=== regfile_wb_arbiter ===
**config.mk**
```make
export PLATFORM = sky130hd
export DESIGN_NAME = regfile_wb_arbiter
export DESIGN_NICKNAME = d
export VERILOG_FILES = /design/src/rtl/regfile_wb_arbiter.sv
export SDC_FILE = /design/constraint.sdc
export NUM_CORES = 1
export LEC_CHECK = 0
export ABC_AREA = 1
export CAP_MARGIN = 10
export CORE_ASPECT_RATIO = 0.7
export CORE_MARGIN = 2
export CORE_UTILIZATION = 37
export CTS_CLUSTER_DIAMETER = 120
export CTS_CLUSTER_SIZE = 8
export DETAILED_ROUTE_END_ITERATION = 12
export GPL_TIMING_DRIVEN = 0
export PLACE_DENSITY = 0.86
export SLEW_MARGIN = 20
export SYNTH_ARGS = -nofsm -noshare
export SYNTH_HDL_FRONTEND = slang
export SYNTH_SLANG_ARGS = --single-unit
```
**constraint.sdc**
```tcl
create_clock -name clk -period 3.2 [get_ports clk]
set_input_delay 0.8 -clock clk [delete_from_list [all_inputs] [get_ports clk]]
set_output_delay 0.8 -clock clk [all_outputs]
set_load 0.005 [all_outputs]
```
**src/rtl/regfile_wb_arbiter.sv**
```systemverilog
// Round-robin arbiter sharing the register-file write port between ALU and load
// write-back, with a registered write port and a pending-write scoreboard.
module regfile_wb_arbiter #(
  parameter int XLEN      = 64,
  parameter int NREG      = 32,
  parameter int AW        = 5,
  parameter int FIRST_PRI = 0
) (
  input  logic            clk,
  input  logic            rst,
  input  logic            alu_valid,
  input  logic [AW-1:0]   alu_rd,
  input  logic [XLEN-1:0] alu_data,
  output logic            alu_ready,
  input  logic            mem_valid,
  input  logic [AW-1:0]   mem_rd,
  input  logic [XLEN-1:0] mem_data,
  output logic            mem_ready,
  input  logic            wb_stall,
  input  logic            claim_en,
  input  logic [AW-1:0]   claim_rd,
  output logic            rf_write_enable,
  output logic [AW-1:0]   rf_rd,
  output logic [XLEN-1:0] rf_wd,
  output logic [NREG-1:0] busy
);

  // 1 when the load port won the most recent accepted transfer
  logic            last_mem;
  logic            accept;
  logic            write_now;
  logic [AW-1:0]   sel_rd;
  logic [XLEN-1:0] sel_data;
  logic [NREG-1:0] busy_next;

  // Ready depends only on valids, stall and the pointer, never on ready itself
  always_comb begin
    alu_ready = 1'b0;
    mem_ready = 1'b0;
    if (!wb_stall) begin
      if (alu_valid && (!mem_valid || last_mem)) begin
        alu_ready = 1'b1;
      end else if (mem_valid) begin
        mem_ready = 1'b1;
      end
    end
  end

  always_comb begin
    accept    = alu_ready | mem_ready;
    sel_rd    = alu_ready ? alu_rd : mem_rd;
    sel_data  = alu_ready ? alu_data : mem_data;
    write_now = accept && (sel_rd != '0);
  end

  // Clear on accept, then set on claim so a new producer wins a same-cycle clash
  always_comb begin
    busy_next = busy;
    if (write_now) begin
      busy_next[sel_rd] = 1'b0;
    end
    if (claim_en && (claim_rd != '0)) begin
      busy_next[claim_rd] = 1'b1;
    end
    busy_next[0] = 1'b0;
  end

  always_ff @(posedge clk or posedge rst) begin
    if (rst) begin
      rf_write_enable <= 1'b0;
      rf_rd           <= '0;
      rf_wd           <= '0;
      busy            <= '0;
      last_mem        <= (FIRST_PRI == 0);
    end else begin
      rf_write_enable <= write_now;
      if (write_now) begin
        rf_rd <= sel_rd;
        rf_wd <= sel_data;
      end
      if (accept) begin
        last_mem <= mem_ready;
      end
      busy <= busy_next;
    end
  end

endmodule

```
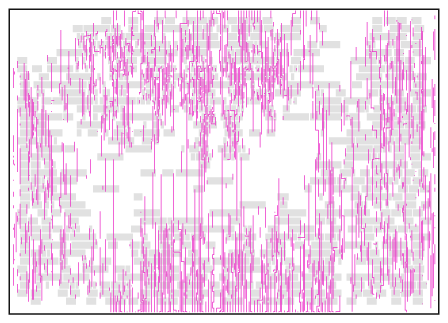
Fig. 1. Metal 2 (regfile_wb_arbiter).
longest straight run: 54.9 µm
main direction: vertical
share of all routed wire: 47%
final wirelength: 16600 µm
vias: 5001

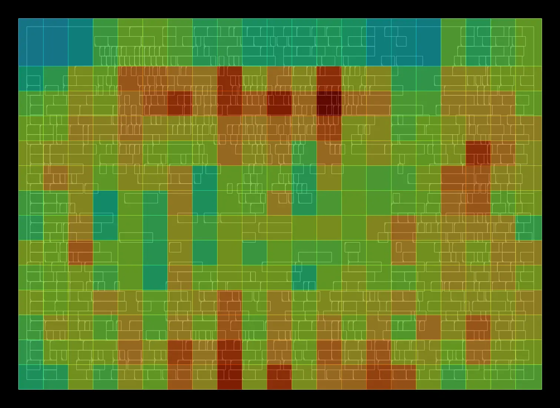
Fig. 2. Track usage over the die (regfile_wb_arbiter).
wire length per cell: 15.9 µm
fin util: 0.600
grt met1 use: 0.300
met3 Use GR: 0.0730
busiest grt layer: met2

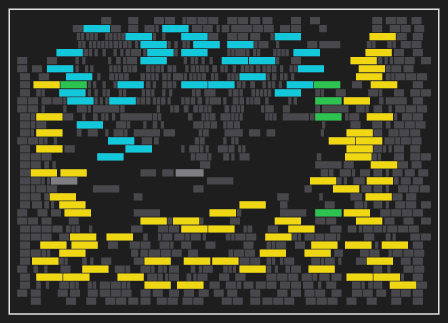
Fig. 3. Sequential cells grouped by signal name (regfile_wb_arbiter).
| name in the netlist | colour | flops |
|---|---|---|
| `rf_wd` | yellow | 64 |
| `busy` | cyan | 31 |
| `rf_rd` | green | 5 |
not coloured: 2
Seq area share: 0.309
sequential power: 1.72 mW
sequential cell area: 2550 µm²

==> Changelog: implementation <==
## Flow update

* Outcome: finished clean
* Area leader share at 0.489
* Switching power at 1.20 mW
* Clock Path Buffers at 2
* CTS Buf Count at 9
* I/O pins at 253
* Syn_area_per_cell at 8.88 µm²
* Worst hold slack at 0.477 ns
* Min-Delay Endpoint: busy[21]
* Clk Latency, worst-skew pair at 0.34 ns
* Chip height at 103 µm
* Power Density at 509 nW/µm²
* Core Rows at 36
* Final hold vios at 0
* Clock Power at 1.08 mW
* Met2 usage at 0.385
* Critical Path Source: mem_valid
* Total Routing Usage GR at 0.230
* Worst path max stage delay at 0.51 ns
* Antenna diodes at 0
* CTS H-tree lvls at 3
-- stage by stage --
step	instances	power, mW	utilization	area [µm²]	setup WS [ns]
after floorplan	582	2.24	-	5170	1.05
after global placement	1022	3.11	0.574	7910	0.106
after detailed placement	1025	3.16	0.579	7970	0.0734
after CTS	1041	4.26	0.600	8270	0.0703
after global routing	1041	4.46	0.600	8270	0.00215
final	1041	4.21	0.600	8270	0.0860
-- cell families (layout without fill, tap and decap cells) --
kind of cell | count (synthesis) | count (layout) | share of synthesized area
mux | 64 | 64 | 0.124
buf+inv | 56 | 325 | 0.0636
flops | 102 | 102 | 0.494
simple gates | 285 | 285 | 0.232
compound gates | 74 | 74 | 0.0862
other cells | 1 | 1 | 0.000725
-- layout make-up --
class	count	area [µm²]	area share
multi-input combinational	424	2290	0.277
timing repair buffer	253	2560	0.310
clock buffer	11	233	0.0282
sequential	102	2550	0.309
clock inverter	5	58.8	0.00711
tap	190	238	0.0288
buffer	30	231	0.0280
inverter	26	101	0.0123
-- per-layer routing --
metal  share of wire  routed length (µm)  vias up
met3           0.090                1480       11
met4          0.0077                 127        0
met2            0.47                7750      226
met1            0.43                7190     2321
met5               0                   0        -
li1                -                   -     2443

=== ifetch_prefetch ===
Fig. 4: ifetch_prefetch, met1 routing
Supply wires on this layer in grey.
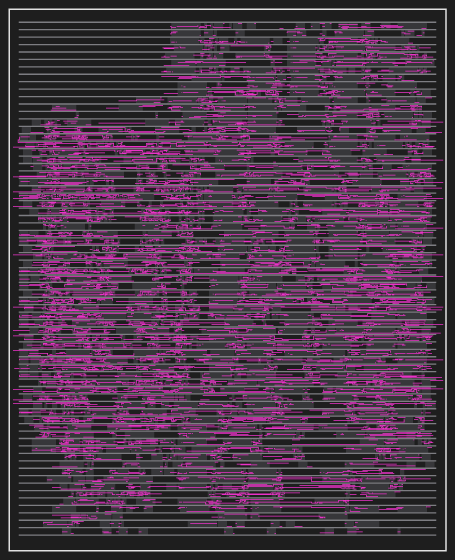
Fig. 5: ifetch_prefetch, wires at chosen ports, followed through buffers
Scale bar: 50 µm.
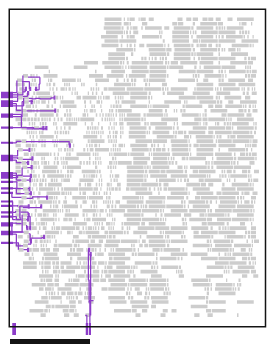
Fig. 6: ifetch_prefetch, track usage over the die
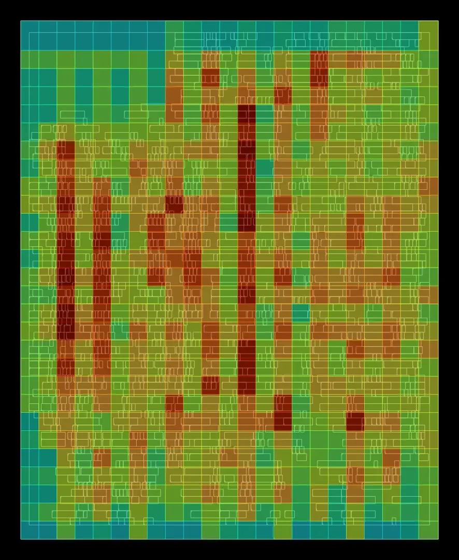
File: config.mk
export PLATFORM = sky130hd
export DESIGN_NAME = ifetch_prefetch
export DESIGN_NICKNAME = d
export VERILOG_FILES = /design/src/rtl/ifetch_prefetch.sv
export SDC_FILE = /design/constraint.sdc
export NUM_CORES = 1
export LEC_CHECK = 0
export ABC_AREA = 1
export CAP_MARGIN = 5
export CORE_ASPECT_RATIO = 1.25
export CORE_MARGIN = 3
export CORE_UTILIZATION = 50
export CTS_BUF_LIST = sky130_fd_sc_hd__clkbuf_8 sky130_fd_sc_hd__clkbuf_16
export DETAILED_ROUTE_END_ITERATION = 10
export PLACE_DENSITY = 0.72
export SLEW_MARGIN = 20
export SYNTH_ARGS = -nofsm -noshare
export SYNTH_HDL_FRONTEND = slang
export SYNTH_SLANG_ARGS = --single-unit
File: constraint.sdc
create_clock -name clk -period 5.91 [get_ports clk]
set_input_delay 0.8865 -clock clk [delete_from_list [all_inputs] [get_ports clk]]
set_output_delay 0.8865 -clock clk [all_outputs]
set_load 0.05 [all_outputs]
File: src/rtl/ifetch_prefetch.sv
// ifetch_prefetch: in-order instruction prefetcher with a credit-limited FIFO.
// Redirects flush the FIFO and drop responses to fetches issued before them.
module ifetch_prefetch #(
   parameter int unsigned DEPTH    = 4,
   parameter logic [31:0] RESET_PC = 32'h0000_0000
) (
   input  logic        clk,
   input  logic        rst,
   output logic        imem_req_valid,
   input  logic        imem_req_ready,
   output logic [31:0] imem_req_addr,
   input  logic        imem_rsp_valid,
   input  logic [31:0] imem_rsp_data,
   input  logic        redirect_valid,
   input  logic [31:0] redirect_pc,
   output logic        ins_valid,
   input  logic        ins_ready,
   output logic [31:0] ins_out,
   output logic [31:0] ins_pc,
   output logic        err
);
   localparam int AW = $clog2(DEPTH);
   typedef logic [AW:0]   cnt_t;
   typedef logic [AW-1:0] ptr_t;
   logic [31:0] fetch_pc_q, fetch_pc_d, rsp_pc_q, rsp_pc_d;
   cnt_t        count_q, count_d, pending_q, pending_d, discard_q, discard_d;
   ptr_t        rd_ptr_q, rd_ptr_d, wr_ptr_q, wr_ptr_d;
   logic [63:0] mem_q [DEPTH];
   logic [63:0] mem_d [DEPTH];
   logic        err_q, err_d;
   logic        req_fire, rsp_fire, push, pop;
   logic [AW+1:0] credit_used;
   // Every slot is either occupied or reserved by an in-flight fetch, so pushes never overflow.
   assign credit_used    = {1'b0, count_q} + {1'b0, pending_q};
   assign imem_req_valid = rst && !redirect_valid && (credit_used < (AW+2)'(DEPTH));
   assign imem_req_addr  = fetch_pc_q;
   assign ins_valid      = count_q != '0;
   assign ins_out        = ins_valid ? mem_q[rd_ptr_q][63:32] : '0;
   assign ins_pc         = ins_valid ? mem_q[rd_ptr_q][31:0] : '0;
   assign err            = err_q;
   assign req_fire       = imem_req_valid && imem_req_ready;
   assign rsp_fire       = imem_rsp_valid && pending_q != '0;
   assign push           = rsp_fire && !redirect_valid && discard_q == '0;
   assign pop            = ins_valid && ins_ready && !redirect_valid;
   always_comb begin
      fetch_pc_d = req_fire ? fetch_pc_q + 32'd4 : fetch_pc_q;
      rsp_pc_d   = push ? rsp_pc_q + 32'd4 : rsp_pc_q;
      pending_d  = pending_q + cnt_t'(req_fire) - cnt_t'(rsp_fire);
      discard_d  = (rsp_fire && discard_q != '0) ? discard_q - cnt_t'(1) : discard_q;
      count_d    = count_q + cnt_t'(push) - cnt_t'(pop);
      rd_ptr_d   = pop ? rd_ptr_q + ptr_t'(1) : rd_ptr_q;
      wr_ptr_d   = push ? wr_ptr_q + ptr_t'(1) : wr_ptr_q;
      err_d      = err_q || (imem_rsp_valid && pending_q == '0);
      mem_d      = mem_q;
      if (push) mem_d[wr_ptr_q] = {imem_rsp_data, rsp_pc_q};
      // Everything still outstanding after this cycle belongs to the old path.
      if (redirect_valid) begin
         fetch_pc_d = {redirect_pc[31:2], 2'b00};
         rsp_pc_d   = {redirect_pc[31:2], 2'b00};
         discard_d  = pending_q - cnt_t'(rsp_fire);
         count_d    = '0;
         rd_ptr_d   = '0;
         wr_ptr_d   = '0;
      end
   end
   always_ff @(posedge clk or negedge rst) begin
      if (!rst) begin
         fetch_pc_q <= RESET_PC;
         rsp_pc_q   <= RESET_PC;
         count_q    <= '0;
         pending_q  <= '0;
         discard_q  <= '0;
         rd_ptr_q   <= '0;
         wr_ptr_q   <= '0;
         err_q      <= 1'b0;
      end else begin
         fetch_pc_q <= fetch_pc_d;
         rsp_pc_q   <= rsp_pc_d;
         count_q    <= count_d;
         pending_q  <= pending_d;
         discard_q  <= discard_d;
         rd_ptr_q   <= rd_ptr_d;
         wr_ptr_q   <= wr_ptr_d;
         err_q      <= err_d;
      end
   end
   always_ff @(posedge clk) begin
      mem_q <= mem_d;
   end
endmodule

==> Changelog: implementation <==
## Flow update

* Count of library flops with an enable pin at 248
* Skew final at 0.0128 ns
* Met2 usage at 0.361
* DRT iter0 DRCs at 819
* Outcome: finished clean
* # resized after CTS at 0
* RSZ-0062 raised after global routing: no
* WL met1 at 14400 µm
* Via density at 5.29
* Top pwr grp: combinational logic
* Antenna violations before repair at 0
* R2r setup slk at 2.36 ns
* Synthesized cell area at 14700 µm²
* Peak Freq at 224 MHz
* Post-synthesis cell count at 1492
* R2r startpoint: count_q[1]
* Crit path max fanout at 75
* Kind of critical path: register to primary output
* Yosys cell types at 40
* Initial Util at 0.512
* Startpoint Class: register
* Ys flops at 322
* Area added between synthesis and finish at 20.7%
* Syn_area_per_cell at 9.84 µm²
* Filler cell count at 2334
* R2R depth at 13
* Final worst path period share at 0.754
* Met2 WL at 16300 µm
* FF-to-FF End: count_q[2]
* Rel. slew slack at 0.346
About Fig. 4:
share of all routed wire: 42%
main direction: horizontal
wire length on this layer: 14400 µm
grt met1 use: 0.290
vias: 10864
final wirelength: 34300 µm

About Fig. 5:
| port | colour | bits | direction | end cells | buffers | wire |
|---|---|---|---|---|---|---|
| `redirect_pc` | purple | 32 | input | 30 | 30 | 612 µm |
I/O pins: 169
count of input and output buffers: 162

About Fig. 6:
busiest grt layer: met2
fin util: 0.618
Total Routing Usage GR: 0.215
met3 Use GR: 0.0275
wire length per cell: 16.7 µm

## cells in the mapped netlist (3+ instances only)
library cell  instances  share of area
edfxtp_1            248           0.51
o21ai_1               8         0.0027
ha_1                 16          0.014
dfrtp_1              74           0.13
nand2_2               3         0.0013
o211ai_1             20          0.010
nand3_1              55          0.019
nor2_4                3         0.0023
inv_2                 5         0.0013
xor2_1               24          0.014
nor3_1                6         0.0020
nand4_1               5         0.0021
a21oi_1              72          0.025
buf_2                24         0.0082
nand2_1             270          0.069
nor2_1              330          0.084
buf_1                 4         0.0010
o21ai_0             143          0.049
nor2_2               11         0.0047
inv_1               101          0.026
xnor2_1               6         0.0036
clkbuf_1             29         0.0074
buf_4                 8         0.0041
nand3b_1              5         0.0026
## final cells by class
cell class | instances | share of cell area
Sequential cell | 322 | 0.525
Timing Repair Buffer | 177 | 0.0991
Clock buffer | 38 | 0.0492
Tap cell | 390 | 0.0275
Multi-Input combinational cell | 998 | 0.265
Inverter | 108 | 0.0229
Clock inverter | 19 | 0.0112
## critical path: stages, from the launching register on
cell             delay [ns]
dfrtp_4                0.60
clkinv_2               0.76
buf_4                  0.52
o21ai_0                0.21
a21oi_1                0.09
clkdlybuf4s50_1        0.77

=== sos_window_norm ===
Fig. 7: sos_window_norm, metal 2
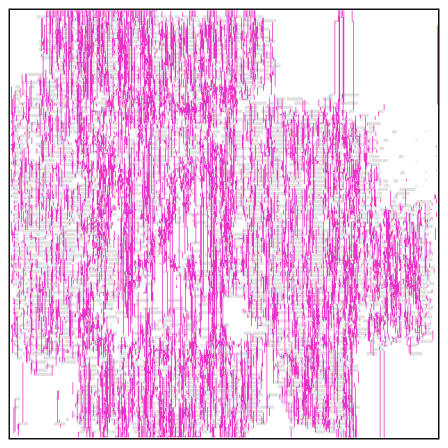
Fig. 8: sos_window_norm, wires at chosen ports, followed through buffers
Scale bar: 100 µm.
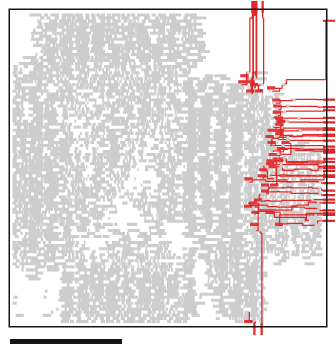
Fig. 9: sos_window_norm, met1 routing
Supply wires on this layer in grey.
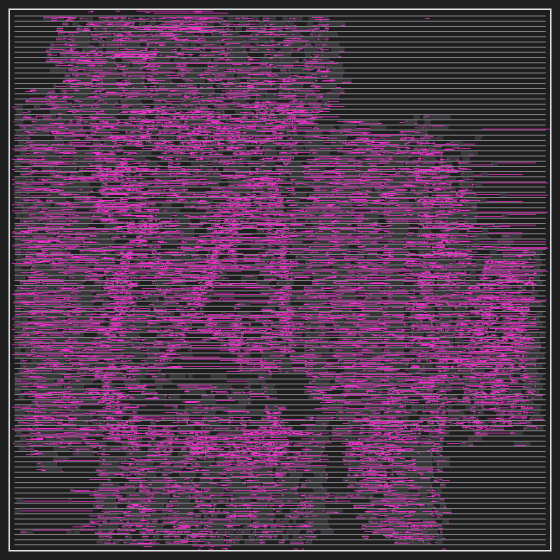
==> config.mk <==
export PLATFORM = sky130hd
export DESIGN_NAME = sos_window_norm
export DESIGN_NICKNAME = d
export VERILOG_FILES = /design/src/rtl/sos_norm_pkg.sv /design/src/rtl/sos_window_norm_isqrt_iter.sv /design/src/rtl/sos_window_norm.sv
export SDC_FILE = /design/constraint.sdc
export NUM_CORES = 2
export LEC_CHECK = 0
export CAP_MARGIN = 10
export CORE_MARGIN = 2
export CORE_UTILIZATION = 50
export DETAILED_ROUTE_END_ITERATION = 7
export PLACE_DENSITY = 0.81
export SLEW_MARGIN = 20
export SYNTH_ARGS = -nofsm -noshare
export SYNTH_HDL_FRONTEND = slang
export SYNTH_SLANG_ARGS = --single-unit
==> constraint.sdc <==
create_clock -name aclk -period 18.7 [get_ports aclk]
set_clock_uncertainty 0.05 [all_clocks]
set_input_delay 4.675 -clock aclk [delete_from_list [all_inputs] [get_ports aclk]]
set_output_delay 4.675 -clock aclk [all_outputs]
set_load 0.01 [all_outputs]
==> src/rtl/sos_norm_pkg.sv <==
// ============================================================================
// Module  : sos_norm_pkg
// Brief   : Shared widths, FSM encoding and FIFO entry type for sos_window_norm.
// Revision: 1.0
// ============================================================================
`default_nettype none

package sos_norm_pkg;

  localparam int TOTAL_BIT_WIDTH = 35;
  localparam int SUM_WIDTH       = TOTAL_BIT_WIDTH + 4;
  localparam int ROOT_WIDTH      = (SUM_WIDTH + 1) / 2;
  localparam int PART_WIDTH      = TOTAL_BIT_WIDTH + 2;
  localparam int IDX_WIDTH       = 10;

  // Added to the block energy only when SOS_NORM_EPS_EN is defined.
  localparam logic [SUM_WIDTH-1:0] EPS = SUM_WIDTH'(1);

  typedef enum logic [1:0] {
    IDLE = 2'd0,
    ITER = 2'd1,
    DONE = 2'd2
  } state_t;

  typedef struct packed {
    logic [SUM_WIDTH-1:0] sum;
    logic [IDX_WIDTH-1:0] idx;
  } fifo_entry_t;

endpackage

`default_nettype wire

==> src/rtl/sos_window_norm_isqrt_iter.sv <==
// ============================================================================
// Module  : isqrt_iter
// Brief   : Serial integer square root, one result bit per clock (restoring).
// Revision: 1.0
// ============================================================================
`default_nettype none

module isqrt_iter
  import sos_norm_pkg::*;
(
  input  logic                  clk,
  input  logic                  rst,
  input  logic                  start,
  input  logic [SUM_WIDTH-1:0]  radicand,
  output logic                  busy,
  output logic                  done,
  output logic [ROOT_WIDTH-1:0] root
);

  localparam int PAD_WIDTH = 2 * ROOT_WIDTH;
  localparam int REM_WIDTH = ROOT_WIDTH + 2;
  localparam int CNT_WIDTH = $clog2(ROOT_WIDTH);

  logic [PAD_WIDTH-1:0] rad;
  logic [REM_WIDTH-1:0] rem;
  logic [CNT_WIDTH-1:0] iter;
  logic [REM_WIDTH-1:0] rem_shift;
  logic [REM_WIDTH-1:0] trial;
  logic [REM_WIDTH-1:0] rem_sub;
  logic                 take;

  // Remainder never exceeds 2*root, so ROOT_WIDTH+2 bits hold the shifted value.
  always_comb begin
    rem_shift = (rem << 2) | {{(REM_WIDTH-2){1'b0}}, rad[PAD_WIDTH-1 -: 2]};
    trial     = {root, 2'b01};
    take      = (rem_shift >= trial);
    rem_sub   = rem_shift - trial;
  end

  assign done = busy && (iter == '0);

  always_ff @(posedge clk) begin
    if (rst) begin
      busy <= 1'b0;
      rad  <= '0;
      rem  <= '0;
      iter <= '0;
      root <= '0;
    end else if (start) begin
      busy <= 1'b1;
      rad  <= PAD_WIDTH'(radicand);
      rem  <= '0;
      root <= '0;
      iter <= CNT_WIDTH'(ROOT_WIDTH - 1);
    end else if (busy) begin
      rad  <= rad << 2;
      rem  <= take ? rem_sub : rem_shift;
      root <= {root[ROOT_WIDTH-2:0], take};
      if (iter == '0) begin
        busy <= 1'b0;
      end else begin
        iter <= iter - 1'b1;
      end
    end
  end

endmodule

`default_nettype wire

==> src/rtl/sos_window_norm.sv <==
// ============================================================================
// Module  : sos_window_norm
// Brief   : 3x3 sum-of-squares block energy and its integer square root for HOG
//           normalisation. Optional macro SOS_NORM_EPS_EN adds EPS to the sum.
// Revision: 1.0
// ============================================================================
`default_nettype none

module sos_window_norm
  import sos_norm_pkg::*;
#(
  parameter int FIFO_DEPTH    = 4,
  parameter int WIN_PER_FRAME = 1024
) (
  input  logic                       aclk,
  input  logic                       arest,
  input  logic                       window_valid,
  input  logic [TOTAL_BIT_WIDTH-1:0] sos_reg1,
  input  logic [TOTAL_BIT_WIDTH-1:0] sos_reg2,
  input  logic [TOTAL_BIT_WIDTH-1:0] sos_reg3,
  input  logic [TOTAL_BIT_WIDTH-1:0] sos_reg4,
  input  logic [TOTAL_BIT_WIDTH-1:0] sos_reg5,
  input  logic [TOTAL_BIT_WIDTH-1:0] sos_reg6,
  input  logic [TOTAL_BIT_WIDTH-1:0] sos_reg7,
  input  logic [TOTAL_BIT_WIDTH-1:0] sos_reg8,
  input  logic [TOTAL_BIT_WIDTH-1:0] sos_reg9,
  output logic                       out_valid,
  input  logic                       out_ready,
  output logic [ROOT_WIDTH-1:0]      norm_root,
  output logic [SUM_WIDTH-1:0]       norm_sum,
  output logic [IDX_WIDTH-1:0]       win_idx,
  output logic                       fifo_overflow
);

  localparam int AW = $clog2(FIFO_DEPTH);

  // Input capture, two-stage adder tree
  logic                       in_valid;
  logic [TOTAL_BIT_WIDTH-1:0] in_r [9];
  logic                       s1_valid;
  logic [PART_WIDTH-1:0]      p0, p1, p2;
  logic                       s2_valid;
  logic [SUM_WIDTH-1:0]       s2_sum;
  logic [SUM_WIDTH-1:0]       sum_raw;
  logic [SUM_WIDTH-1:0]       sum_next;

  // FIFO
  fifo_entry_t                mem [FIFO_DEPTH];
  logic [AW-1:0]              wr_ptr, rd_ptr;
  logic [AW:0]                count;
  logic                       fifo_empty, fifo_full;
  logic                       push_ok, pop;
  logic [IDX_WIDTH-1:0]       win_cnt;
  fifo_entry_t                head;

  // Control / engine
  state_t                     state, state_next;
  logic                       start;
  logic                       eng_busy, eng_done;
  logic [SUM_WIDTH-1:0]       cur_sum;
  logic [IDX_WIDTH-1:0]       cur_idx;

  always_ff @(posedge aclk) begin
    if (arest) begin
      in_valid <= 1'b0;
      for (int i = 0; i < 9; i++) in_r[i] <= '0;
    end else begin
      in_valid <= window_valid;
      if (window_valid) begin
        in_r[0] <= sos_reg1; in_r[1] <= sos_reg2; in_r[2] <= sos_reg3;
        in_r[3] <= sos_reg4; in_r[4] <= sos_reg5; in_r[5] <= sos_reg6;
        in_r[6] <= sos_reg7; in_r[7] <= sos_reg8; in_r[8] <= sos_reg9;
      end
    end
  end

  always_ff @(posedge aclk) begin
    if (arest) begin
      s1_valid <= 1'b0;
      p0       <= '0;
      p1       <= '0;
      p2       <= '0;
    end else begin
      s1_valid <= in_valid;
      p0 <= PART_WIDTH'(in_r[0]) + PART_WIDTH'(in_r[1]) + PART_WIDTH'(in_r[2]);
      p1 <= PART_WIDTH'(in_r[3]) + PART_WIDTH'(in_r[4]) + PART_WIDTH'(in_r[5]);
      p2 <= PART_WIDTH'(in_r[6]) + PART_WIDTH'(in_r[7]) + PART_WIDTH'(in_r[8]);
    end
  end

  always_comb begin
    sum_raw = SUM_WIDTH'(p0) + SUM_WIDTH'(p1) + SUM_WIDTH'(p2);
`ifdef SOS_NORM_EPS_EN
    sum_next = sum_raw + EPS;
`else
    sum_next = sum_raw;
`endif
  end

  always_ff @(posedge aclk) begin
    if (arest) begin
      s2_valid <= 1'b0;
      s2_sum   <= '0;
    end else begin
      s2_valid <= s1_valid;
      s2_sum   <= sum_next;
    end
  end

  // A pop frees the slot in the same cycle, so a full FIFO can still accept.
  assign fifo_empty = (count == '0);
  assign fifo_full  = (count == (AW+1)'(FIFO_DEPTH));
  assign push_ok    = s2_valid && (!fifo_full || pop);
  assign head       = mem[rd_ptr];

  always_ff @(posedge aclk) begin
    if (push_ok) begin
      mem[wr_ptr] <= '{sum: s2_sum, idx: win_cnt};
    end
  end

  always_ff @(posedge aclk) begin
    if (arest) begin
      wr_ptr        <= '0;
      rd_ptr        <= '0;
      count         <= '0;
      win_cnt       <= '0;
      fifo_overflow <= 1'b0;
    end else begin
      if (push_ok) wr_ptr <= wr_ptr + 1'b1;
      if (pop)     rd_ptr <= rd_ptr + 1'b1;
      case ({push_ok, pop})
        2'b10:   count <= count + 1'b1;
        2'b01:   count <= count - 1'b1;
        default: count <= count;
      endcase
      if (s2_valid) begin
        // Dropped windows still consume an index to keep frame alignment.
        win_cnt <= (win_cnt == IDX_WIDTH'(WIN_PER_FRAME - 1)) ? '0 : win_cnt + 1'b1;
        if (!push_ok) fifo_overflow <= 1'b1;
      end
    end
  end

  always_ff @(posedge aclk) begin
    if (arest) begin
      state   <= IDLE;
      cur_sum <= '0;
      cur_idx <= '0;
    end else begin
      state <= state_next;
      if (start) begin
        cur_sum <= head.sum;
        cur_idx <= head.idx;
      end
    end
  end

  always_comb begin
    state_next = state;
    start      = 1'b0;
    pop        = 1'b0;
    out_valid  = 1'b0;
    case (state)
      IDLE: begin
        if (!fifo_empty && !eng_busy) begin
          pop        = 1'b1;
          start      = 1'b1;
          state_next = ITER;
        end
      end
      ITER: begin
        if (eng_done) state_next = DONE;
      end
      DONE: begin
        out_valid = 1'b1;
        if (out_ready) state_next = IDLE;
      end
      default: state_next = IDLE;
    endcase
  end

  isqrt_iter u_isqrt (
    .clk      (aclk),
    .rst      (arest),
    .start    (start),
    .radicand (head.sum),
    .busy     (eng_busy),
    .done     (eng_done),
    .root     (norm_root)
  );

  assign norm_sum = cur_sum;
  assign win_idx  = cur_idx;

endmodule

`default_nettype wire
==> Changelog: implementation <==
## Flow update

* Outcome: finished clean
* Area added between synthesis and finish at 20.0%
* Placed insts at 4484
* Minimum clock period at 7.62 ns
* Max IR drop VDD at 0.0917 mV
* Wire length per cell at 18.9 µm
* Worst EP arrival at 7.82 ns
* CTS tree: yes
* Simple Share, Synth at 0.126
* Clock Path Buffers at 3
* LEAKAGE at 18.2 nW
* Finish-stage setup viols at 0
* # resized after CTS at 0
* Routability congestion estimate at 0.887
* Cell class contributing the biggest share of worst-path delay: buffers and inverters
* Min-Delay Endpoint: s1_valid
* CTS Buf Count at 85
* Clk Latency, worst-skew pair at 0.65 ns
* Max reg flops at 315
* Total power at 6.72 mW
* Top cells by area: edfxtp_1 (39%), dfxtp_1 (16%), fa_1 (7.5%)
* Die width at 283 µm
* Most instantiated cells after synthesis: edfxtp_1 (511), and2_1 (324), dfxtp_1 (310)
* Crit path buf inv count at 4
* XOR/XNOR Fraction of Synth Area at 0.0321
* Largest Register: in_r
* Ys flops at 821
* Worst hold slack at 0.390 ns
* Peak Freq at 131 MHz
* Antenna violations before repair at 0
* Remaining antenna violation count at 0
* Top Layout Cells: edfxtp_1 (511), clkdlybuf4s50_1 (388), and2_1 (320)
* Combinational share of power at 0.376
* Synth area leader: edfxtp_1
* Int Pwr at 4.32 mW
* Dominant logic cell type in the layout: edfxtp_1
* DRT iter0 DRCs at 1666
* Yosys chip area at 39000 µm²
* R2r setup slk at 14.77 ns
* R2r startpoint: in_r[0][106]
About Fig. 7:
share of all routed wire: 51%
nets with wire on the layer: 3579
wire length on this layer: 45.1 mm
longest straight run: 83.3 µm
main direction: vertical
vias: 25098
final wirelength: 87700 µm
met2 usage: 0.382

About Fig. 8:
| port | colour | bits | direction | end cells | buffers | wire |
|---|---|---|---|---|---|---|
| `norm_sum` | red | 39 | output | 39 | 39 | 2320 µm |
count of input and output buffers: 389
I/O pins: 390

About Fig. 9:
main direction: horizontal
nets with wire on the layer: 3924
share of all routed wire: 41%
grt met1 use: 0.271

## power by group through the flow
| stage | Clock, mW | Sequential, mW | Combinational [mW] |
|---|---|---|---|
| 2_1_floorplan | 0 | 2.43 | 1.85 |
| 3_3_place_gp | 0 | 2.49 | 2.46 |
| 3_5_place_dp | 0 | 2.51 | 2.50 |
| 4_1_cts | 1.76 | 2.47 | 2.52 |
| 5_1_grt | 1.83 | 2.50 | 2.81 |
| 6_report | 1.73 | 2.47 | 2.52 |
## final cells by class
cell class,count,area [µm²]
clock buffers,102,2290
fillers,5995,30500
well taps,1040,1300
inverters,79,297
repair buffers,405,4050
multi-input cells,2140,16700
flip-flops and latches,821,21600
clock inverters,57,596
## metal layers
| layer | vias up | wire length, µm | track usage | part of all wire |
|---|---|---|---|---|
| met3 | 139 | 3720 | 0.0268 | 0.042 |
| met2 | 651 | 45100 | 0.382 | 0.51 |
| met1 | 12202 | 36100 | 0.271 | 0.41 |
| met5 | - | 0 | 0 | 0 |
| met4 | 0 | 2830 | 0.0780 | 0.032 |
| li1 | 12106 | - | - | - |

=== program_loader ===
Fig. 10: program_loader, sequential cells grouped by signal name
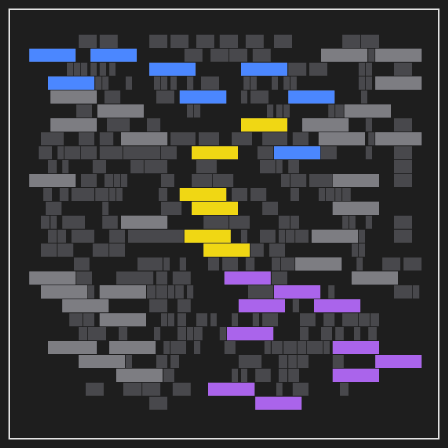
### config.mk
export PLATFORM = sky130hd
export DESIGN_NAME = program_loader
export DESIGN_NICKNAME = d
export VERILOG_FILES = /design/src/rtl/cpu_pkg.sv /design/src/rtl/loader_watchdog.sv /design/src/rtl/program_loader.sv
export SDC_FILE = /design/constraint.sdc
export NUM_CORES = 1
export LEC_CHECK = 0
export CAP_MARGIN = 5
export CELL_PAD_IN_SITES_DETAIL_PLACEMENT = 0
export CELL_PAD_IN_SITES_GLOBAL_PLACEMENT = 1
export CORE_MARGIN = 3
export CORE_UTILIZATION = 42
export DETAILED_ROUTE_END_ITERATION = 12
export GPL_ROUTABILITY_DRIVEN = 0
export HOLD_SLACK_MARGIN = 0.03
export PLACE_DENSITY_LB_ADDON = 0.1
export RECOVER_POWER = 100
export SETUP_SLACK_MARGIN = 0.3
export SYNTH_ARGS = -nofsm -noshare
export SYNTH_HDL_FRONTEND = slang
export SYNTH_SLANG_ARGS = --single-unit
### constraint.sdc
create_clock -name clk -period 7.9 [get_ports clk]
set_input_delay 1.58 -clock clk [delete_from_list [all_inputs] [get_ports clk]]
set_output_delay 1.58 -clock clk [all_outputs]
set_load 0.1 [all_outputs]
### src/rtl/cpu_pkg.sv
// Shared CPU-side constants and the boot loader state encoding.
// Controller code reuses the same state names for consistency.
package cpu_pkg;

    localparam int DATA_W  = 8;
    localparam int ADDR_W  = 5;
    localparam int DEPTH   = 32;
    localparam int TIMEOUT = 1000;

    typedef enum logic [2:0] {
        IDLE,
        LEN,
        DATA,
        CSUM,
        DONE,
        ERR
    } loader_state_t;

endpackage

### src/rtl/loader_watchdog.sv
// Inter-byte idle watchdog for the program loader: counts cycles without an
// accepted byte while enabled and pulses o_expire on the last allowed cycle.
module loader_watchdog #(
    parameter int TIMEOUT = cpu_pkg::TIMEOUT
) (
    input  logic clk,
    input  logic rst,
    input  logic i_en,
    input  logic i_accept,
    output logic o_expire
);

    localparam int TW = $clog2(TIMEOUT + 1);

    logic [TW-1:0] r_timer;
    logic          w_expire;

    assign w_expire = i_en && !i_accept && (r_timer == TW'(TIMEOUT - 1));
    assign o_expire = w_expire;

    // Clearing on expiry keeps the counter at zero for the next frame.
    always_ff @(posedge clk or posedge rst) begin
        if (rst) begin
            r_timer <= '0;
        end else if (!i_en || i_accept || w_expire) begin
            r_timer <= '0;
        end else begin
            r_timer <= r_timer + 1'b1;
        end
    end

endmodule

### src/rtl/program_loader.sv
// Boot-time loader: receives a length/payload/checksum frame, writes the payload
// into memory from address 0 and releases the CPU only after a good checksum.
module program_loader #(
    parameter int DATA_W  = cpu_pkg::DATA_W,
    parameter int ADDR_W  = cpu_pkg::ADDR_W,
    parameter int DEPTH   = cpu_pkg::DEPTH,
    parameter int TIMEOUT = cpu_pkg::TIMEOUT
) (
    input  logic              clk,
    input  logic              rst,
    input  logic              start,
    input  logic              in_valid,
    input  logic [DATA_W-1:0] in_data,
    output logic              in_ready,
    output logic              mem_we,
    output logic [ADDR_W-1:0] mem_addr,
    output logic [DATA_W-1:0] mem_wdata,
    output logic              cpu_rst,
    output logic              load_done,
    output logic              load_err,
    output logic [ADDR_W:0]   bytes_loaded
);

    import cpu_pkg::*;

    localparam int unsigned DEPTH_U = DEPTH;

    loader_state_t r_state;
    loader_state_t w_next;

    logic              r_in_ready;
    logic              r_mem_we;
    logic [ADDR_W-1:0] r_mem_addr;
    logic [DATA_W-1:0] r_mem_wdata;
    logic              r_cpu_rst;
    logic              r_load_done;
    logic              r_load_err;
    logic [ADDR_W:0]   r_cnt;
    logic [ADDR_W:0]   r_len;
    logic [DATA_W-1:0] r_sum;

    logic              w_accept;
    logic              w_active;
    logic              w_can_start;
    logic              w_expire;
    logic [DATA_W-1:0] w_sum_next;

    assign w_accept    = in_valid && r_in_ready;
    assign w_active    = (r_state == LEN) || (r_state == DATA) || (r_state == CSUM);
    assign w_can_start = start && ((r_state == IDLE) || (r_state == DONE) || (r_state == ERR));
    assign w_sum_next  = r_sum + in_data;

    loader_watchdog #(
        .TIMEOUT (TIMEOUT)
    ) u_watchdog (
        .clk      (clk),
        .rst      (rst),
        .i_en     (w_active),
        .i_accept (w_accept),
        .o_expire (w_expire)
    );

    always_ff @(posedge clk or posedge rst) begin
        if (rst) begin
            r_state <= IDLE;
        end else begin
            r_state <= w_next;
        end
    end

    always_comb begin
        w_next = r_state;
        case (r_state)
            IDLE: begin
                if (start) w_next = LEN;
            end
            LEN: begin
                if (w_expire) begin
                    w_next = ERR;
                end else if (w_accept) begin
                    if ((in_data == '0) || (32'(in_data) > DEPTH_U)) w_next = ERR;
                    else                                            w_next = DATA;
                end
            end
            DATA: begin
                if (w_expire)                                   w_next = ERR;
                else if (w_accept && (r_cnt + 1'b1 == r_len))   w_next = CSUM;
            end
            CSUM: begin
                if (w_expire) begin
                    w_next = ERR;
                end else if (w_accept) begin
                    w_next = (w_sum_next == '0) ? DONE : ERR;
                end
            end
            DONE, ERR: begin
                if (start) w_next = LEN;
            end
            default: w_next = IDLE;
        endcase
    end

    // Status outputs follow the next state so they line up with the state register.
    always_ff @(posedge clk or posedge rst) begin
        if (rst) begin
            r_in_ready  <= 1'b0;
            r_mem_we    <= 1'b0;
            r_mem_addr  <= '0;
            r_mem_wdata <= '0;
            r_cpu_rst   <= 1'b1;
            r_load_done <= 1'b0;
            r_load_err  <= 1'b0;
            r_cnt       <= '0;
            r_len       <= '0;
            r_sum       <= '0;
        end else begin
            r_mem_we    <= 1'b0;
            r_in_ready  <= (w_next == LEN) || (w_next == DATA) || (w_next == CSUM);
            r_cpu_rst   <= (w_next != DONE);
            r_load_done <= (w_next == DONE);
            r_load_err  <= (w_next == ERR);
            if (w_can_start) begin
                r_sum <= '0;
                r_cnt <= '0;
            end
            if ((r_state == LEN) && w_accept) begin
                r_len <= in_data[ADDR_W:0];
            end
            if ((r_state == DATA) && w_accept) begin
                r_mem_we    <= 1'b1;
                r_mem_addr  <= r_cnt[ADDR_W-1:0];
                r_mem_wdata <= in_data;
                r_sum       <= w_sum_next;
                r_cnt       <= r_cnt + 1'b1;
            end
        end
    end

    assign in_ready     = r_in_ready;
    assign mem_we       = r_mem_we;
    assign mem_addr     = r_mem_addr;
    assign mem_wdata    = r_mem_wdata;
    assign cpu_rst      = r_cpu_rst;
    assign load_done    = r_load_done;
    assign load_err     = r_load_err;
    assign bytes_loaded = r_cnt;

endmodule

==> Changelog: implementation <==
## Flow update

* Outcome: complete, but fails checks
* FF-to-FF End: load_done
* R2r setup slk at 4.50 ns
* Final hold vios at 0
* Yosys cell types at 41
* Ys flops at 51
* Chip height at 83.7 µm
* Min-Delay Endpoint: mem_addr[2]
* Failing checks: capacitance limit, slew limit
* Dominant logic cell type in the layout: nand2_1
* Syn_nets at 277
* Peak Freq at 211 MHz
* P_comb at 0.342 mW
* Hold Crit Start: mem_addr[2]
* Clock Power Share at 0.204
* Total Routing Usage GR at 0.161
* Max-Cap Viols at 1
* Multi-input comb cells at 190
* Largest logic family: simple AND/OR/NAND/NOR gates
* Crit path capture type: register
* Final-layout clock buffer total at 6
* Clock root cell: clkbuf_8
* Worst EP arrival at 4.93 ns
* Gate Area at 1200 µm²
* Max-slew violation count at 52
* Remaining antenna violation count at 0
* R2R depth at 7
About Fig. 10:
| name in the netlist | colour | flops |
|---|---|---|
| `mem_wdata` | blue | 8 |
| `r_len` | yellow | 6 |
| `u_watchdog.r_timer` | purple | 10 |
sequential power: 0.345 mW
Seq area share: 0.419
fin util: 0.537

[cells in the mapped netlist]
library cell,number
o31ai_1,2
a21oi_1,7
a31oi_1,1
o21a_1,1
o41ai_1,1
xnor2_1,7
fa_1,1
nor4_1,1
ha_1,9
nand2b_1,1
nor3_1,3
clkbuf_1,6
a211oi_1,3
o22ai_1,1
dfrtp_1,50
nor2_1,20
and2_1,1
o2111ai_1,2
o21bai_1,2
nand4_1,1
a211oi_4,1
or4_1,2
nor4b_1,1
a22o_1,10
mux2i_1,1
and3_1,7
nand2_1,51
inv_2,1
nor3b_1,1
buf_1,2
mux2_2,6
or3_1,4
o21ai_0,12
a41oi_1,1
a21boi_1,1
inv_1,5
nand3_1,12
or4_4,2
xor2_1,13
dfstp_2,1
a221o_1,1
[worst max-delay path: stages]
cell           delay [ns]
dlygate4sd3_1        0.52
and2_0               0.33
nand2_1              0.48
inv_1                0.82
o2111ai_1            0.24
nor4b_1              0.63
a211oi_4             0.11
and3_1               0.19
[routing by layer]
metal	global-route usage	vias to the layer above	share of wire
met4	0.0365	0	0.010
met5	0	-	0
met1	0.226	925	0.50
li1	-	962	-
met3	0.0355	6	0.033
met2	0.255	23	0.46

=== tx_serializer_8b10b ===
Fig. 11: tx_serializer_8b10b, met1 routing
Supply wires on this layer in grey.
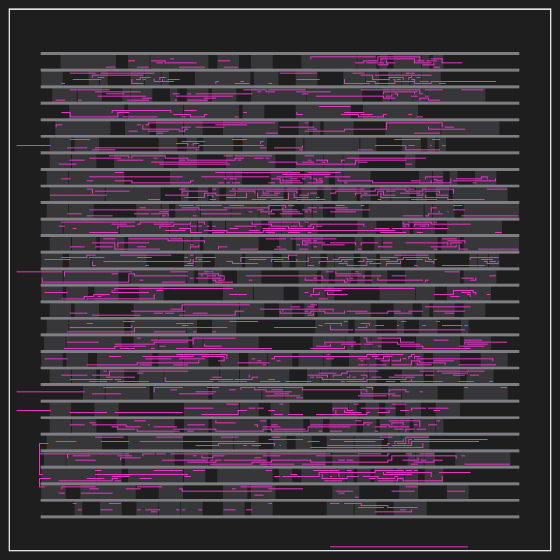
Fig. 12: tx_serializer_8b10b, metal 2
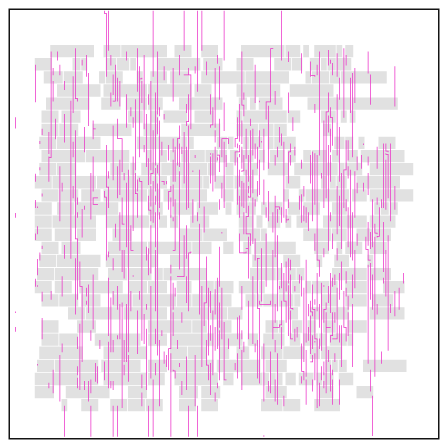
<file path="config.mk">
export PLATFORM = sky130hd
export DESIGN_NAME = tx_serializer_8b10b
export DESIGN_NICKNAME = d
export VERILOG_FILES = /design/src/rtl/tx_8b10b_pkg.sv /design/src/rtl/encoder_8b10b.sv /design/src/rtl/tx_serializer_8b10b.sv
export SDC_FILE = /design/constraint.sdc
export NUM_CORES = 1
export LEC_CHECK = 0
export CAP_MARGIN = 0
export CORE_MARGIN = 5
export CORE_UTILIZATION = 56
export CTS_CLUSTER_DIAMETER = 40
export CTS_CLUSTER_SIZE = 14
export DETAILED_ROUTE_END_ITERATION = 7
export GPL_TIMING_DRIVEN = 0
export PLACE_DENSITY_LB_ADDON = 0.08
export RECOVER_POWER = 25
export SLEW_MARGIN = 5
export SYNTH_ARGS = -nofsm -noshare
export SYNTH_HDL_FRONTEND = slang
export SYNTH_SLANG_ARGS = --single-unit
</file>
<file path="constraint.sdc">
create_clock -name CLK -period 5.9 [get_ports CLK]
set_input_delay 1.18 -clock CLK [delete_from_list [all_inputs] [get_ports CLK]]
set_output_delay 1.18 -clock CLK [all_outputs]
set_load 0.02 [all_outputs]
</file>
<file path="src/rtl/tx_8b10b_pkg.sv">
`default_nettype none
// ============================================================================
//  Module   : tx_8b10b_pkg
//  Purpose  : Shared constants and table lookups for the 8b/10b transmit path.
//             Symbols are written here in the conventional "abcdei fghj"
//             order with bit 'a' in bit 9. to_line_order() reverses them so
//             that bit 'a' sits in bit 0, which is the first bit on the line.
//  Contents : width_sel_e    - WIDTH_SEL encodings
//             K28_5_RDN/RDP  - comma idle symbols for RD- / RD+
//             enc_5b6b_rdn   - 5b/6b table, RD- column
//             enc_3b4b_rdn   - 3b/4b table, RD- column (P7 or A7 for y=7)
//             width_to_nbytes, to_line_order helpers
//  Revision : 1.0 - initial release
// ============================================================================
package tx_8b10b_pkg;

    typedef enum logic [1:0] {
        WSEL_8B   = 2'b00,
        WSEL_16B  = 2'b01,
        WSEL_32B  = 2'b10,
        WSEL_RSVD = 2'b11
    } width_sel_e;

    localparam logic RD_NEG = 1'b0;
    localparam logic RD_POS = 1'b1;

    localparam logic [9:0] K28_5_RDN = 10'b0011111010;
    localparam logic [9:0] K28_5_RDP = 10'b1100000101;

    // The reserved code sends a full word, the same as the 32-bit code.
    function automatic logic [2:0] width_to_nbytes(input logic [1:0] sel);
        logic [2:0] n;
        n = 3'd4;
        case (width_sel_e'(sel))
            WSEL_8B:  n = 3'd1;
            WSEL_16B: n = 3'd2;
            default:  n = 3'd4;
        endcase
        return n;
    endfunction

    function automatic logic [9:0] to_line_order(input logic [9:0] w);
        logic [9:0] r;
        for (int i = 0; i < 10; i++) begin
            r[i] = w[9-i];
        end
        return r;
    endfunction

    function automatic logic [5:0] enc_5b6b_rdn(input logic [4:0] x);
        logic [5:0] c;
        c = 6'b000000;
        case (x)
            5'd0:  c = 6'b100111;
            5'd1:  c = 6'b011101;
            5'd2:  c = 6'b101101;
            5'd3:  c = 6'b110001;
            5'd4:  c = 6'b110101;
            5'd5:  c = 6'b101001;
            5'd6:  c = 6'b011001;
            5'd7:  c = 6'b111000;
            5'd8:  c = 6'b111001;
            5'd9:  c = 6'b100101;
            5'd10: c = 6'b010101;
            5'd11: c = 6'b110100;
            5'd12: c = 6'b001101;
            5'd13: c = 6'b101100;
            5'd14: c = 6'b011100;
            5'd15: c = 6'b010111;
            5'd16: c = 6'b011011;
            5'd17: c = 6'b100011;
            5'd18: c = 6'b010011;
            5'd19: c = 6'b110010;
            5'd20: c = 6'b001011;
            5'd21: c = 6'b101010;
            5'd22: c = 6'b011010;
            5'd23: c = 6'b111010;
            5'd24: c = 6'b110011;
            5'd25: c = 6'b100110;
            5'd26: c = 6'b010110;
            5'd27: c = 6'b110110;
            5'd28: c = 6'b001110;
            5'd29: c = 6'b101110;
            5'd30: c = 6'b011110;
            default: c = 6'b101011;
        endcase
        return c;
    endfunction

    function automatic logic [3:0] enc_3b4b_rdn(input logic [2:0] y, input logic alt7);
        logic [3:0] c;
        c = 4'b0000;
        case (y)
            3'd0: c = 4'b1011;
            3'd1: c = 4'b1001;
            3'd2: c = 4'b0101;
            3'd3: c = 4'b1100;
            3'd4: c = 4'b1101;
            3'd5: c = 4'b1010;
            3'd6: c = 4'b0110;
            default: c = alt7 ? 4'b0111 : 4'b1110;
        endcase
        return c;
    endfunction

endpackage
`default_nettype wire

</file>
<file path="src/rtl/encoder_8b10b.sv">
`default_nettype none
// ============================================================================
//  Module   : encoder_8b10b
//  Purpose  : Combinational 8b/10b data encoder with running disparity.
//  Ports    : data   [7:0] in  - byte to encode (HGF EDCBA)
//             rd_in        in  - running disparity before the symbol (0=RD-)
//             sym    [9:0] out - symbol in line order, bit 0 = 'a' (sent first)
//             rd_out       out - running disparity after the symbol
//  Revision : 1.0 - initial release
// ============================================================================
module encoder_8b10b
    import tx_8b10b_pkg::*;
(
    input  logic [7:0] data,
    input  logic       rd_in,
    output logic [9:0] sym,
    output logic       rd_out
);

    logic [4:0] x;
    logic [2:0] y;
    logic [5:0] code6_n;
    logic [5:0] code6;
    logic [3:0] code4_n;
    logic [3:0] code4;
    logic       rd_mid;
    logic       alt7;

    always_comb begin
        x = data[4:0];
        y = data[7:5];

        // Unbalanced codes swap to their complement under RD+. D.7 is
        // balanced but still has a separate RD+ form.
        code6_n = enc_5b6b_rdn(x);
        if ((rd_in == RD_POS) && (($countones(code6_n) != 3) || (x == 5'd7))) begin
            code6 = ~code6_n;
        end else begin
            code6 = code6_n;
        end
        rd_mid = rd_in ^ ($countones(code6_n) != 3);

        // A7 avoids a run of five identical bits across the sub-block seam.
        alt7 = (y == 3'd7) &&
               (((rd_mid == RD_NEG) && ((x == 5'd17) || (x == 5'd18) || (x == 5'd20))) ||
                ((rd_mid == RD_POS) && ((x == 5'd11) || (x == 5'd13) || (x == 5'd14))));

        code4_n = enc_3b4b_rdn(y, alt7);
        if ((rd_mid == RD_POS) && (($countones(code4_n) != 2) || (y == 3'd3))) begin
            code4 = ~code4_n;
        end else begin
            code4 = code4_n;
        end
        rd_out = rd_mid ^ ($countones(code4_n) != 2);

        sym = to_line_order({code6, code4});
    end

endmodule
`default_nettype wire

</file>
<file path="src/rtl/tx_serializer_8b10b.sv">
`default_nettype none
// ============================================================================
//  Module   : tx_serializer_8b10b
//  Purpose  : Transmit datapath. Accepts 8/16/32-bit words, slices them into
//             bytes, 8b/10b-encodes each byte and shifts the symbols out one
//             bit per clock. Sends K28.5 idles while no word is held.
//  Ports    : CLK            in  - bit clock
//             RESET_TX       in  - asynchronous active-low reset
//             WIDTH_SEL [1:0] in - 00=8b, 01=16b, 10/11=32b
//             IN_DATA  [31:0] in - parallel word, byte0=[7:0] sent first
//             IN_VALID       in  - word offered
//             IN_READY       out - word taken on the edge with VALID&READY
//             OUT_SERIAL     out - serial line, bit 'a' first
//             OUT_SYNC       out - first bit time of each symbol
//             OUT_K          out - current symbol is a K28.5 idle
//  Revision : 1.0 - initial release
// ============================================================================
module tx_serializer_8b10b
    import tx_8b10b_pkg::*;
(
    input  logic        CLK,
    input  logic        RESET_TX,
    input  logic [1:0]  WIDTH_SEL,
    input  logic [31:0] IN_DATA,
    input  logic        IN_VALID,
    output logic        IN_READY,
    output logic        OUT_SERIAL,
    output logic        OUT_SYNC,
    output logic        OUT_K
);

    localparam logic [3:0] BIT_LAST = 4'd9;

    logic        hold_full;
    logic [31:0] hold_data;
    logic [2:0]  nbytes;
    logic [1:0]  byte_idx;
    logic [3:0]  bit_cnt;
    logic [9:0]  shreg;
    logic        rd;
    logic        k_flag;

    logic [7:0]  cur_byte;
    logic [9:0]  enc_sym;
    logic        enc_rd_out;
    logic        accept;
    logic        boundary;
    logic        last_byte;

    assign cur_byte  = hold_data[{byte_idx, 3'b000} +: 8];
    assign accept    = IN_VALID & IN_READY;
    assign boundary  = (bit_cnt == BIT_LAST);
    assign last_byte = ({1'b0, byte_idx} == (nbytes - 3'd1));

    encoder_8b10b u_encoder (
        .data   (cur_byte),
        .rd_in  (rd),
        .sym    (enc_sym),
        .rd_out (enc_rd_out)
    );

    always_ff @(posedge CLK or negedge RESET_TX) begin
        if (!RESET_TX) begin
            hold_full <= 1'b0;
            hold_data <= 32'd0;
            nbytes    <= 3'd1;
            byte_idx  <= 2'd0;
            bit_cnt   <= BIT_LAST;  // first edge out of reset loads a symbol
            shreg     <= 10'd0;
            rd        <= RD_NEG;
            k_flag    <= 1'b0;
        end else begin
            // Accept only happens with the hold register empty, so it never
            // collides with the boundary logic below that drains it.
            if (accept) begin
                hold_data <= IN_DATA;
                nbytes    <= width_to_nbytes(WIDTH_SEL);
                hold_full <= 1'b1;
                byte_idx  <= 2'd0;
            end

            if (boundary) begin
                bit_cnt <= 4'd0;
                if (hold_full) begin
                    shreg  <= enc_sym;
                    rd     <= enc_rd_out;
                    k_flag <= 1'b0;
                    if (last_byte) begin
                        hold_full <= 1'b0;
                    end else begin
                        byte_idx <= byte_idx + 2'd1;
                    end
                end else begin
                    // K28.5 is unbalanced in both forms, so disparity flips.
                    shreg  <= (rd == RD_POS) ? to_line_order(K28_5_RDP)
                                             : to_line_order(K28_5_RDN);
                    rd     <= ~rd;
                    k_flag <= 1'b1;
                end
            end else begin
                shreg   <= {1'b0, shreg[9:1]};
                bit_cnt <= bit_cnt + 4'd1;
            end
        end
    end

    assign IN_READY   = RESET_TX & ~hold_full;
    assign OUT_SERIAL = shreg[0];
    assign OUT_SYNC   = (bit_cnt == 4'd0);
    assign OUT_K      = k_flag;

endmodule
`default_nettype wire

</file>
==> Changelog: implementation <==
## Flow update

* Total Routing Usage GR at 0.192
* Max-slew violation count at 0
* Skew final at 0.00536 ns
* Initial Util at 0.580
* Max-Cap Viols at 0
* Seq area share at 0.332
* Ao+oa area frac at 0.130
* Outcome: finished clean
* Area leader share at 0.367
* Setup Buffers After CTS at 0
* Finish-stage setup viols at 0
* Min-Delay Endpoint: shreg[8]
* Largest logic family: multiplexers
* Dpl hpwl at 5270 µm
* Post-route setup TNS at 0 ns
* DRC Markers at 0
* Place WS at 0.194 ns
* Fraction of registers with async set/reset at 1.00
Notes on Fig. 11 above:
longest straight run: 26.2 µm
nets with wire on the layer: 366
wire length on this layer: 3230 µm
vias: 2470
grt met1 use: 0.266
final wirelength: 6870 µm

Notes on Fig. 12 above:
main direction: vertical
longest straight run: 37.7 µm
wire length on this layer: 3350 µm
share of all routed wire: 49%
nets with wire on the layer: 349
met2 usage: 0.313

-- layer usage --
metal	up-vias	global-route usage
li1	1210	-
met1	1204	0.266
met2	52	0.313
met3	4	0.0307
met4	0	0.0522
met5	-	0
-- worst max-delay path, cell delays in order, from the launching register on --
cell and delay (ns):
dfrtp_1 0.39, buf_6 0.14, buf_2 0.20, mux4_2 0.44
inv_1 0.11, ha_1 0.26, and3b_1 0.20, a221oi_2 0.26
o211ai_1 0.16, a22oi_2 0.28, ha_1 0.29, fa_1 0.44
ha_1 0.27, and4bb_2 0.27, xnor2_2 0.33, and3_1 0.23
a21o_1 0.14, nor2_1 0.05, ha_1 0.28, xor2_1 0.14
a21oi_1 0.15, xnor2_1 0.14, a21oi_1 0.09, xor2_1 0.16
-- registers in the layout, summed over array words and instances, names as in the netlist --
name       count
hold_full      1
rd             1
shreg         10
nbytes         3
hold_data     32
OUT_K          1
bit_cnt        4
byte_idx       2

=== fill_readout_sequencer ===
Fig. 13: fill_readout_sequencer, track usage over the die
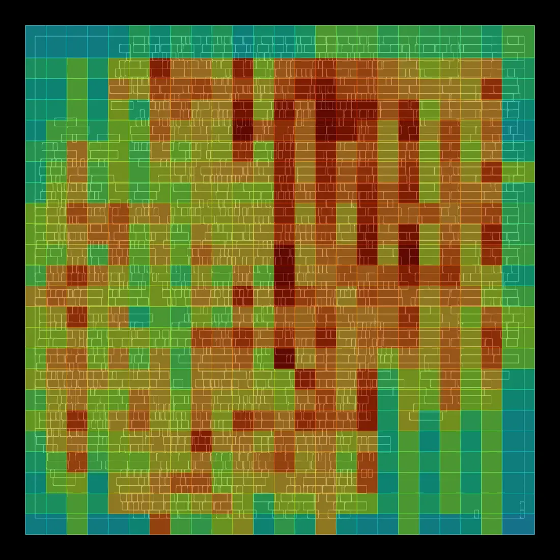
Fig. 14: fill_readout_sequencer, wires at chosen ports, followed through buffers
Scale bar: 50 µm.
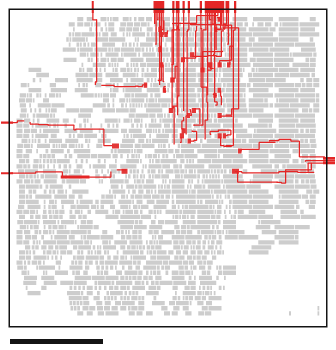
==> config.mk <==
export PLATFORM = sky130hd
export DESIGN_NAME = fill_readout_sequencer
export DESIGN_NICKNAME = d
export VERILOG_FILES = /design/src/rtl/fill_readout_sequencer.sv
export SDC_FILE = /design/constraint.sdc
export NUM_CORES = 1
export LEC_CHECK = 0
export CAP_MARGIN = 10
export CORE_MARGIN = 3
export CORE_UTILIZATION = 54
export CTS_CLUSTER_SIZE = 8
export DETAILED_ROUTE_END_ITERATION = 6
export PLACE_DENSITY = 0.86
export SLEW_MARGIN = 5
export SYNTH_ARGS = -nofsm -noshare
export SYNTH_HDL_FRONTEND = slang
export SYNTH_SLANG_ARGS = --single-unit
==> constraint.sdc <==
create_clock -name clk -period 5 [get_ports clk]
set_input_delay 1.25 -clock clk [delete_from_list [all_inputs] [get_ports clk]]
set_output_delay 1.25 -clock clk [all_outputs]
set_load 0.05 [all_outputs]
==> src/rtl/fill_readout_sequencer.sv <==
// Streams one stored ADC fill as an AXIS response frame (CSN, CC, header, N data words).
// Memory read latency is hidden behind a credit-managed output buffer shared by all frame words.
module fill_readout_sequencer #(
  parameter int unsigned ADDR_W      = 12,
  parameter int unsigned BUF_DEPTH   = 4,
  parameter int unsigned MEM_LATENCY = 2
) (
  input  logic              clk,
  input  logic              reset,
  input  logic              cmd_valid,
  output logic              cmd_ready,
  input  logic [31:0]       cmd_csn,
  input  logic [31:0]       cmd_cc,
  output logic              busy,
  output logic [31:0]       tx_data,
  output logic [0:3]        tx_tkeep,
  output logic              tx_tvalid,
  output logic              tx_tlast,
  input  logic              tx_tready,
  output logic [ADDR_W-1:0] ADC_data_mem_addrb,
  input  logic [31:0]       ADC_data_mem_doutb,
  output logic              ADC_header_fifo_rd_en,
  input  logic [31:0]       ADC_header_fifo_dout,
  input  logic              ADC_header_fifo_empty,
  output logic [31:0]       fills_read,
  output logic [ADDR_W-1:0] rd_ptr
);

  localparam int unsigned IdxW = (BUF_DEPTH > 1) ? $clog2(BUF_DEPTH) : 1;
  localparam int unsigned CntW = $clog2(BUF_DEPTH + 1);

  typedef enum logic [2:0] {StIdle, StCheck, StSendCsn, StSendCc, StSendHdr, StData} state_e;

  state_e                state;
  logic [31:0]           csn_q, cc_q, hdr_q, fills_q;
  logic [ADDR_W-1:0]     n_q, issued_q, addr_q, ptr_q;
  logic                  err_q, rd_en_q;
  logic [31:0]           buf_data [BUF_DEPTH];
  logic [BUF_DEPTH-1:0]  buf_last;
  logic [IdxW-1:0]       wr_idx, rd_idx, wr_next, rd_next;
  logic [CntW-1:0]       occ;
  logic [MEM_LATENCY:0]  pipe_vld, pipe_last;

  logic                  pop, push, push_last, hdr_push, hdr_last, issue, tlast_pop;
  logic [31:0]           push_word, hdr_word;
  logic [1:0]            hdr_rem;
  logic [7:0]            inflight, credit;

  // hdr_rem reserves buffer slots for header words not yet pushed, so header pushes never stall
  // and data issued from SEND_CSN onward always lands behind the header.
  always_comb begin
    hdr_push = 1'b0;
    hdr_word = '0;
    hdr_last = 1'b0;
    hdr_rem  = 2'd0;
    unique case (state)
      StSendCsn: begin
        hdr_push = 1'b1;
        hdr_word = csn_q;
        hdr_rem  = 2'd3;
      end
      StSendCc: begin
        hdr_push = 1'b1;
        hdr_word = cc_q | 32'h8000_0000 | (err_q ? 32'h4000_0000 : 32'h0);
        hdr_last = err_q;
        hdr_rem  = 2'd2;
      end
      StSendHdr: begin
        hdr_push = 1'b1;
        hdr_word = hdr_q;
        hdr_last = (n_q == '0);
        hdr_rem  = 2'd1;
      end
      default: ;
    endcase
  end

  always_comb begin
    inflight = '0;
    for (int i = 0; i <= int'(MEM_LATENCY); i++) inflight = inflight + 8'(pipe_vld[i]);
    pop       = (occ != '0) && tx_tready;
    tlast_pop = pop && buf_last[rd_idx];
    push      = hdr_push || pipe_vld[MEM_LATENCY];
    push_word = hdr_push ? hdr_word : ADC_data_mem_doutb;
    push_last = hdr_push ? hdr_last : pipe_last[MEM_LATENCY];
    credit    = 8'(occ) + inflight + 8'(hdr_rem) - 8'(pop);
    issue     = (state inside {StSendCsn, StSendCc, StSendHdr, StData}) && !err_q &&
                (issued_q != n_q) && (credit < 8'(BUF_DEPTH));
    wr_next   = (wr_idx == IdxW'(BUF_DEPTH - 1)) ? '0 : wr_idx + 1'b1;
    rd_next   = (rd_idx == IdxW'(BUF_DEPTH - 1)) ? '0 : rd_idx + 1'b1;
  end

  always_ff @(posedge clk) begin
    if (reset) begin
      state     <= StIdle;
      csn_q     <= '0;
      cc_q      <= '0;
      hdr_q     <= '0;
      n_q       <= '0;
      err_q     <= 1'b0;
      rd_en_q   <= 1'b0;
      issued_q  <= '0;
      addr_q    <= '0;
      ptr_q     <= '0;
      fills_q   <= '0;
      pipe_vld  <= '0;
      pipe_last <= '0;
      wr_idx    <= '0;
      rd_idx    <= '0;
      occ       <= '0;
    end else begin
      rd_en_q <= 1'b0;
      unique case (state)
        StIdle: if (cmd_valid) begin
          csn_q <= cmd_csn;
          cc_q  <= cmd_cc;
          state <= StCheck;
        end
        StCheck: begin
          err_q    <= ADC_header_fifo_empty;
          rd_en_q  <= !ADC_header_fifo_empty;
          hdr_q    <= ADC_header_fifo_dout;
          n_q      <= ADC_header_fifo_empty ? '0 : ADC_header_fifo_dout[ADDR_W-1:0];
          issued_q <= '0;
          state    <= StSendCsn;
        end
        StSendCsn: state <= StSendCc;
        StSendCc:  state <= err_q ? StData : StSendHdr;
        StSendHdr: state <= StData;
        StData: if (tlast_pop) begin
          if (!err_q) fills_q <= fills_q + 32'd1;
          state <= StIdle;
        end
        default: state <= StIdle;
      endcase

      if (issue) begin
        addr_q   <= ptr_q;
        ptr_q    <= ptr_q + 1'b1;
        issued_q <= issued_q + 1'b1;
      end
      pipe_vld  <= {pipe_vld[MEM_LATENCY-1:0], issue};
      pipe_last <= {pipe_last[MEM_LATENCY-1:0], issue && (issued_q == n_q - 1'b1)};

      if (push) wr_idx <= wr_next;
      if (pop)  rd_idx <= rd_next;
      occ <= occ + CntW'(push) - CntW'(pop);
    end
  end

  always_ff @(posedge clk) begin
    if (push) begin
      buf_data[wr_idx] <= push_word;
      buf_last[wr_idx] <= push_last;
    end
  end

  assign cmd_ready             = (state == StIdle) && !reset;
  assign busy                  = (state != StIdle);
  assign tx_tvalid             = (occ != '0);
  assign tx_data               = tx_tvalid ? buf_data[rd_idx] : '0;
  assign tx_tlast              = tx_tvalid && buf_last[rd_idx];
  assign tx_tkeep              = 4'b1111;
  assign ADC_data_mem_addrb    = addr_q;
  assign ADC_header_fifo_rd_en = rd_en_q;
  assign fills_read            = fills_q;
  assign rd_ptr                = ptr_q;

endmodule

==> Changelog: implementation <==
## Flow update

* Outcome: finished clean
* Inverters, non-clock at 36
* Synth area leader: edfxtp_1
* Area leader share at 0.275
* Final-layout clock buffer total at 68
* Via density at 5.94
* Multi-input comb cells at 970
* Dpl hpwl at 26000 µm
* Initial Util at 0.552
* Seq/Total Area, Yosys at 0.545
* CTS Sinks at 327
* Yosys chip area at 14400 µm²
* LEAKAGE at 6.32 nW
* # resized after CTS at 0
* Post-synthesis cell count at 1437
* Clock root cell: clkbuf_16
* Fa+ha+maj area frac at 0.0201
* Synthesized cell area at 14400 µm²
* Yosys cell types at 60
* Gate Area at 6030 µm²
* Vias at 11831
* Most common cell in the netlist: nand2_1
* Clock slew at reported path FFs at 0.05 ns
* Antenna diodes at 4
* DRT iter0 DRCs at 1520
* Req. time, crit path at 5.43 ns
* WL met1 at 15800 µm
* Max IR drop VDD at 0.263 mV
* Ys flops at 327
## Picture notes: Fig. 13
grt met1 use: 0.358
Total Routing Usage GR: 0.270
met3 Use GR: 0.0487
wire length per cell: 20.2 µm
fin util: 0.696

## Picture notes: Fig. 14
| port | colour | bits | direction | end cells | buffers | wire |
|---|---|---|---|---|---|---|
| `ADC_data_mem_doutb` | red | 32 | input | 32 | 32 | 1660 µm |
count of input and output buffers: 224
I/O pins: 230

power by group:
group          total (mW)  switching [mW]  internal, mW  leakage, nW
Clock                2.83            1.13          1.70        0.625
Sequential           3.31           0.171          3.14         2.79
Combinational        3.11            2.02          1.09         2.90
metrics by stage:
| step | hold WS (ns) | cell area, µm² | power (mW) |
|---|---|---|---|
| after CTS | 0.454 | 18200 | 9.25 |
| after floorplan | 0.414 | 14400 | 5.41 |
| after global placement | 0.441 | 16900 | 6.28 |
| after detailed placement | 0.447 | 16900 | 6.40 |
| final | 0.451 | 18200 | 9.26 |
| after global routing | 0.472 | 18200 | 9.62 |
critical path: stages:
cell	delay [ns]
clkdlybuf4s50_1	0.52
nand2_1	0.14
inv_2	0.09
ha_1	0.24
fa_1	0.51
inv_1	0.04
ha_1	0.26
a21o_1	0.17
a21oi_1	0.28
o32a_1	0.75
buf_4	0.28
nor4_1	0.06
a221o_1	0.30
layout by cell type, fill, tap and decap left out, drive strengths merged, types with 18 or more instances in the layout:
master and count:
nand2 238, clkdlybuf4s50 223, a21oi 199, dfxtp 195, edfxtp 132, nor2 85
clkbuf 68, o21ai 44, nand3 37, and2 37, inv 37, mux4 33
mux2i 32, xnor2 30, buf 25, nor3 21, ha 20, and3 18

=== vga_rect_compositor ===
[config.mk]
export PLATFORM = sky130hd
export DESIGN_NAME = vga_rect_compositor
export DESIGN_NICKNAME = d
export VERILOG_FILES = /design/src/rtl/vga_rect_compositor.sv
export SDC_FILE = /design/constraint.sdc
export NUM_CORES = 1
export LEC_CHECK = 0
export CORE_AREA = 2 2 153 155
export CTS_CLUSTER_SIZE = 30
export DETAILED_ROUTE_END_ITERATION = 6
export DIE_AREA = 0 0 155 157
export PLACE_DENSITY = 0.7
export SLEW_MARGIN = 20
export SYNTH_ARGS = -nofsm -noshare
export SYNTH_HDL_FRONTEND = slang
export SYNTH_SLANG_ARGS = --single-unit
[constraint.sdc]
create_clock -name clk -period 8.7 [get_ports clk]
set_input_delay 2.61 -clock clk [delete_from_list [all_inputs] [get_ports clk]]
set_output_delay 2.61 -clock clk [all_outputs]
set_load 0.1 [all_outputs]
[src/rtl/vga_rect_compositor.sv]
// VGA timing generator with frame-cadence LFSR placement of NUM_RECT rectangles
// and a fixed-priority compositor. All pins are driven from registers.
module vga_rect_compositor #(
  parameter int unsigned H_VISIBLE         = 640,
  parameter int unsigned H_FP              = 16,
  parameter int unsigned H_SYNC            = 96,
  parameter int unsigned H_BP              = 48,
  parameter int unsigned V_VISIBLE         = 480,
  parameter int unsigned V_FP              = 10,
  parameter int unsigned V_SYNC            = 2,
  parameter int unsigned V_BP              = 33,
  parameter bit          HSYNC_POL         = 1'b0,
  parameter bit          VSYNC_POL         = 1'b0,
  parameter int unsigned NUM_RECT          = 2,
  parameter int unsigned COLOR_W           = 2,
  parameter int unsigned FRAMES_PER_UPDATE = 60,
  parameter logic [15:0] LFSR_SEED         = 16'hACE1
) (
  input  logic               clk,
  input  logic               rst,
  input  logic               freeze,
  output logic               hsync,
  output logic               vsync,
  output logic [COLOR_W-1:0] red,
  output logic [COLOR_W-1:0] green,
  output logic [COLOR_W-1:0] blue,
  output logic               upd
);

  localparam int unsigned H_TOTAL = H_VISIBLE + H_FP + H_SYNC + H_BP;
  localparam int unsigned V_TOTAL = V_VISIBLE + V_FP + V_SYNC + V_BP;
  localparam int unsigned HW      = $clog2(H_TOTAL);
  localparam int unsigned VW      = $clog2(V_TOTAL);
  localparam int unsigned CW      = (HW > VW) ? HW : VW;
  // Raw sample widths: 10/9 bits at 640x480, always < 2x the visible range.
  localparam int unsigned X_BITS  = $clog2(H_VISIBLE);
  localparam int unsigned Y_BITS  = $clog2(V_VISIBLE);
  localparam int unsigned FW      = (FRAMES_PER_UPDATE > 1) ? $clog2(FRAMES_PER_UPDATE) : 1;
  localparam int unsigned GEN_LEN = 4 * NUM_RECT;
  localparam int unsigned GW      = $clog2(GEN_LEN);

  typedef enum logic [0:0] {StIdle, StGen} state_e;

  logic [HW-1:0]       h_q, h_d;
  logic [VW-1:0]       v_q, v_d;
  logic [FW-1:0]       frame_cnt_q, frame_cnt_d;
  logic [15:0]         lfsr_q, lfsr_d;
  state_e              state_q, state_d;
  logic [GW-1:0]       gen_cnt_q, gen_cnt_d;
  logic                tick, place, commit;
  logic [CW-1:0]       x_smp, y_smp, sample;
  logic [CW-1:0]       shadow_q [GEN_LEN];
  logic [CW-1:0]       shadow_d [GEN_LEN];
  logic [CW-1:0]       left_q [NUM_RECT];
  logic [CW-1:0]       right_q [NUM_RECT];
  logic [CW-1:0]       top_q [NUM_RECT];
  logic [CW-1:0]       bottom_q [NUM_RECT];
  logic [NUM_RECT-1:0] valid_q, hit;
  logic [CW-1:0]       hx, vy;
  logic                visible, hs_on, vs_on;
  logic [COLOR_W-1:0]  red_d, green_d, blue_d;

  function automatic logic [CW-1:0] cmin(input logic [CW-1:0] a, input logic [CW-1:0] b);
    return (a < b) ? a : b;
  endfunction

  function automatic logic [CW-1:0] cmax(input logic [CW-1:0] a, input logic [CW-1:0] b);
    return (a < b) ? b : a;
  endfunction

  // Raster counters: h wraps every line, v advances on h wrap.
  always_comb begin
    h_d = h_q + 1'b1;
    v_d = v_q;
    if (h_q == HW'(H_TOTAL - 1)) begin
      h_d = '0;
      v_d = (v_q == VW'(V_TOTAL - 1)) ? '0 : v_q + 1'b1;
    end
  end

  assign tick = (h_q == '0) && (v_q == VW'(V_VISIBLE));

  // Frame cadence: placement event every FRAMES_PER_UPDATE ticks unless frozen.
  always_comb begin
    frame_cnt_d = frame_cnt_q;
    place       = 1'b0;
    if (tick) begin
      if (frame_cnt_q == FW'(FRAMES_PER_UPDATE - 1)) begin
        frame_cnt_d = '0;
        place       = ~freeze;
      end else begin
        frame_cnt_d = frame_cnt_q + 1'b1;
      end
    end
  end

  // Galois LFSR, x^16+x^14+x^13+x^11+1, free running.
  always_comb begin
    lfsr_d = {1'b0, lfsr_q[15:1]} ^ (lfsr_q[0] ? 16'hB400 : 16'h0000);
  end

  // Fold raw LFSR bits into the visible range and pick x or y by sample slot.
  always_comb begin
    x_smp = CW'(lfsr_q[X_BITS-1:0]);
    if (x_smp >= CW'(H_VISIBLE)) x_smp = x_smp - CW'(H_VISIBLE);
    y_smp = CW'(lfsr_q[Y_BITS-1:0]);
    if (y_smp >= CW'(V_VISIBLE)) y_smp = y_smp - CW'(V_VISIBLE);
    sample = gen_cnt_q[1] ? y_smp : x_smp;
  end

  // Placement FSM: one coordinate per GEN cycle, commit on the last one.
  always_comb begin
    state_d   = state_q;
    gen_cnt_d = gen_cnt_q;
    commit    = 1'b0;
    unique case (state_q)
      StIdle: begin
        if (place) begin
          state_d   = StGen;
          gen_cnt_d = '0;
        end
      end
      StGen: begin
        if (gen_cnt_q == GW'(GEN_LEN - 1)) begin
          commit  = 1'b1;
          state_d = StIdle;
        end else begin
          gen_cnt_d = gen_cnt_q + 1'b1;
        end
      end
    endcase
  end

  // Shadow bank write; the commit reads this so the final sample is included.
  always_comb begin
    shadow_d = shadow_q;
    if (state_q == StGen) shadow_d[gen_cnt_q] = sample;
  end

  // Timing, cadence, LFSR, FSM and shadow state.
  always_ff @(posedge clk or negedge rst) begin
    if (!rst) begin
      h_q         <= '0;
      v_q         <= '0;
      frame_cnt_q <= '0;
      lfsr_q      <= LFSR_SEED;
      state_q     <= StIdle;
      gen_cnt_q   <= '0;
      for (int i = 0; i < GEN_LEN; i++) shadow_q[i] <= '0;
    end else begin
      h_q         <= h_d;
      v_q         <= v_d;
      frame_cnt_q <= frame_cnt_d;
      lfsr_q      <= lfsr_d;
      state_q     <= state_d;
      gen_cnt_q   <= gen_cnt_d;
      shadow_q    <= shadow_d;
    end
  end

  // Active rectangle set, replaced atomically on commit.
  always_ff @(posedge clk or negedge rst) begin
    if (!rst) begin
      for (int i = 0; i < NUM_RECT; i++) begin
        left_q[i]   <= '0;
        right_q[i]  <= '0;
        top_q[i]    <= '0;
        bottom_q[i] <= '0;
      end
      valid_q <= '0;
    end else if (commit) begin
      for (int i = 0; i < NUM_RECT; i++) begin
        left_q[i]   <= cmin(shadow_d[4*i],     shadow_d[4*i + 1]);
        right_q[i]  <= cmax(shadow_d[4*i],     shadow_d[4*i + 1]);
        top_q[i]    <= cmin(shadow_d[4*i + 2], shadow_d[4*i + 3]);
        bottom_q[i] <= cmax(shadow_d[4*i + 2], shadow_d[4*i + 3]);
      end
      valid_q <= '1;
    end
  end

  assign hx      = CW'(h_q);
  assign vy      = CW'(v_q);
  assign visible = (h_q < HW'(H_VISIBLE)) && (v_q < VW'(V_VISIBLE));
  assign hs_on   = (h_q >= HW'(H_VISIBLE + H_FP)) && (h_q <= HW'(H_VISIBLE + H_FP + H_SYNC - 1));
  assign vs_on   = (v_q >= VW'(V_VISIBLE + V_FP)) && (v_q <= VW'(V_VISIBLE + V_FP + V_SYNC - 1));

  // Inclusive-bound hit test per channel.
  always_comb begin
    hit = '0;
    for (int i = 0; i < NUM_RECT; i++) begin
      hit[i] = valid_q[i] && (hx >= left_q[i]) && (hx <= right_q[i]) &&
               (vy >= top_q[i]) && (vy <= bottom_q[i]);
    end
  end

  // Compositor: walk from highest channel down so the lowest hitting one wins.
  always_comb begin
    red_d   = '0;
    green_d = '0;
    blue_d  = '0;
    if (visible) begin
      red_d   = '1;
      green_d = '1;
      blue_d  = '1;
      for (int i = int'(NUM_RECT) - 1; i >= 0; i--) begin
        if (hit[i]) begin
          red_d   = '0;
          green_d = '0;
          blue_d  = '0;
          case (i % 4)
            0:       red_d = '1;
            1:       blue_d = '1;
            2:       green_d = '1;
            default: begin
              red_d   = '1;
              green_d = '1;
            end
          endcase
        end
      end
    end
  end

  // Output register stage keeps sync and colour aligned.
  always_ff @(posedge clk or negedge rst) begin
    if (!rst) begin
      hsync <= ~HSYNC_POL;
      vsync <= ~VSYNC_POL;
      red   <= '0;
      green <= '0;
      blue  <= '0;
      upd   <= 1'b0;
    end else begin
      hsync <= hs_on ? HSYNC_POL : ~HSYNC_POL;
      vsync <= vs_on ? VSYNC_POL : ~VSYNC_POL;
      red   <= red_d;
      green <= green_d;
      blue  <= blue_d;
      upd   <= commit;
    end
  end

endmodule

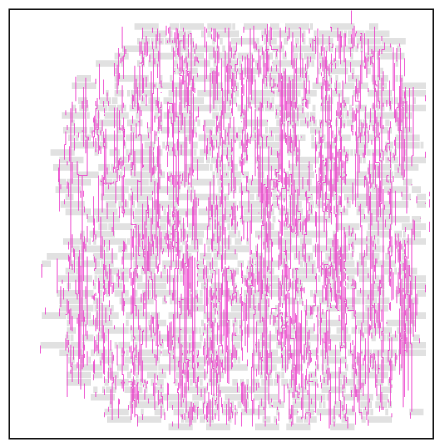
Fig. 15. Metal 2 (vga_rect_compositor).
wire length on this layer: 12700 µm
longest straight run: 60.5 µm
share of all routed wire: 45%
main direction: vertical
final wirelength: 28000 µm
vias: 8865
met2 usage: 0.374

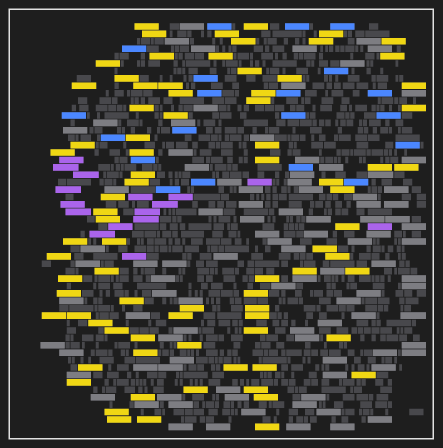
Fig. 16. Sequential cells grouped by signal name (vga_rect_compositor).
| name in the netlist | colour | flops |
|---|---|---|
| `shadow_q` | yellow | 80 |
| `lfsr_q` | purple | 16 |
| `bottom_q` | blue | 20 |
not coloured: 97
sequential power: 0.991 mW
Seq area share: 0.400
sequential cell area: 5340 µm²
fin util: 0.594

==> Changelog: implementation <==
## Flow update

* Outcome: finished clean
* Total power at 2.04 mW
* Minimum clock period at 4.77 ns
* XOR/XNOR Fraction of Synth Area at 0.0135
* Min-Delay Endpoint: lfsr_q[11]
* Syn_nets at 1361
* R2r setup slk at 4.13 ns
* Crit path capture type: primary output
* Most common cell in the netlist: dfrtp_1
* CTS H-tree lvls at 1
* Req. time, crit path at 6.09 ns
* Die width at 155 µm
* Setup Buffers After CTS at 0
* Share of layout cells above drive strength 1 at 0.103
* Max-slew violation count at 0
* RSZ-0062 raised after global routing: no
* Max layer used: met4
* Yosys chip area at 12300 µm²
* Chip height at 157 µm
* Final worst-path setup slack at 3.93 ns
* Peak Freq at 210 MHz
* Area leader share at 0.413
* Simple Share, Synth at 0.130
* Antenna diodes at 0
* Hold Crit Start: lfsr_q[12]
* Met3 WL at 1460 µm
* Startpoint Class: register
* Kind of critical path: register to primary output
* Crit path cell chain: clkdlybuf4s50_1
* Max-Cap Viols at 0
* Crit path buf inv count at 1
* Place WS at 4.23 ns
* Tightest Hold Check Type: register to register
* WL met1 at 13300 µm
* Core Rows at 55
* Seq/Total Area, Yosys at 0.434
* Critical path endpoint: vsync
* DRT iter0 DRCs at 802
* Area fraction in mux cells at 0.0730
* Ys flops at 213
* Power Density at 153 nW/µm²
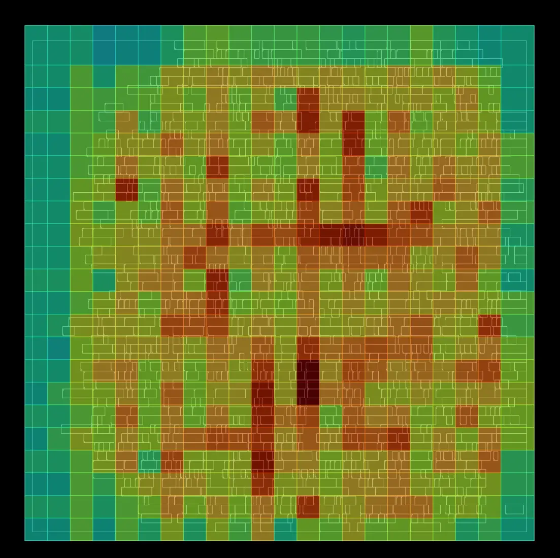
Fig. 17. Track usage over the die (vga_rect_compositor).
Total Routing Usage GR: 0.237
busiest grt layer: met2
grt met1 use: 0.337
wire length per cell: 18.4 µm
met3 Use GR: 0.0446

## cell type report
cell class / instances / area [µm²]
fillers: 1873 / 9140
repair buffers: 20 / 186
multi-input cells: 810 / 6110
flip-flops and latches: 213 / 5340
inverters: 150 / 563
clock inverters: 10 / 114
clock buffers: 34 / 689
well taps: 285 / 357
## metrics by stage
stage	util	hold WS, ns	instance area (µm²)	instances
CTS	0.594	0.359	13400	1522
detailed placement	0.558	0.343	12600	1478
global route	0.594	0.371	13400	1522
floorplan	-	0.333	12300	1230
global placement	0.558	0.342	12600	1478
finish	0.594	0.354	13400	1522
## where the power goes
part	switching, mW	total (mW)	internal, mW
registers	0	0.991	0.991
logic	0.0193	0.0211	0.00176
clock network	0.418	1.03	0.613
total	0.437	2.04	1.61
## sequential cells by signal (all words and copies together), names as in the netlist, 6 cells and up
name and flops:
bottom_q 20, frame_cnt_q 6, h_q 10, left_q 20, lfsr_q 16, right_q 20
shadow_q 80, top_q 20, v_q 10
## kinds of logic after synthesis
group           Yosys count
compound gates          264
xor+xnor                 19
buf+inv                 207
simple gates            315
fa+ha+maj               128
flops                   213
mux                      84

=== ram_sp_clr ===
Fig. 18: ram_sp_clr, sequential cells grouped by signal name
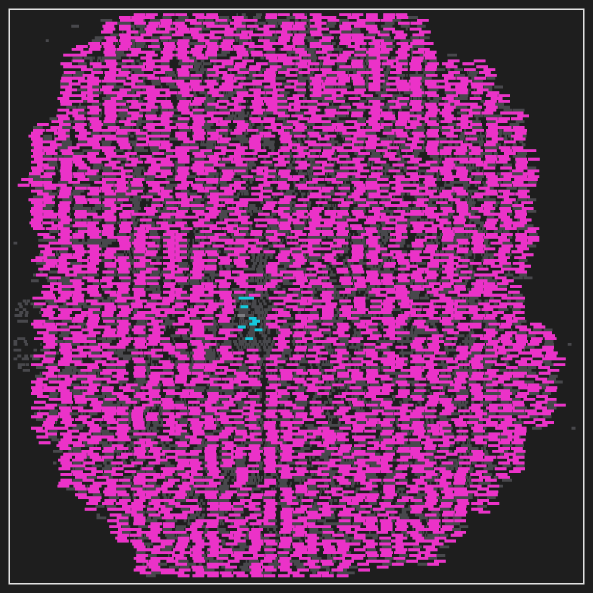
Fig. 19: ram_sp_clr, track usage over the die
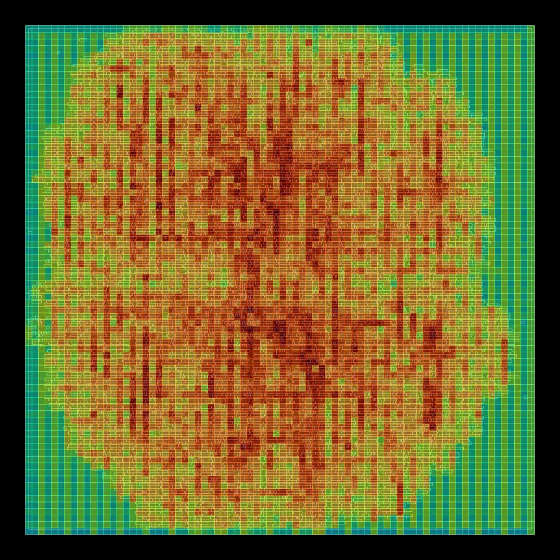
Fig. 20: ram_sp_clr, metal 2
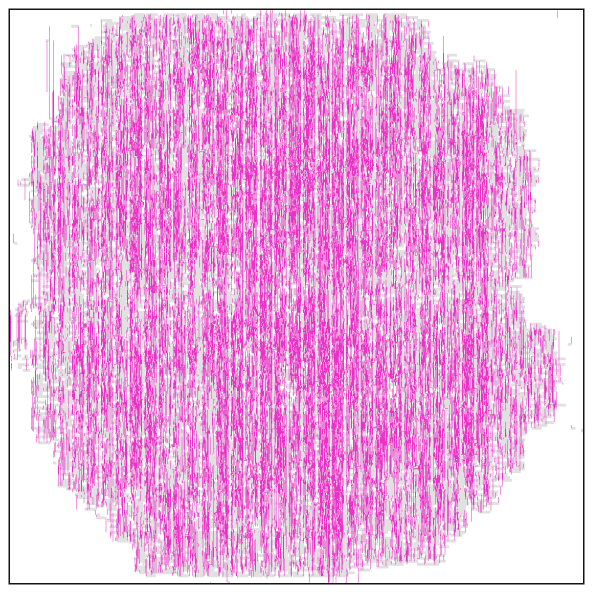
===== src/rtl/ram_sp_clr_pkg.sv =====
// ram_sp_clr_pkg: shared types and helpers for the clearable single-port RAM.
// Optional parity storage is enabled by defining RAM_SP_CLR_PARITY_EN.
package ram_sp_clr_pkg;

  typedef enum logic {
    CLEAR = 1'b0,
    READY = 1'b1
  } clr_state_t;

  localparam int RD_COMB = 0;
  localparam int RD_REG  = 1;

  // Even parity: the returned bit makes the total number of ones even.
  function automatic logic f_lane_parity(input logic [7:0] lane);
    return ^lane;
  endfunction

endpackage


===== src/rtl/ram_clr_seq.sv =====
// ram_clr_seq: walks every word address after reset, issuing a clear strobe,
// and holds busy until the last word has been written.
//
// state | meaning
// CLEAR | zeroing mem[cnt] each cycle, accesses blocked
// READY | normal user access
module ram_clr_seq
  import ram_sp_clr_pkg::*;
#(
  parameter int ADDR_W = 8
) (
  input  logic              clk,
  input  logic              rst,
  output logic              busy,
  output logic              clr_we,
  output logic [ADDR_W-1:0] clr_addr
);

  localparam int DEPTH = 2 ** ADDR_W;
  // One bit wider than the address so the terminal compare cannot alias.
  localparam logic [ADDR_W:0] CNT_LAST = (ADDR_W + 1)'(DEPTH - 1);
  localparam logic [ADDR_W:0] CNT_ONE  = (ADDR_W + 1)'(1);

  clr_state_t      state, state_nxt;
  logic [ADDR_W:0] cnt, cnt_nxt;

  // State and clear-address registers; reset restarts the sweep at word 0.
  always_ff @(posedge clk) begin
    if (rst) begin
      state <= CLEAR;
      cnt   <= '0;
    end else begin
      state <= state_nxt;
      cnt   <= cnt_nxt;
    end
  end

  // Next-state and clear strobe; no word is written during a reset cycle.
  always_comb begin
    state_nxt = state;
    cnt_nxt   = cnt;
    clr_we    = 1'b0;
    case (state)
      CLEAR: begin
        clr_we  = !rst;
        cnt_nxt = cnt + CNT_ONE;
        if (cnt == CNT_LAST) state_nxt = READY;
      end
      READY: ;
      default: state_nxt = CLEAR;
    endcase
  end

  assign busy     = (state == CLEAR);
  assign clr_addr = cnt[ADDR_W-1:0];

endmodule


===== src/rtl/ram_sp_clr.sv =====
// ram_sp_clr: parametrised single-port RAM with byte-lane writes, selectable
// read latency (0 = combinational, 1 = registered) and a post-reset clear.
// Define RAM_SP_CLR_PARITY_EN to add per-lane even parity and Par_Err.
module ram_sp_clr
  import ram_sp_clr_pkg::*;
#(
  parameter int DATA_W = 16,
  parameter int ADDR_W = 8,
  parameter int RD_LAT = RD_COMB
) (
  input  logic                  clk,
  input  logic                  rst,
  input  logic [ADDR_W-1:0]     Addr,
  input  logic [DATA_W/8-1:0]   Write_En,
  input  logic [DATA_W-1:0]     D,
  output logic [DATA_W-1:0]     O,
  output logic                  Busy
`ifdef RAM_SP_CLR_PARITY_EN
  ,
  output logic                  Par_Err
`endif
);

  localparam int NB    = DATA_W / 8;
  localparam int DEPTH = 2 ** ADDR_W;

  logic [DATA_W-1:0] mem [DEPTH];
  logic [DATA_W-1:0] rd_word;
  logic              clr_we;
  logic [ADDR_W-1:0] clr_addr;
  logic              user_ok;

  ram_clr_seq #(.ADDR_W(ADDR_W)) u_seq (
    .clk      (clk),
    .rst      (rst),
    .busy     (Busy),
    .clr_we   (clr_we),
    .clr_addr (clr_addr)
  );

  assign user_ok = !Busy && !rst;
  assign rd_word = mem[Addr];

  // Storage: clear sweep has priority; user writes only land when idle.
  always_ff @(posedge clk) begin
    if (clr_we) begin
      mem[clr_addr] <= '0;
    end else if (user_ok) begin
      for (int i = 0; i < NB; i++)
        if (Write_En[i]) mem[Addr][8*i +: 8] <= D[8*i +: 8];
    end
  end

`ifdef RAM_SP_CLR_PARITY_EN
  logic [NB-1:0] par_mem [DEPTH];
  logic          rd_err;

  // Parity bits follow the same write/clear rules as their data lanes.
  always_ff @(posedge clk) begin
    if (clr_we) begin
      par_mem[clr_addr] <= '0;
    end else if (user_ok) begin
      for (int i = 0; i < NB; i++)
        if (Write_En[i]) par_mem[Addr][i] <= f_lane_parity(D[8*i +: 8]);
    end
  end

  // Any lane whose stored parity disagrees with its data flags an error.
  always_comb begin
    rd_err = 1'b0;
    for (int i = 0; i < NB; i++)
      rd_err = rd_err | (f_lane_parity(rd_word[8*i +: 8]) ^ par_mem[Addr][i]);
  end
`endif

  if (RD_LAT == RD_REG) begin : g_rd_reg
    // Registered read, read-first on a same-address write; zero while busy.
    always_ff @(posedge clk) begin
      if (rst || Busy) O <= '0;
      else             O <= rd_word;
    end
`ifdef RAM_SP_CLR_PARITY_EN
    // Parity error flag registered alongside O.
    always_ff @(posedge clk) begin
      if (rst || Busy) Par_Err <= 1'b0;
      else             Par_Err <= rd_err;
    end
`endif
  end else begin : g_rd_comb
    // Combinational read, masked to zero while the clear runs.
    always_comb begin
      O = Busy ? '0 : rd_word;
    end
`ifdef RAM_SP_CLR_PARITY_EN
    // Parity error flag with the same combinational timing as O.
    always_comb begin
      Par_Err = Busy ? 1'b0 : rd_err;
    end
`endif
  end

endmodule


===== config.mk =====
export PLATFORM = sky130hd
export DESIGN_NAME = ram_sp_clr
export DESIGN_NICKNAME = d
export VERILOG_FILES = /design/src/rtl/ram_sp_clr_pkg.sv /design/src/rtl/ram_clr_seq.sv /design/src/rtl/ram_sp_clr.sv
export SDC_FILE = /design/constraint.sdc
export NUM_CORES = 2
export LEC_CHECK = 0
export CORE_MARGIN = 3
export CORE_UTILIZATION = 57
export DETAILED_ROUTE_END_ITERATION = 10
export PLACE_DENSITY = 0.73
export SLEW_MARGIN = 20
export SYNTH_ARGS = -nofsm -noshare
export SYNTH_HDL_FRONTEND = slang
export SYNTH_HIERARCHICAL = 1
export SYNTH_SLANG_ARGS = --single-unit

===== constraint.sdc =====
create_clock -name clk -period 7.5 [get_ports clk]
set_input_delay 1.125 -clock clk [delete_from_list [all_inputs] [get_ports clk]]
set_output_delay 1.125 -clock clk [all_outputs]
set_load 0.01 [all_outputs]

==> Changelog: implementation <==
## Flow update

* Critical Path Source: Addr[5]
* Outcome: finished clean
* Busiest grt layer: met2
* Core Rows at 195
* Dominant register cell: edfxtp_1
* Area leader share at 0.760
* Top Layout Cells: edfxtp_1 (4096), mux4_2 (741), nor2_1 (637)
* Setup Buffers After CTS at 0
* Hold Crit Start: u_seq/cnt[8]
* Worst path slowest cell: clkdlybuf4s50_1
* Total power at 46.2 mW
* DRT Pass-1 Iters at 9
* Core box area at 282000 µm²
* Largest net degree at the start of global routing at 193
* CTS Sinks at 4106
* Area added between synthesis and finish at 10.7%
* CTS tree: yes
* Gr ovfl total at 0
* Final std cells w/o fill at 12192
* Most instantiated cells after synthesis: edfxtp_1 (4096), mux4_2 (741), nor2_1 (645)
* Fraction of registers with async set/reset at 0
* Clock Path Buffers at 4
* Tightest Hold Check Type: register to register
* Worst path max stage delay at 1.00 ns
* Chip height at 539 µm
* Post-synthesis cell count at 7828
* Synth area leader: edfxtp_1
* Synthesized cell area at 162000 µm²
* Final worst path period share at 0.991
* Count of library flops with an enable pin at 4096
* Post-CTS Hold Fix Bufs at 0
* Vias in the first global route at 82673
* Final hold vios at 0
* Power Density at 258 nW/µm²
* First-pass GRT wire length at 621000 µm
* Critical path endpoint: O[15]
* Yosys cell count at 7828
* Skew final at 0.0742 ns
About Fig. 18:
| name in the netlist | colour | flops | where |
|---|---|---|---|
| `u_seq/cnt` | cyan | 9 | centre |
| `mem` | magenta | 4096 | widely spread |
not coloured: 1
Seq area share: 0.688
fin util: 0.634
sequential power: 24.9 mW
sequential cell area: 123000 µm²

About Fig. 19:
grt met1 use: 0.415
Total Routing Usage GR: 0.301
met2 usage: 0.445
wire length per cell: 36.1 µm

About Fig. 20:
main direction: vertical
wire length on this layer: 200 mm
final wirelength: 440000 µm
vias: 84999

sequential cells by signal, summed over array words and instances, names as in the netlist:
register	cells
u_seq/cnt	9
mem	4096
u_seq/state	1
where the power goes:
group	internal [mW]	leakage [nW]	total, mW	switching (mW)
clock network	11.0	6.12	19.5	8.50
registers	24.9	44.0	24.9	0.00750
logic	0.628	13.4	1.79	1.17
cell families after synthesis:
family          after synthesis  share of synthesized area
fa+ha+maj                     2                   0.000155
mux                        1374                      0.152
simple gates               1082                     0.0286
buf+inv                     491                     0.0239
flops                      4106                      0.761
xor+xnor                      4                   0.000217
compound gates              769                     0.0336
through the flow:
stage	cell area [µm²]	hold slack (ns)	setup slack, ns
after floorplan	162000	0.459	0.760
after global placement	166000	0.470	0.180
after detailed placement	166000	0.478	0.341
after CTS	179000	0.493	0.329
after global routing	179000	0.549	0.295
final	179000	0.496	0.0641
layout make-up:
type	instances	area share
Timing Repair Buffer	350	0.0202
Multi-Input combinational cell	3231	0.195
Antenna cell	31	0.000433
Sequential cell	4106	0.688
Clock inverter	236	0.0115
Tap cell	3743	0.0261
Clock buffer	489	0.0587
Inverter	6	0.000189

=== tile_reduce_accum ===
`config.mk`:
```
export PLATFORM = sky130hd
export DESIGN_NAME = tile_reduce_accum
export DESIGN_NICKNAME = d
export VERILOG_FILES = /design/src/rtl/tile_reduce_accum.sv
export SDC_FILE = /design/constraint.sdc
export NUM_CORES = 2
export LEC_CHECK = 0
export CAP_MARGIN = 20
export CORE_MARGIN = 4
export CORE_UTILIZATION = 39
export DETAILED_ROUTE_END_ITERATION = 6
export PLACE_DENSITY = 0.65
export SKIP_LAST_GASP = 1
export SYNTH_ARGS = -nofsm -noshare
export SYNTH_HDL_FRONTEND = slang
export SYNTH_SLANG_ARGS = --single-unit
```
`constraint.sdc`:
```
create_clock -name clk -period 7.3 [get_ports clk]
set_clock_uncertainty 0.05 [all_clocks]
set_input_delay 1.095 -clock clk [delete_from_list [all_inputs] [get_ports clk]]
set_output_delay 1.095 -clock clk [all_outputs]
set_load 0.01 [all_outputs]
```
`src/rtl/tile_reduce_accum.sv`:
```
// Tile column-reduction accumulator: reduces a ROWS x COLS signed tile to one
// COLS-lane vector per beat, with MAC / OUTER / MAX modes, group tracking,
// per-lane output narrowing and valid/ready handshakes on both sides.
module tile_reduce_accum #(
   parameter int unsigned ROWS      = 4,
   parameter int unsigned COLS      = 4,
   parameter int unsigned IN_WIDTH  = 32,
   parameter int unsigned ACC_WIDTH = 40,
   parameter int unsigned OUT_WIDTH = 32,
   parameter bit          SAT_EN    = 1'b1
) (
   input  logic                            clk,
   input  logic                            rst_n,
   input  logic                            in_valid,
   output logic                            in_ready,
   input  logic [1:0]                      in_mode,
   input  logic                            in_clear,
   input  logic                            in_last,
   input  logic [ROWS*COLS*IN_WIDTH-1:0]   mat_in,
   output logic                            out_valid,
   input  logic                            out_ready,
   output logic [COLS*OUT_WIDTH-1:0]       vec_out,
   output logic [COLS-1:0]                 out_sat,
   output logic [15:0]                     out_count
);

   localparam int unsigned LEVELS = $clog2(ROWS);
   localparam int unsigned CNT_W  = 16;
   localparam logic [ACC_WIDTH-1:0] OUT_MAX =
      {{(ACC_WIDTH-OUT_WIDTH+1){1'b0}}, {(OUT_WIDTH-1){1'b1}}};
   localparam logic [ACC_WIDTH-1:0] OUT_MIN = ~OUT_MAX;
   localparam logic [CNT_W-1:0] CNT_MAX = '1;

   typedef enum logic [1:0] {
      MODE_MAC   = 2'b00,
      MODE_OUTER = 2'b01,
      MODE_MAX   = 2'b10,
      MODE_RSVD  = 2'b11
   } mode_e;

   logic                              adv_c;
   logic [ACC_WIDTH-1:0]              tree_c [2*ROWS];
   logic [COLS-1:0][ACC_WIDTH-1:0]    col_sum_c;

   logic                              s0_valid_q, s0_valid_d;
   mode_e                             s0_mode_q, s0_mode_d;
   logic                              s0_clear_q, s0_clear_d;
   logic                              s0_last_q, s0_last_d;
   logic [COLS-1:0][ACC_WIDTH-1:0]    s0_sum_q, s0_sum_d;

   logic [COLS-1:0][ACC_WIDTH-1:0]    acc_q, acc_d;
   logic                              group_open_q, group_open_d;
   logic [CNT_W-1:0]                  cnt_q, cnt_d;

   logic                              out_valid_q, out_valid_d;
   logic [COLS*OUT_WIDTH-1:0]         vec_out_q, vec_out_d;
   logic [COLS-1:0]                   out_sat_q, out_sat_d;
   logic [CNT_W-1:0]                  out_count_q, out_count_d;

   logic                              first_c;
   logic                              emit_c;
   logic [COLS-1:0][ACC_WIDTH-1:0]    emit_src_c;
   logic [CNT_W-1:0]                  emit_cnt_c;
   logic [CNT_W-1:0]                  cnt_next_c;

   // Whole pipeline advances together; a stalled output holds every stage.
   assign adv_c    = !out_valid_q || out_ready;
   assign in_ready = adv_c;

   // Balanced adder tree per column; zero padding carries odd leftovers up a level.
   always_comb begin
      col_sum_c = '0;
      for (int r = 0; r < 2*ROWS; r++) tree_c[r] = '0;
      for (int c = 0; c < COLS; c++) begin
         for (int r = 0; r < ROWS; r++) begin
            tree_c[r] = ACC_WIDTH'($signed(mat_in[(r*COLS+c)*IN_WIDTH +: IN_WIDTH]));
         end
         for (int r = ROWS; r < 2*ROWS; r++) begin
            tree_c[r] = '0;
         end
         for (int lvl = 0; lvl < LEVELS; lvl++) begin
            for (int r = 0; r < ROWS; r++) begin
               if ((r % (2 << lvl)) == 0) begin
                  tree_c[r] = tree_c[r] + tree_c[r + (1 << lvl)];
               end
            end
         end
         col_sum_c[c] = tree_c[0];
      end
   end

   // Stage 0: capture column sums and beat controls on accept.
   always_comb begin
      s0_valid_d = s0_valid_q;
      s0_mode_d  = s0_mode_q;
      s0_clear_d = s0_clear_q;
      s0_last_d  = s0_last_q;
      s0_sum_d   = s0_sum_q;
      if (adv_c) begin
         s0_valid_d = in_valid;
         if (in_valid) begin
            s0_mode_d  = mode_e'(in_mode);
            s0_clear_d = in_clear;
            s0_last_d  = in_last;
            s0_sum_d   = col_sum_c;
         end
      end
   end

   // Stage 1: accumulate / max / pass-through, group tracking and output narrowing.
   always_comb begin
      acc_d        = acc_q;
      group_open_d = group_open_q;
      cnt_d        = cnt_q;
      out_valid_d  = out_valid_q;
      vec_out_d    = vec_out_q;
      out_sat_d    = out_sat_q;
      out_count_d  = out_count_q;
      emit_c       = 1'b0;
      emit_src_c   = acc_q;
      emit_cnt_c   = cnt_q;
      first_c      = s0_clear_q || !group_open_q;
      cnt_next_c   = first_c ? CNT_W'(1)
                             : ((cnt_q == CNT_MAX) ? cnt_q : cnt_q + CNT_W'(1));
      if (adv_c) begin
         if (s0_valid_q) begin
            case (s0_mode_q)
               MODE_MAC, MODE_MAX: begin
                  for (int c = 0; c < COLS; c++) begin
                     if (first_c) begin
                        acc_d[c] = s0_sum_q[c];
                     end else if (s0_mode_q == MODE_MAC) begin
                        acc_d[c] = acc_q[c] + s0_sum_q[c];
                     end else if ($signed(s0_sum_q[c]) > $signed(acc_q[c])) begin
                        acc_d[c] = s0_sum_q[c];
                     end else begin
                        acc_d[c] = acc_q[c];
                     end
                  end
                  cnt_d        = cnt_next_c;
                  group_open_d = 1'b1;
                  if (s0_last_q) begin
                     emit_c       = 1'b1;
                     emit_src_c   = acc_d;
                     emit_cnt_c   = cnt_d;
                     group_open_d = 1'b0;
                  end
               end
               MODE_OUTER: begin
                  emit_c     = 1'b1;
                  emit_src_c = s0_sum_q;
                  emit_cnt_c = CNT_W'(1);
               end
               default: begin
                  if (s0_last_q && group_open_q) begin
                     emit_c       = 1'b1;
                     emit_src_c   = acc_q;
                     emit_cnt_c   = cnt_q;
                     group_open_d = 1'b0;
                  end
               end
            endcase
         end
         out_valid_d = emit_c;
         if (emit_c) begin
            out_count_d = emit_cnt_c;
            for (int c = 0; c < COLS; c++) begin
               if (SAT_EN && ($signed(emit_src_c[c]) > $signed(OUT_MAX))) begin
                  vec_out_d[c*OUT_WIDTH +: OUT_WIDTH] = OUT_WIDTH'(OUT_MAX);
                  out_sat_d[c] = 1'b1;
               end else if (SAT_EN && ($signed(emit_src_c[c]) < $signed(OUT_MIN))) begin
                  vec_out_d[c*OUT_WIDTH +: OUT_WIDTH] = OUT_WIDTH'(OUT_MIN);
                  out_sat_d[c] = 1'b1;
               end else begin
                  vec_out_d[c*OUT_WIDTH +: OUT_WIDTH] = OUT_WIDTH'(emit_src_c[c]);
                  out_sat_d[c] = 1'b0;
               end
            end
         end
      end
   end

   // State registers.
   always_ff @(posedge clk or negedge rst_n) begin
      if (!rst_n) begin
         s0_valid_q   <= 1'b0;
         s0_mode_q    <= MODE_MAC;
         s0_clear_q   <= 1'b0;
         s0_last_q    <= 1'b0;
         s0_sum_q     <= '0;
         acc_q        <= '0;
         group_open_q <= 1'b0;
         cnt_q        <= '0;
         out_valid_q  <= 1'b0;
         vec_out_q    <= '0;
         out_sat_q    <= '0;
         out_count_q  <= '0;
      end else begin
         s0_valid_q   <= s0_valid_d;
         s0_mode_q    <= s0_mode_d;
         s0_clear_q   <= s0_clear_d;
         s0_last_q    <= s0_last_d;
         s0_sum_q     <= s0_sum_d;
         acc_q        <= acc_d;
         group_open_q <= group_open_d;
         cnt_q        <= cnt_d;
         out_valid_q  <= out_valid_d;
         vec_out_q    <= vec_out_d;
         out_sat_q    <= out_sat_d;
         out_count_q  <= out_count_d;
      end
   end

   assign out_valid = out_valid_q;
   assign vec_out   = vec_out_q;
   assign out_sat   = out_sat_q;
   assign out_count = out_count_q;

endmodule

```
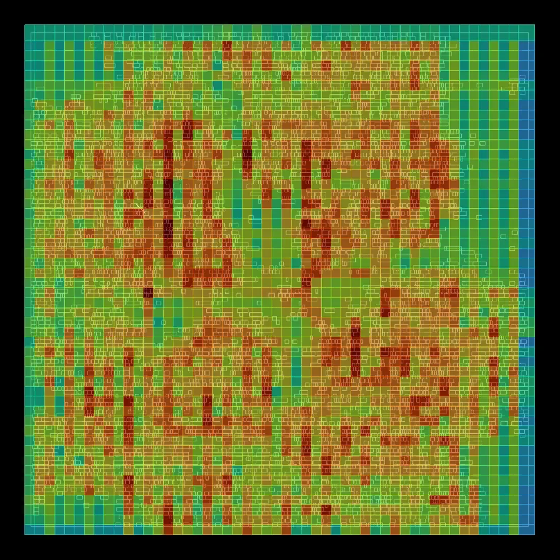
Fig. 21. Track usage over the die (tile_reduce_accum).
busiest grt layer: met2
wire length per cell: 21.4 µm

==> Changelog: implementation <==
## Flow update

* Outcome: complete, but fails checks
* DRC Markers at 2
* Synth Warn # at 0
* Clock slew at reported path FFs at 0.06 ns
* Critical Path Source: s0_sum_q[38]
* Yosys chip area at 47300 µm²
* Vias in the first global route at 44811
* CTS tree: yes
* Sw frac at 0.524
* Failing checks: DRC
* Clock Path Buffers at 3
* Max-Cap Viols at 0
* OpenROAD warning count at 192
* Chip footprint at 127000 µm²
* Startpoint Class: register
* Remaining antenna violation count at 0
* Syn_nets at 6884
* Initial Util at 0.393
* Synth area leader: dfrtp_1
routing by layer:
| layer | GRT usage | wire length, µm | vias up |
|---|---|---|---|
| met3 | 0.0406 | 11400 | 218 |
| met4 | 0.0633 | 3940 | 0 |
| met5 | 0 | 0 | - |
| li1 | - | - | 21387 |
| met2 | 0.421 | 78200 | 1485 |
| met1 | 0.347 | 73500 | 21942 |
registers in the layout (all words and copies together), names as in the netlist:
signal,count
out_valid,1
group_open_q,1
s0_valid_q,1
out_count,16
s0_last_q,1
vec_out,128
s0_mode_q,2
cnt_q,16
s0_clear_q,1
out_sat,4
acc_q,160
s0_sum_q,136
stage by stage:
step,utilization,instances
2_1_floorplan,-,5651
3_3_place_gp,0.463,7712
3_5_place_dp,0.463,7712
4_1_cts,0.479,7817
5_1_grt,0.479,7819
6_report,0.479,7819
layout make-up:
class,instances,area (µm²)
fillers,11669,62500
clock buffers,74,1580
flip-flops and latches,467,11700
well taps,1612,2020
multi-input cells,4537,33200
repair buffers,743,7370
inverters,355,1330
clock inverters,31,383

=== vga_compositor ===
### src/rtl/vga_pkg.sv
// Shared definitions for the VGA pixel-output path.
// Holds the colour word layout ({R[1:0],G[2:0],B[2:0]}), the coordinate width
// used by the rectangle comparators, and the 640x480 visible-area limits.
package vga_pkg;

   localparam int RGB_W   = 8;
   localparam int COORD_W = 12;

   // Colour field positions inside the packed 8-bit RGB word.
   localparam int R_HI = 7;
   localparam int R_LO = 6;
   localparam int G_HI = 5;
   localparam int G_LO = 3;
   localparam int B_HI = 2;
   localparam int B_LO = 0;

   localparam int H_ACTIVE_640 = 640;
   localparam int V_ACTIVE_480 = 480;

   typedef logic [RGB_W-1:0]   rgb_t;
   typedef logic [COORD_W-1:0] coord_t;

endpackage

### src/rtl/rect_hit.sv
// Combinational rectangle membership test.
// Ports:
//   i_en             layer enable
//   i_x, i_y         pixel coordinate (already widened to COORD_W)
//   i_x1, i_x2       horizontal bounds (exclusive)
//   i_y1, i_y2       vertical bounds (exclusive)
//   o_hit            pixel lies strictly inside the rectangle and layer is enabled
// Strict comparisons mean a rectangle with x2 <= x1+1 or y2 <= y1+1 never hits.
module rect_hit
   import vga_pkg::*;
(
   input  logic   i_en,
   input  coord_t i_x,
   input  coord_t i_y,
   input  coord_t i_x1,
   input  coord_t i_x2,
   input  coord_t i_y1,
   input  coord_t i_y2,
   output logic   o_hit
);

   assign o_hit = i_en & (i_x > i_x1) & (i_x < i_x2) & (i_y > i_y1) & (i_y < i_y2);

endmodule

### src/rtl/vga_compositor.sv
// Pixel-output stage between the timing generator / rectangle animators and
// the VGA pins. Two-strobe pipeline: stage 1 tests the pixel against every
// layer rectangle, stage 2 picks the highest-priority colour (layer 0 wins)
// or blanks outside the visible area. Sync is delayed by the same two strobes
// so it stays aligned with colour. Overlaps between layer 0 and each other
// layer are accumulated over a frame and published on i_frame_end.
// Ports:
//   i_clk, i_rst          clock, asynchronous active-low reset
//   i_pix_stb             pipeline advance enable
//   i_hs, i_vs            sync in (active-low)
//   i_x, i_y              current pixel
//   i_frame_end           end-of-frame pulse, qualified by i_pix_stb
//   i_obj_*               packed per-layer enables, bounds and colours
//   o_hs, o_vs            delayed sync
//   o_r, o_g, o_b         pixel colour
//   o_collide             per-layer overlap with layer 0 over the last frame
module vga_compositor
   import vga_pkg::*;
#(
   parameter int         N_OBJ    = 3,
   parameter int         H_ACTIVE = H_ACTIVE_640,
   parameter int         V_ACTIVE = V_ACTIVE_480,
   parameter logic [7:0] BG_RGB   = 8'h00
) (
   input  logic                     i_clk,
   input  logic                     i_rst,
   input  logic                     i_pix_stb,
   input  logic                     i_hs,
   input  logic                     i_vs,
   input  logic [9:0]               i_x,
   input  logic [8:0]               i_y,
   input  logic                     i_frame_end,
   input  logic [N_OBJ-1:0]         i_obj_en,
   input  logic [COORD_W*N_OBJ-1:0] i_obj_x1,
   input  logic [COORD_W*N_OBJ-1:0] i_obj_x2,
   input  logic [COORD_W*N_OBJ-1:0] i_obj_y1,
   input  logic [COORD_W*N_OBJ-1:0] i_obj_y2,
   input  logic [RGB_W*N_OBJ-1:0]   i_obj_rgb,
   output logic                     o_hs,
   output logic                     o_vs,
   output logic [1:0]               o_r,
   output logic [2:0]               o_g,
   output logic [2:0]               o_b,
   output logic [N_OBJ-1:0]         o_collide
);

   localparam coord_t H_LIM = COORD_W'(H_ACTIVE);
   localparam coord_t V_LIM = COORD_W'(V_ACTIVE);

   coord_t           x_ext, y_ext;
   logic [N_OBJ-1:0] hit_d, hit_q;
   logic             active_d, active_q;
   logic             hs_q, vs_q;
   rgb_t             rgb_d, rgb_q;
   logic             hs_out_q, vs_out_q;
   logic [N_OBJ-1:0] contrib, acc_d, acc_q, collide_d, collide_q;

   // ---- Stage 1: bounds test ----
   assign x_ext    = COORD_W'(i_x);
   assign y_ext    = COORD_W'(i_y);
   assign active_d = (x_ext < H_LIM) & (y_ext < V_LIM);

   for (genvar k = 0; k < N_OBJ; k++) begin : g_hit
      rect_hit u_rect_hit (
         .i_en  (i_obj_en[k]),
         .i_x   (x_ext),
         .i_y   (y_ext),
         .i_x1  (i_obj_x1[COORD_W*k +: COORD_W]),
         .i_x2  (i_obj_x2[COORD_W*k +: COORD_W]),
         .i_y1  (i_obj_y1[COORD_W*k +: COORD_W]),
         .i_y2  (i_obj_y2[COORD_W*k +: COORD_W]),
         .o_hit (hit_d[k])
      );
   end

   // ---- Stage 2: priority select and blanking ----
   always_comb begin
      rgb_d = BG_RGB;
      // Walk from lowest priority up so the lowest hitting index wins.
      for (int k = N_OBJ - 1; k >= 0; k--) begin
         if (hit_q[k]) rgb_d = i_obj_rgb[RGB_W*k +: RGB_W];
      end
      if (!active_q) rgb_d = '0;
   end

   // Collision uses the stage-1 result of the current strobe so the pixel
   // presented together with i_frame_end still counts toward the closing frame.
   always_comb begin
      contrib = '0;
      for (int k = 1; k < N_OBJ; k++) begin
         contrib[k] = active_d & hit_d[0] & hit_d[k];
      end
      acc_d     = acc_q | contrib;
      collide_d = collide_q;
      if (i_frame_end) begin
         collide_d = acc_q | contrib;
         acc_d     = '0;
      end
   end

   always_ff @(posedge i_clk or negedge i_rst) begin
      if (!i_rst) begin
         hit_q     <= '0;
         active_q  <= 1'b0;
         hs_q      <= 1'b1;
         vs_q      <= 1'b1;
         rgb_q     <= '0;
         hs_out_q  <= 1'b1;
         vs_out_q  <= 1'b1;
         acc_q     <= '0;
         collide_q <= '0;
      end else if (i_pix_stb) begin
         hit_q     <= hit_d;
         active_q  <= active_d;
         hs_q      <= i_hs;
         vs_q      <= i_vs;
         rgb_q     <= rgb_d;
         hs_out_q  <= hs_q;
         vs_out_q  <= vs_q;
         acc_q     <= acc_d;
         collide_q <= collide_d;
      end
   end

   assign o_hs      = hs_out_q;
   assign o_vs      = vs_out_q;
   assign o_r       = rgb_q[R_HI:R_LO];
   assign o_g       = rgb_q[G_HI:G_LO];
   assign o_b       = rgb_q[B_HI:B_LO];
   assign o_collide = collide_q;

endmodule

### config.mk
export PLATFORM = sky130hd
export DESIGN_NAME = vga_compositor
export DESIGN_NICKNAME = d
export VERILOG_FILES = /design/src/rtl/vga_pkg.sv /design/src/rtl/rect_hit.sv /design/src/rtl/vga_compositor.sv
export SDC_FILE = /design/constraint.sdc
export NUM_CORES = 1
export LEC_CHECK = 0
export CAP_MARGIN = 20
export CORE_MARGIN = 8
export CORE_UTILIZATION = 30
export CTS_CLUSTER_DIAMETER = 120
export CTS_CLUSTER_SIZE = 8
export DETAILED_ROUTE_END_ITERATION = 8
export GPL_TIMING_DRIVEN = 0
export PLACE_DENSITY_LB_ADDON = 0.25
export SYNTH_ARGS = -nofsm -noshare
export SYNTH_HDL_FRONTEND = slang
export SYNTH_SLANG_ARGS = --single-unit
### constraint.sdc
create_clock -name i_clk -period 1.2 [get_ports i_clk]
set_input_delay 0.24 -clock i_clk [delete_from_list [all_inputs] [get_ports i_clk]]
set_output_delay 0.24 -clock i_clk [all_outputs]
set_load 0.02 [all_outputs]
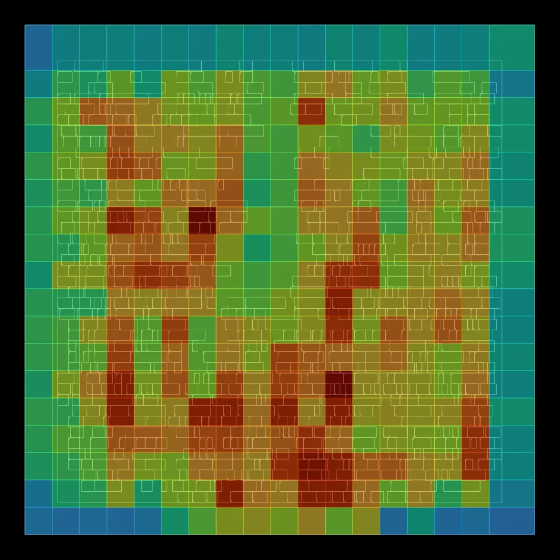
Fig. 22. Track usage over the die (vga_compositor).
busiest grt layer: met2
fin util: 0.610
wire length per cell: 19.3 µm
met2 usage: 0.350

==> Changelog: implementation <==
## Flow update

* Outcome: complete, but fails checks
* Failing checks: setup timing
* Slew @ Worst Pin at 0.946 ns
* Critical Path Source: i_obj_x2[1]
* Largest class: multi-input combinational cells
* R2R depth at 5
* Area leader share at 0.354
* Finish-stage setup viols at 7
* Yosys chip area at 3810 µm²
* Die width at 129 µm
* Remaining antenna violation count at 0
* CTS H-tree lvls at 1
* Setup Buffers After CTS at 10
* Power Density at 484 nW/µm²
* Yosys cell count at 490
* Area added between synthesis and finish at 100%
* Seq pwr share at 0.195
* Filler cell count at 1123
* Core Rows at 41
* Initial Util at 0.305
* Final worst-path setup slack at -0.684 ns
==> cell usage after synthesis (all sizes together), types with 2 or more instances <==
master / number
a211o: 2
a211oi: 7
a21boi: 2
a21o: 8
a21oi: 38
a22oi: 7
a32oi: 2
and4: 2
clkbuf: 6
dfrtp: 16
dfstp: 4
ha: 108
inv: 107
mux2: 4
mux2i: 2
nand2: 29
nand3: 7
nand4: 14
nand4bb: 2
nor2: 26
nor2b: 6
nor3: 11
nor3b: 3
nor4: 5
nor4bb: 2
o211ai: 12
o21ai: 21
o2bb2ai: 9
o31ai: 3
o32ai: 2
or3: 3
==> layer usage <==
metal,wire (µm),up-vias,global-route usage
met3,1300,32,0.0559
met5,8,-,0
met1,6800,2131,0.214
met2,8480,162,0.350
met4,552,2,0.0525
li1,-,2211,-
==> stage by stage <==
| step | utilization | setup TNS (ns) | std cells | setup WS (ns) |
|---|---|---|---|---|
| after floorplan | - | -3.01 | 490 | -0.560 |
| after global placement | 0.496 | -15.84 | 868 | -1.62 |
| after detailed placement | 0.496 | -17.75 | 868 | -1.67 |
| after CTS | 0.567 | -4.29 | 880 | -0.825 |
| after global routing | 0.610 | -4.60 | 890 | -0.748 |
| final | 0.610 | -4.08 | 890 | -0.684 |

=== datapath ===
Fig. 23: datapath, wires at chosen ports, followed through buffers
Scale bar: 50 µm.
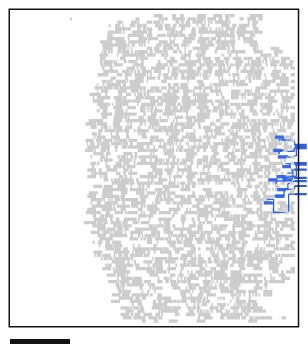
Fig. 24: datapath, sequential cells grouped by signal name
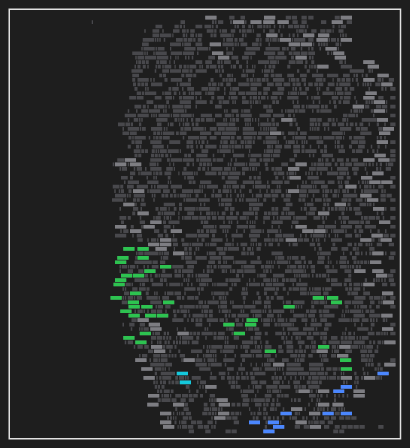
<file path="config.mk">
export PLATFORM = sky130hd
export DESIGN_NAME = datapath
export DESIGN_NICKNAME = d
export VERILOG_FILES = /design/src/rtl/datapath.sv
export SDC_FILE = /design/constraint.sdc
export NUM_CORES = 1
export LEC_CHECK = 0
export CORE_ASPECT_RATIO = 1.1
export CORE_MARGIN = 2
export CORE_UTILIZATION = 37
export DETAILED_ROUTE_END_ITERATION = 10
export RECOVER_POWER = 50
export SETUP_SLACK_MARGIN = 0.05
export SLEW_MARGIN = 10
export SYNTH_ARGS = -nofsm -noshare
export SYNTH_HDL_FRONTEND = slang
export SYNTH_SLANG_ARGS = --single-unit
export TNS_END_PERCENT = 100
</file>
<file path="constraint.sdc">
create_clock -name clk -period 14.42 [get_ports clk]
set_clock_uncertainty 0.1 [all_clocks]
set_input_delay 2.884 -clock clk [delete_from_list [all_inputs] [get_ports clk]]
set_output_delay 2.884 -clock clk [all_outputs]
set_load 0.01 [all_outputs]
</file>
<file path="src/rtl/datapath.sv">
// datapath: streams two small matrices W (row_w x col_w) and X (row_x x col_x)
// in row-major order, one 4-bit element per clock, then registers P = W * X
// into the nine o-outputs and raises done until the next clear.
// Optional feature: define DATAPATH_DIM_CHECK_EN to flag illegal dimensions
// (zero dimension or col_w != row_x) on err and force all outputs to 0.

// One dot product of a W row with an X column.
module datapath_dot (
    input  logic [2:0][3:0] a,
    input  logic [2:0][3:0] b,
    output logic [9:0]      sum
);
    // Full 3-term sum; cells beyond the loaded region are zero, so they drop out.
    always_comb begin
        sum = '0;
        for (int k = 0; k < 3; k++)
            sum = sum + 10'(a[k]) * 10'(b[k]);
    end
endmodule

module datapath (
    input  logic       clk,
    input  logic       clear_mem_n,
    input  logic [3:0] data_in,
    input  logic [1:0] row_w,
    input  logic [1:0] col_w,
    input  logic [1:0] row_x,
    input  logic [1:0] col_x,
    output logic [9:0] o11, o12, o13,
    output logic [9:0] o21, o22, o23,
    output logic [9:0] o31, o32, o33,
    output logic       done,
    output logic       err
);
    typedef enum logic [1:0] {LOAD_W, LOAD_X, COMPUTE, DONE} state_t;

    state_t                 state;
    logic [2:0][2:0][3:0]   w, x;        // [row][col]
    logic [2:0][2:0][3:0]   xcol;        // X transposed: [col][row]
    logic [2:0][2:0][9:0]   prod, p;     // [row][col]
    logic [1:0]             rw_q, cw_q, rx_q, cx_q;
    logic                   dims_vld;
    logic [1:0]             r, c;
    logic                   err_q;

    // Dimensions seen by the current edge: live inputs until latched on the first load edge.
    logic [1:0] rw_e, cw_e, rx_e, cx_e;
    assign rw_e = dims_vld ? rw_q : row_w;
    assign cw_e = dims_vld ? cw_q : col_w;
    assign rx_e = dims_vld ? rx_q : row_x;
    assign cx_e = dims_vld ? cx_q : col_x;

    // An empty matrix is skipped so the edge count stays rows*cols for each.
    logic w_empty, x_empty, do_w, do_x, do_comp, illegal;
    logic [1:0] lim_r, lim_c;
    assign w_empty = (rw_e == 2'd0) || (cw_e == 2'd0);
    assign x_empty = (rx_e == 2'd0) || (cx_e == 2'd0);
    assign do_w    = (state == LOAD_W) && !w_empty;
    assign do_x    = ((state == LOAD_X) || ((state == LOAD_W) && w_empty)) && !x_empty;
    assign do_comp = (state == COMPUTE) ||
                     (((state == LOAD_W) || (state == LOAD_X)) && !do_w && !do_x);
    assign lim_r   = do_w ? rw_e - 2'd1 : rx_e - 2'd1;
    assign lim_c   = do_w ? cw_e - 2'd1 : cx_e - 2'd1;

`ifdef DATAPATH_DIM_CHECK_EN
    assign illegal = (rw_e == 2'd0) || (cw_e == 2'd0) || (rx_e == 2'd0) ||
                     (cx_e == 2'd0) || (cw_e != rx_e);
`else
    assign illegal = 1'b0;
`endif

    // Nine dot-product lanes, one per output element.
    for (genvar i = 0; i < 3; i++) begin : g_row
        for (genvar j = 0; j < 3; j++) begin : g_col
            assign xcol[j][i] = x[i][j];
            datapath_dot u_dot (.a(w[i]), .b(xcol[j]), .sum(prod[i][j]));
        end
    end

    // Sequencer: load W, load X, compute once, then hold until cleared.
    always_ff @(posedge clk) begin
        if (!clear_mem_n) begin
            state    <= LOAD_W;
            w        <= '0;
            x        <= '0;
            p        <= '0;
            rw_q     <= '0;
            cw_q     <= '0;
            rx_q     <= '0;
            cx_q     <= '0;
            dims_vld <= 1'b0;
            r        <= '0;
            c        <= '0;
            done     <= 1'b0;
            err_q    <= 1'b0;
        end else begin
            if ((state == LOAD_W) && !dims_vld) begin
                rw_q     <= row_w;
                cw_q     <= col_w;
                rx_q     <= row_x;
                cx_q     <= col_x;
                dims_vld <= 1'b1;
            end
            if (do_w) w[r][c] <= data_in;
            if (do_x) x[r][c] <= data_in;
            if (do_w || do_x) begin
                if (c == lim_c) begin
                    c <= '0;
                    if (r == lim_r) begin
                        r     <= '0;
                        state <= do_w ? LOAD_X : COMPUTE;
                    end else begin
                        r <= r + 2'd1;
                    end
                end else begin
                    c <= c + 2'd1;
                end
            end
            if (do_comp) begin
                p     <= illegal ? '0 : prod;
                done  <= 1'b1;
                err_q <= illegal;
                state <= DONE;
            end
        end
    end

    assign err = err_q;
    assign o11 = p[0][0]; assign o12 = p[0][1]; assign o13 = p[0][2];
    assign o21 = p[1][0]; assign o22 = p[1][1]; assign o23 = p[1][2];
    assign o31 = p[2][0]; assign o32 = p[2][1]; assign o33 = p[2][2];
endmodule

</file>
==> Changelog: implementation <==
## Flow update

* Clock Power Share at 0.374
* Outcome: complete, but fails checks
* Crit path max fanout at 74
* Cell class contributing the biggest share of worst-path delay: buffers and inverters
* Max-Cap Viols at 2
* Ao+oa area frac at 0.0749
* Worst hold slack at 0.350 ns
* Synth area leader: fa_1
* Failing checks: capacitance limit, slew limit
* Yosys chip area at 22300 µm²
* Busiest grt layer: met2
* FF-to-FF End: o12[8]
* Switching power at 0.467 mW
* Max layer used: met5
* Antenna violations before repair at 1
* Setup Buffers After CTS at 0
* Max-slew violation count at 127
* WL met1 at 26500 µm
* Seq pwr share at 0.427
* Met2 usage at 0.317
* Share of layout cells above drive strength 1 at 0.0183
* Post-synthesis cell count at 2604
* Chip height at 262 µm
* Flip-flops at 178
* Area fraction in mux cells at 0.0396
* Most common cell in the netlist: inv_1
* Place WS at 8.18 ns
* Worst path max stage delay at 2.64 ns
* R2R depth at 20
* Remaining antenna violation count at 0
About Fig. 23:
| port | colour | bits | direction | end cells | buffers | wire |
|---|---|---|---|---|---|---|
| `o33` | blue | 10 | output | 10 | 10 | 196 µm |
count of input and output buffers: 104
I/O pins: 106

About Fig. 24:
| name in the netlist | colour | flops |
|---|---|---|
| `o11` | blue | 10 |
| `state` | cyan | 2 |
| `x` | green | 36 |
Seq area share: 0.145
sequential cell area: 3560 µm²
fin util: 0.411

sequential cells by signal, summed over array words and instances, names as in the netlist:
| register | cells |
|---|---|
| o21 | 10 |
| state | 2 |
| r | 2 |
| o11 | 10 |
| c | 2 |
| o22 | 10 |
| w | 36 |
| dims_vld | 1 |
| done | 1 |
| x | 36 |
| rx_q | 2 |
| o13 | 10 |
| cx_q | 2 |
| o33 | 10 |
| o12 | 10 |
| rw_q | 2 |
| cw_q | 2 |
| o32 | 10 |
| o31 | 10 |
| o23 | 10 |
power groups by stage:
stage | registers (mW) | clock network (mW) | logic (mW)
finish | 0.573 | 0.502 | 0.266
global route | 0.578 | 0.534 | 0.294
CTS | 0.573 | 0.517 | 0.275
detailed placement | 0.585 | 0 | 0.275
global placement | 0.584 | 0 | 0.270
floorplan | 0.557 | 0 | 0.198
worst max path at each step:
stage / from / to / slack (ns) / cells past startpoint
finish: clear_mem_n / state[0] / 5.53 / 7
global placement: x[16] / o12[8] / 8.26 / 20
global route: clear_mem_n / state[0] / 5.15 / 7
detailed placement: x[16] / o12[8] / 8.18 / 20
floorplan: x[19] / o12[8] / 8.84 / 20
CTS: x[16] / o12[8] / 8.17 / 20


==> screenshots <==
Met1 routing.
Supply wires on this layer in grey.
image #1
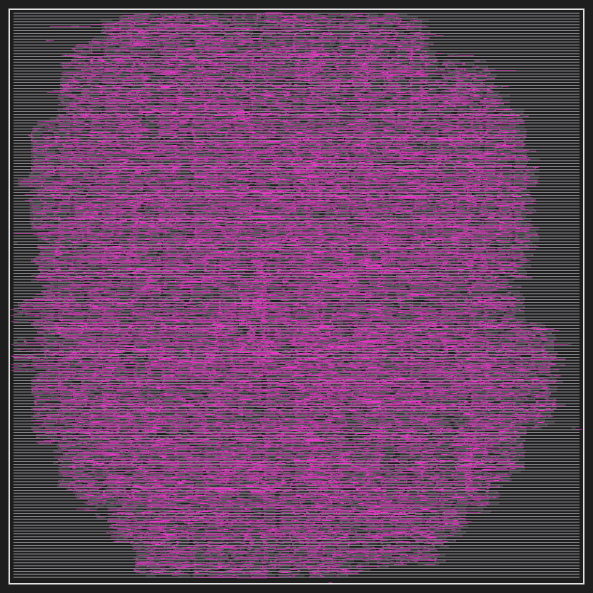
image #2
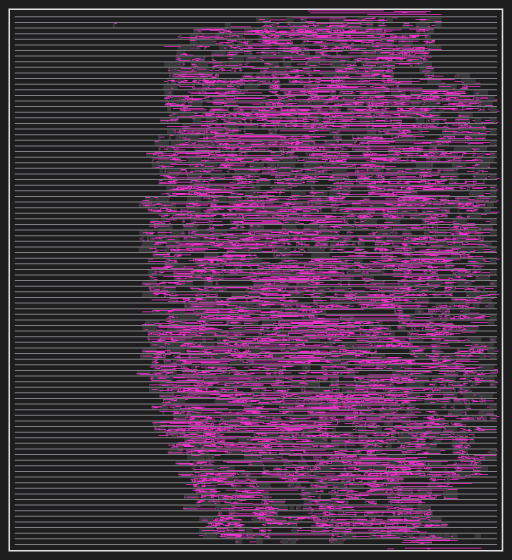
image #3
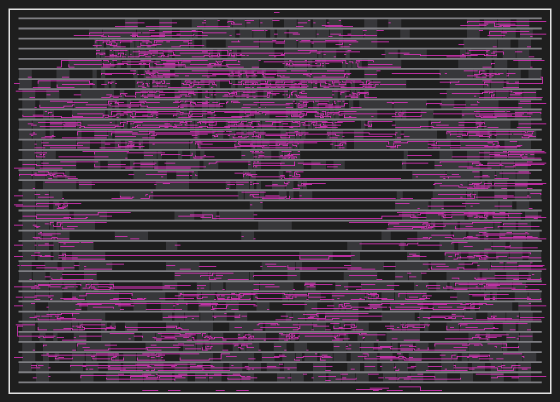
image #4
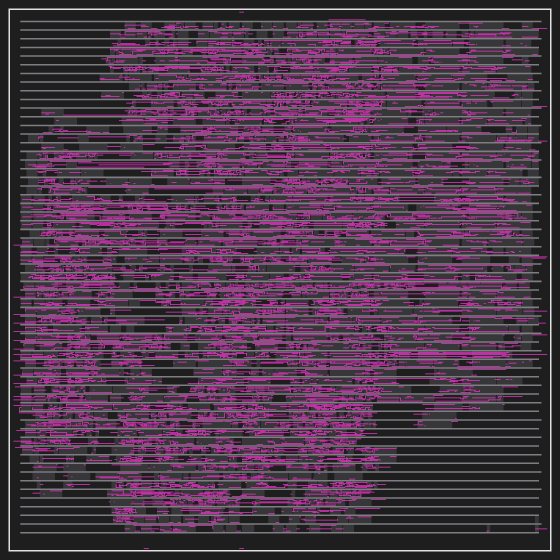
image #5
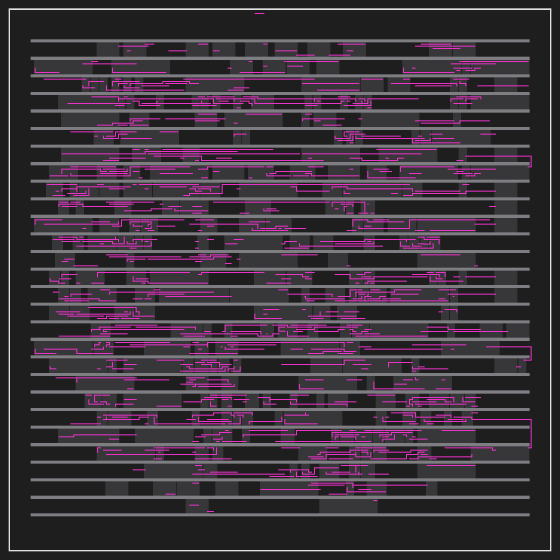
image #6
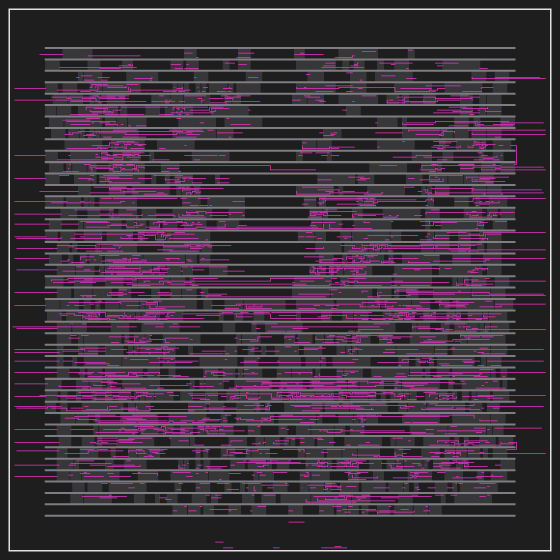
vga_compositor -> image #6
ram_sp_clr -> image #1
fill_readout_sequencer -> image #4
regfile_wb_arbiter -> image #3
datapath -> image #2
program_loader -> image #5

Key to image #3:
main direction: horizontal
wire length on this layer: 7190 µm
share of all routed wire: 43%
nets with wire on the layer: 882
longest straight run: 77.7 µm


==> gallery <==
Wires at chosen ports, followed through buffers.
shot_01.png
Scale bar: 200 µm.
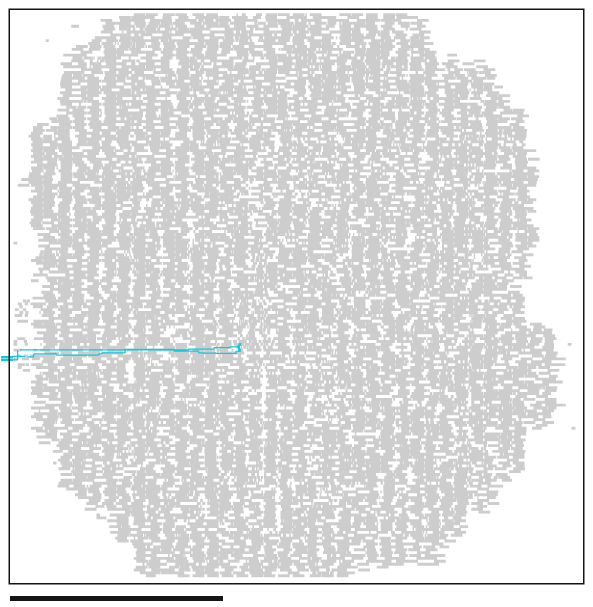
shot_02.png
Scale bar: 100 µm.
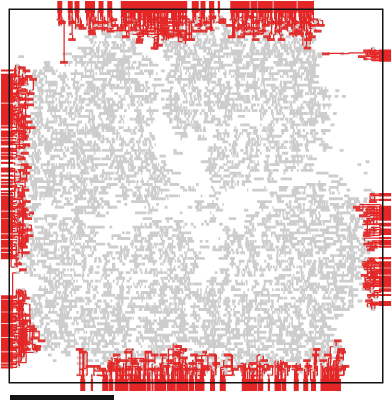
shot_03.png
Scale bar: 50 µm.
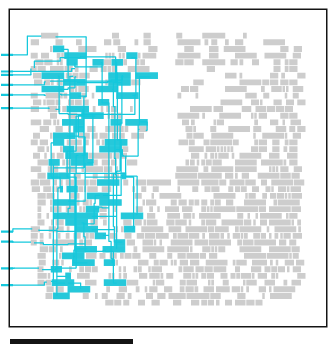
shot_04.png
Scale bar: 20 µm.
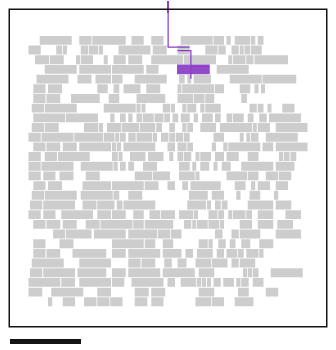
shot_05.png
Scale bar: 50 µm.
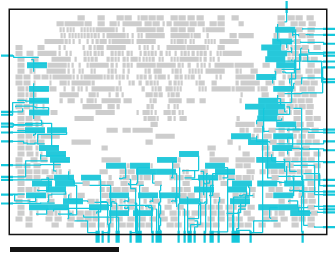
shot_06.png
Scale bar: 50 µm.
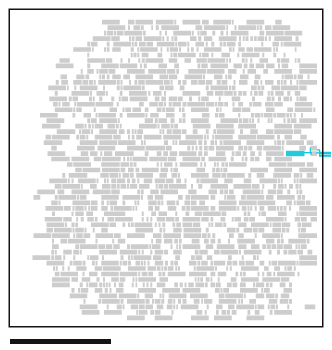
shot_03.png: vga_compositor
shot_06.png: vga_rect_compositor
shot_02.png: tile_reduce_accum
shot_01.png: ram_sp_clr
shot_05.png: regfile_wb_arbiter
shot_04.png: tx_serializer_8b10b
- largest die: shot_01.png
- most cells: shot_01.png

Power figures rest on the tool's default switching activity, not on a simulated workload.
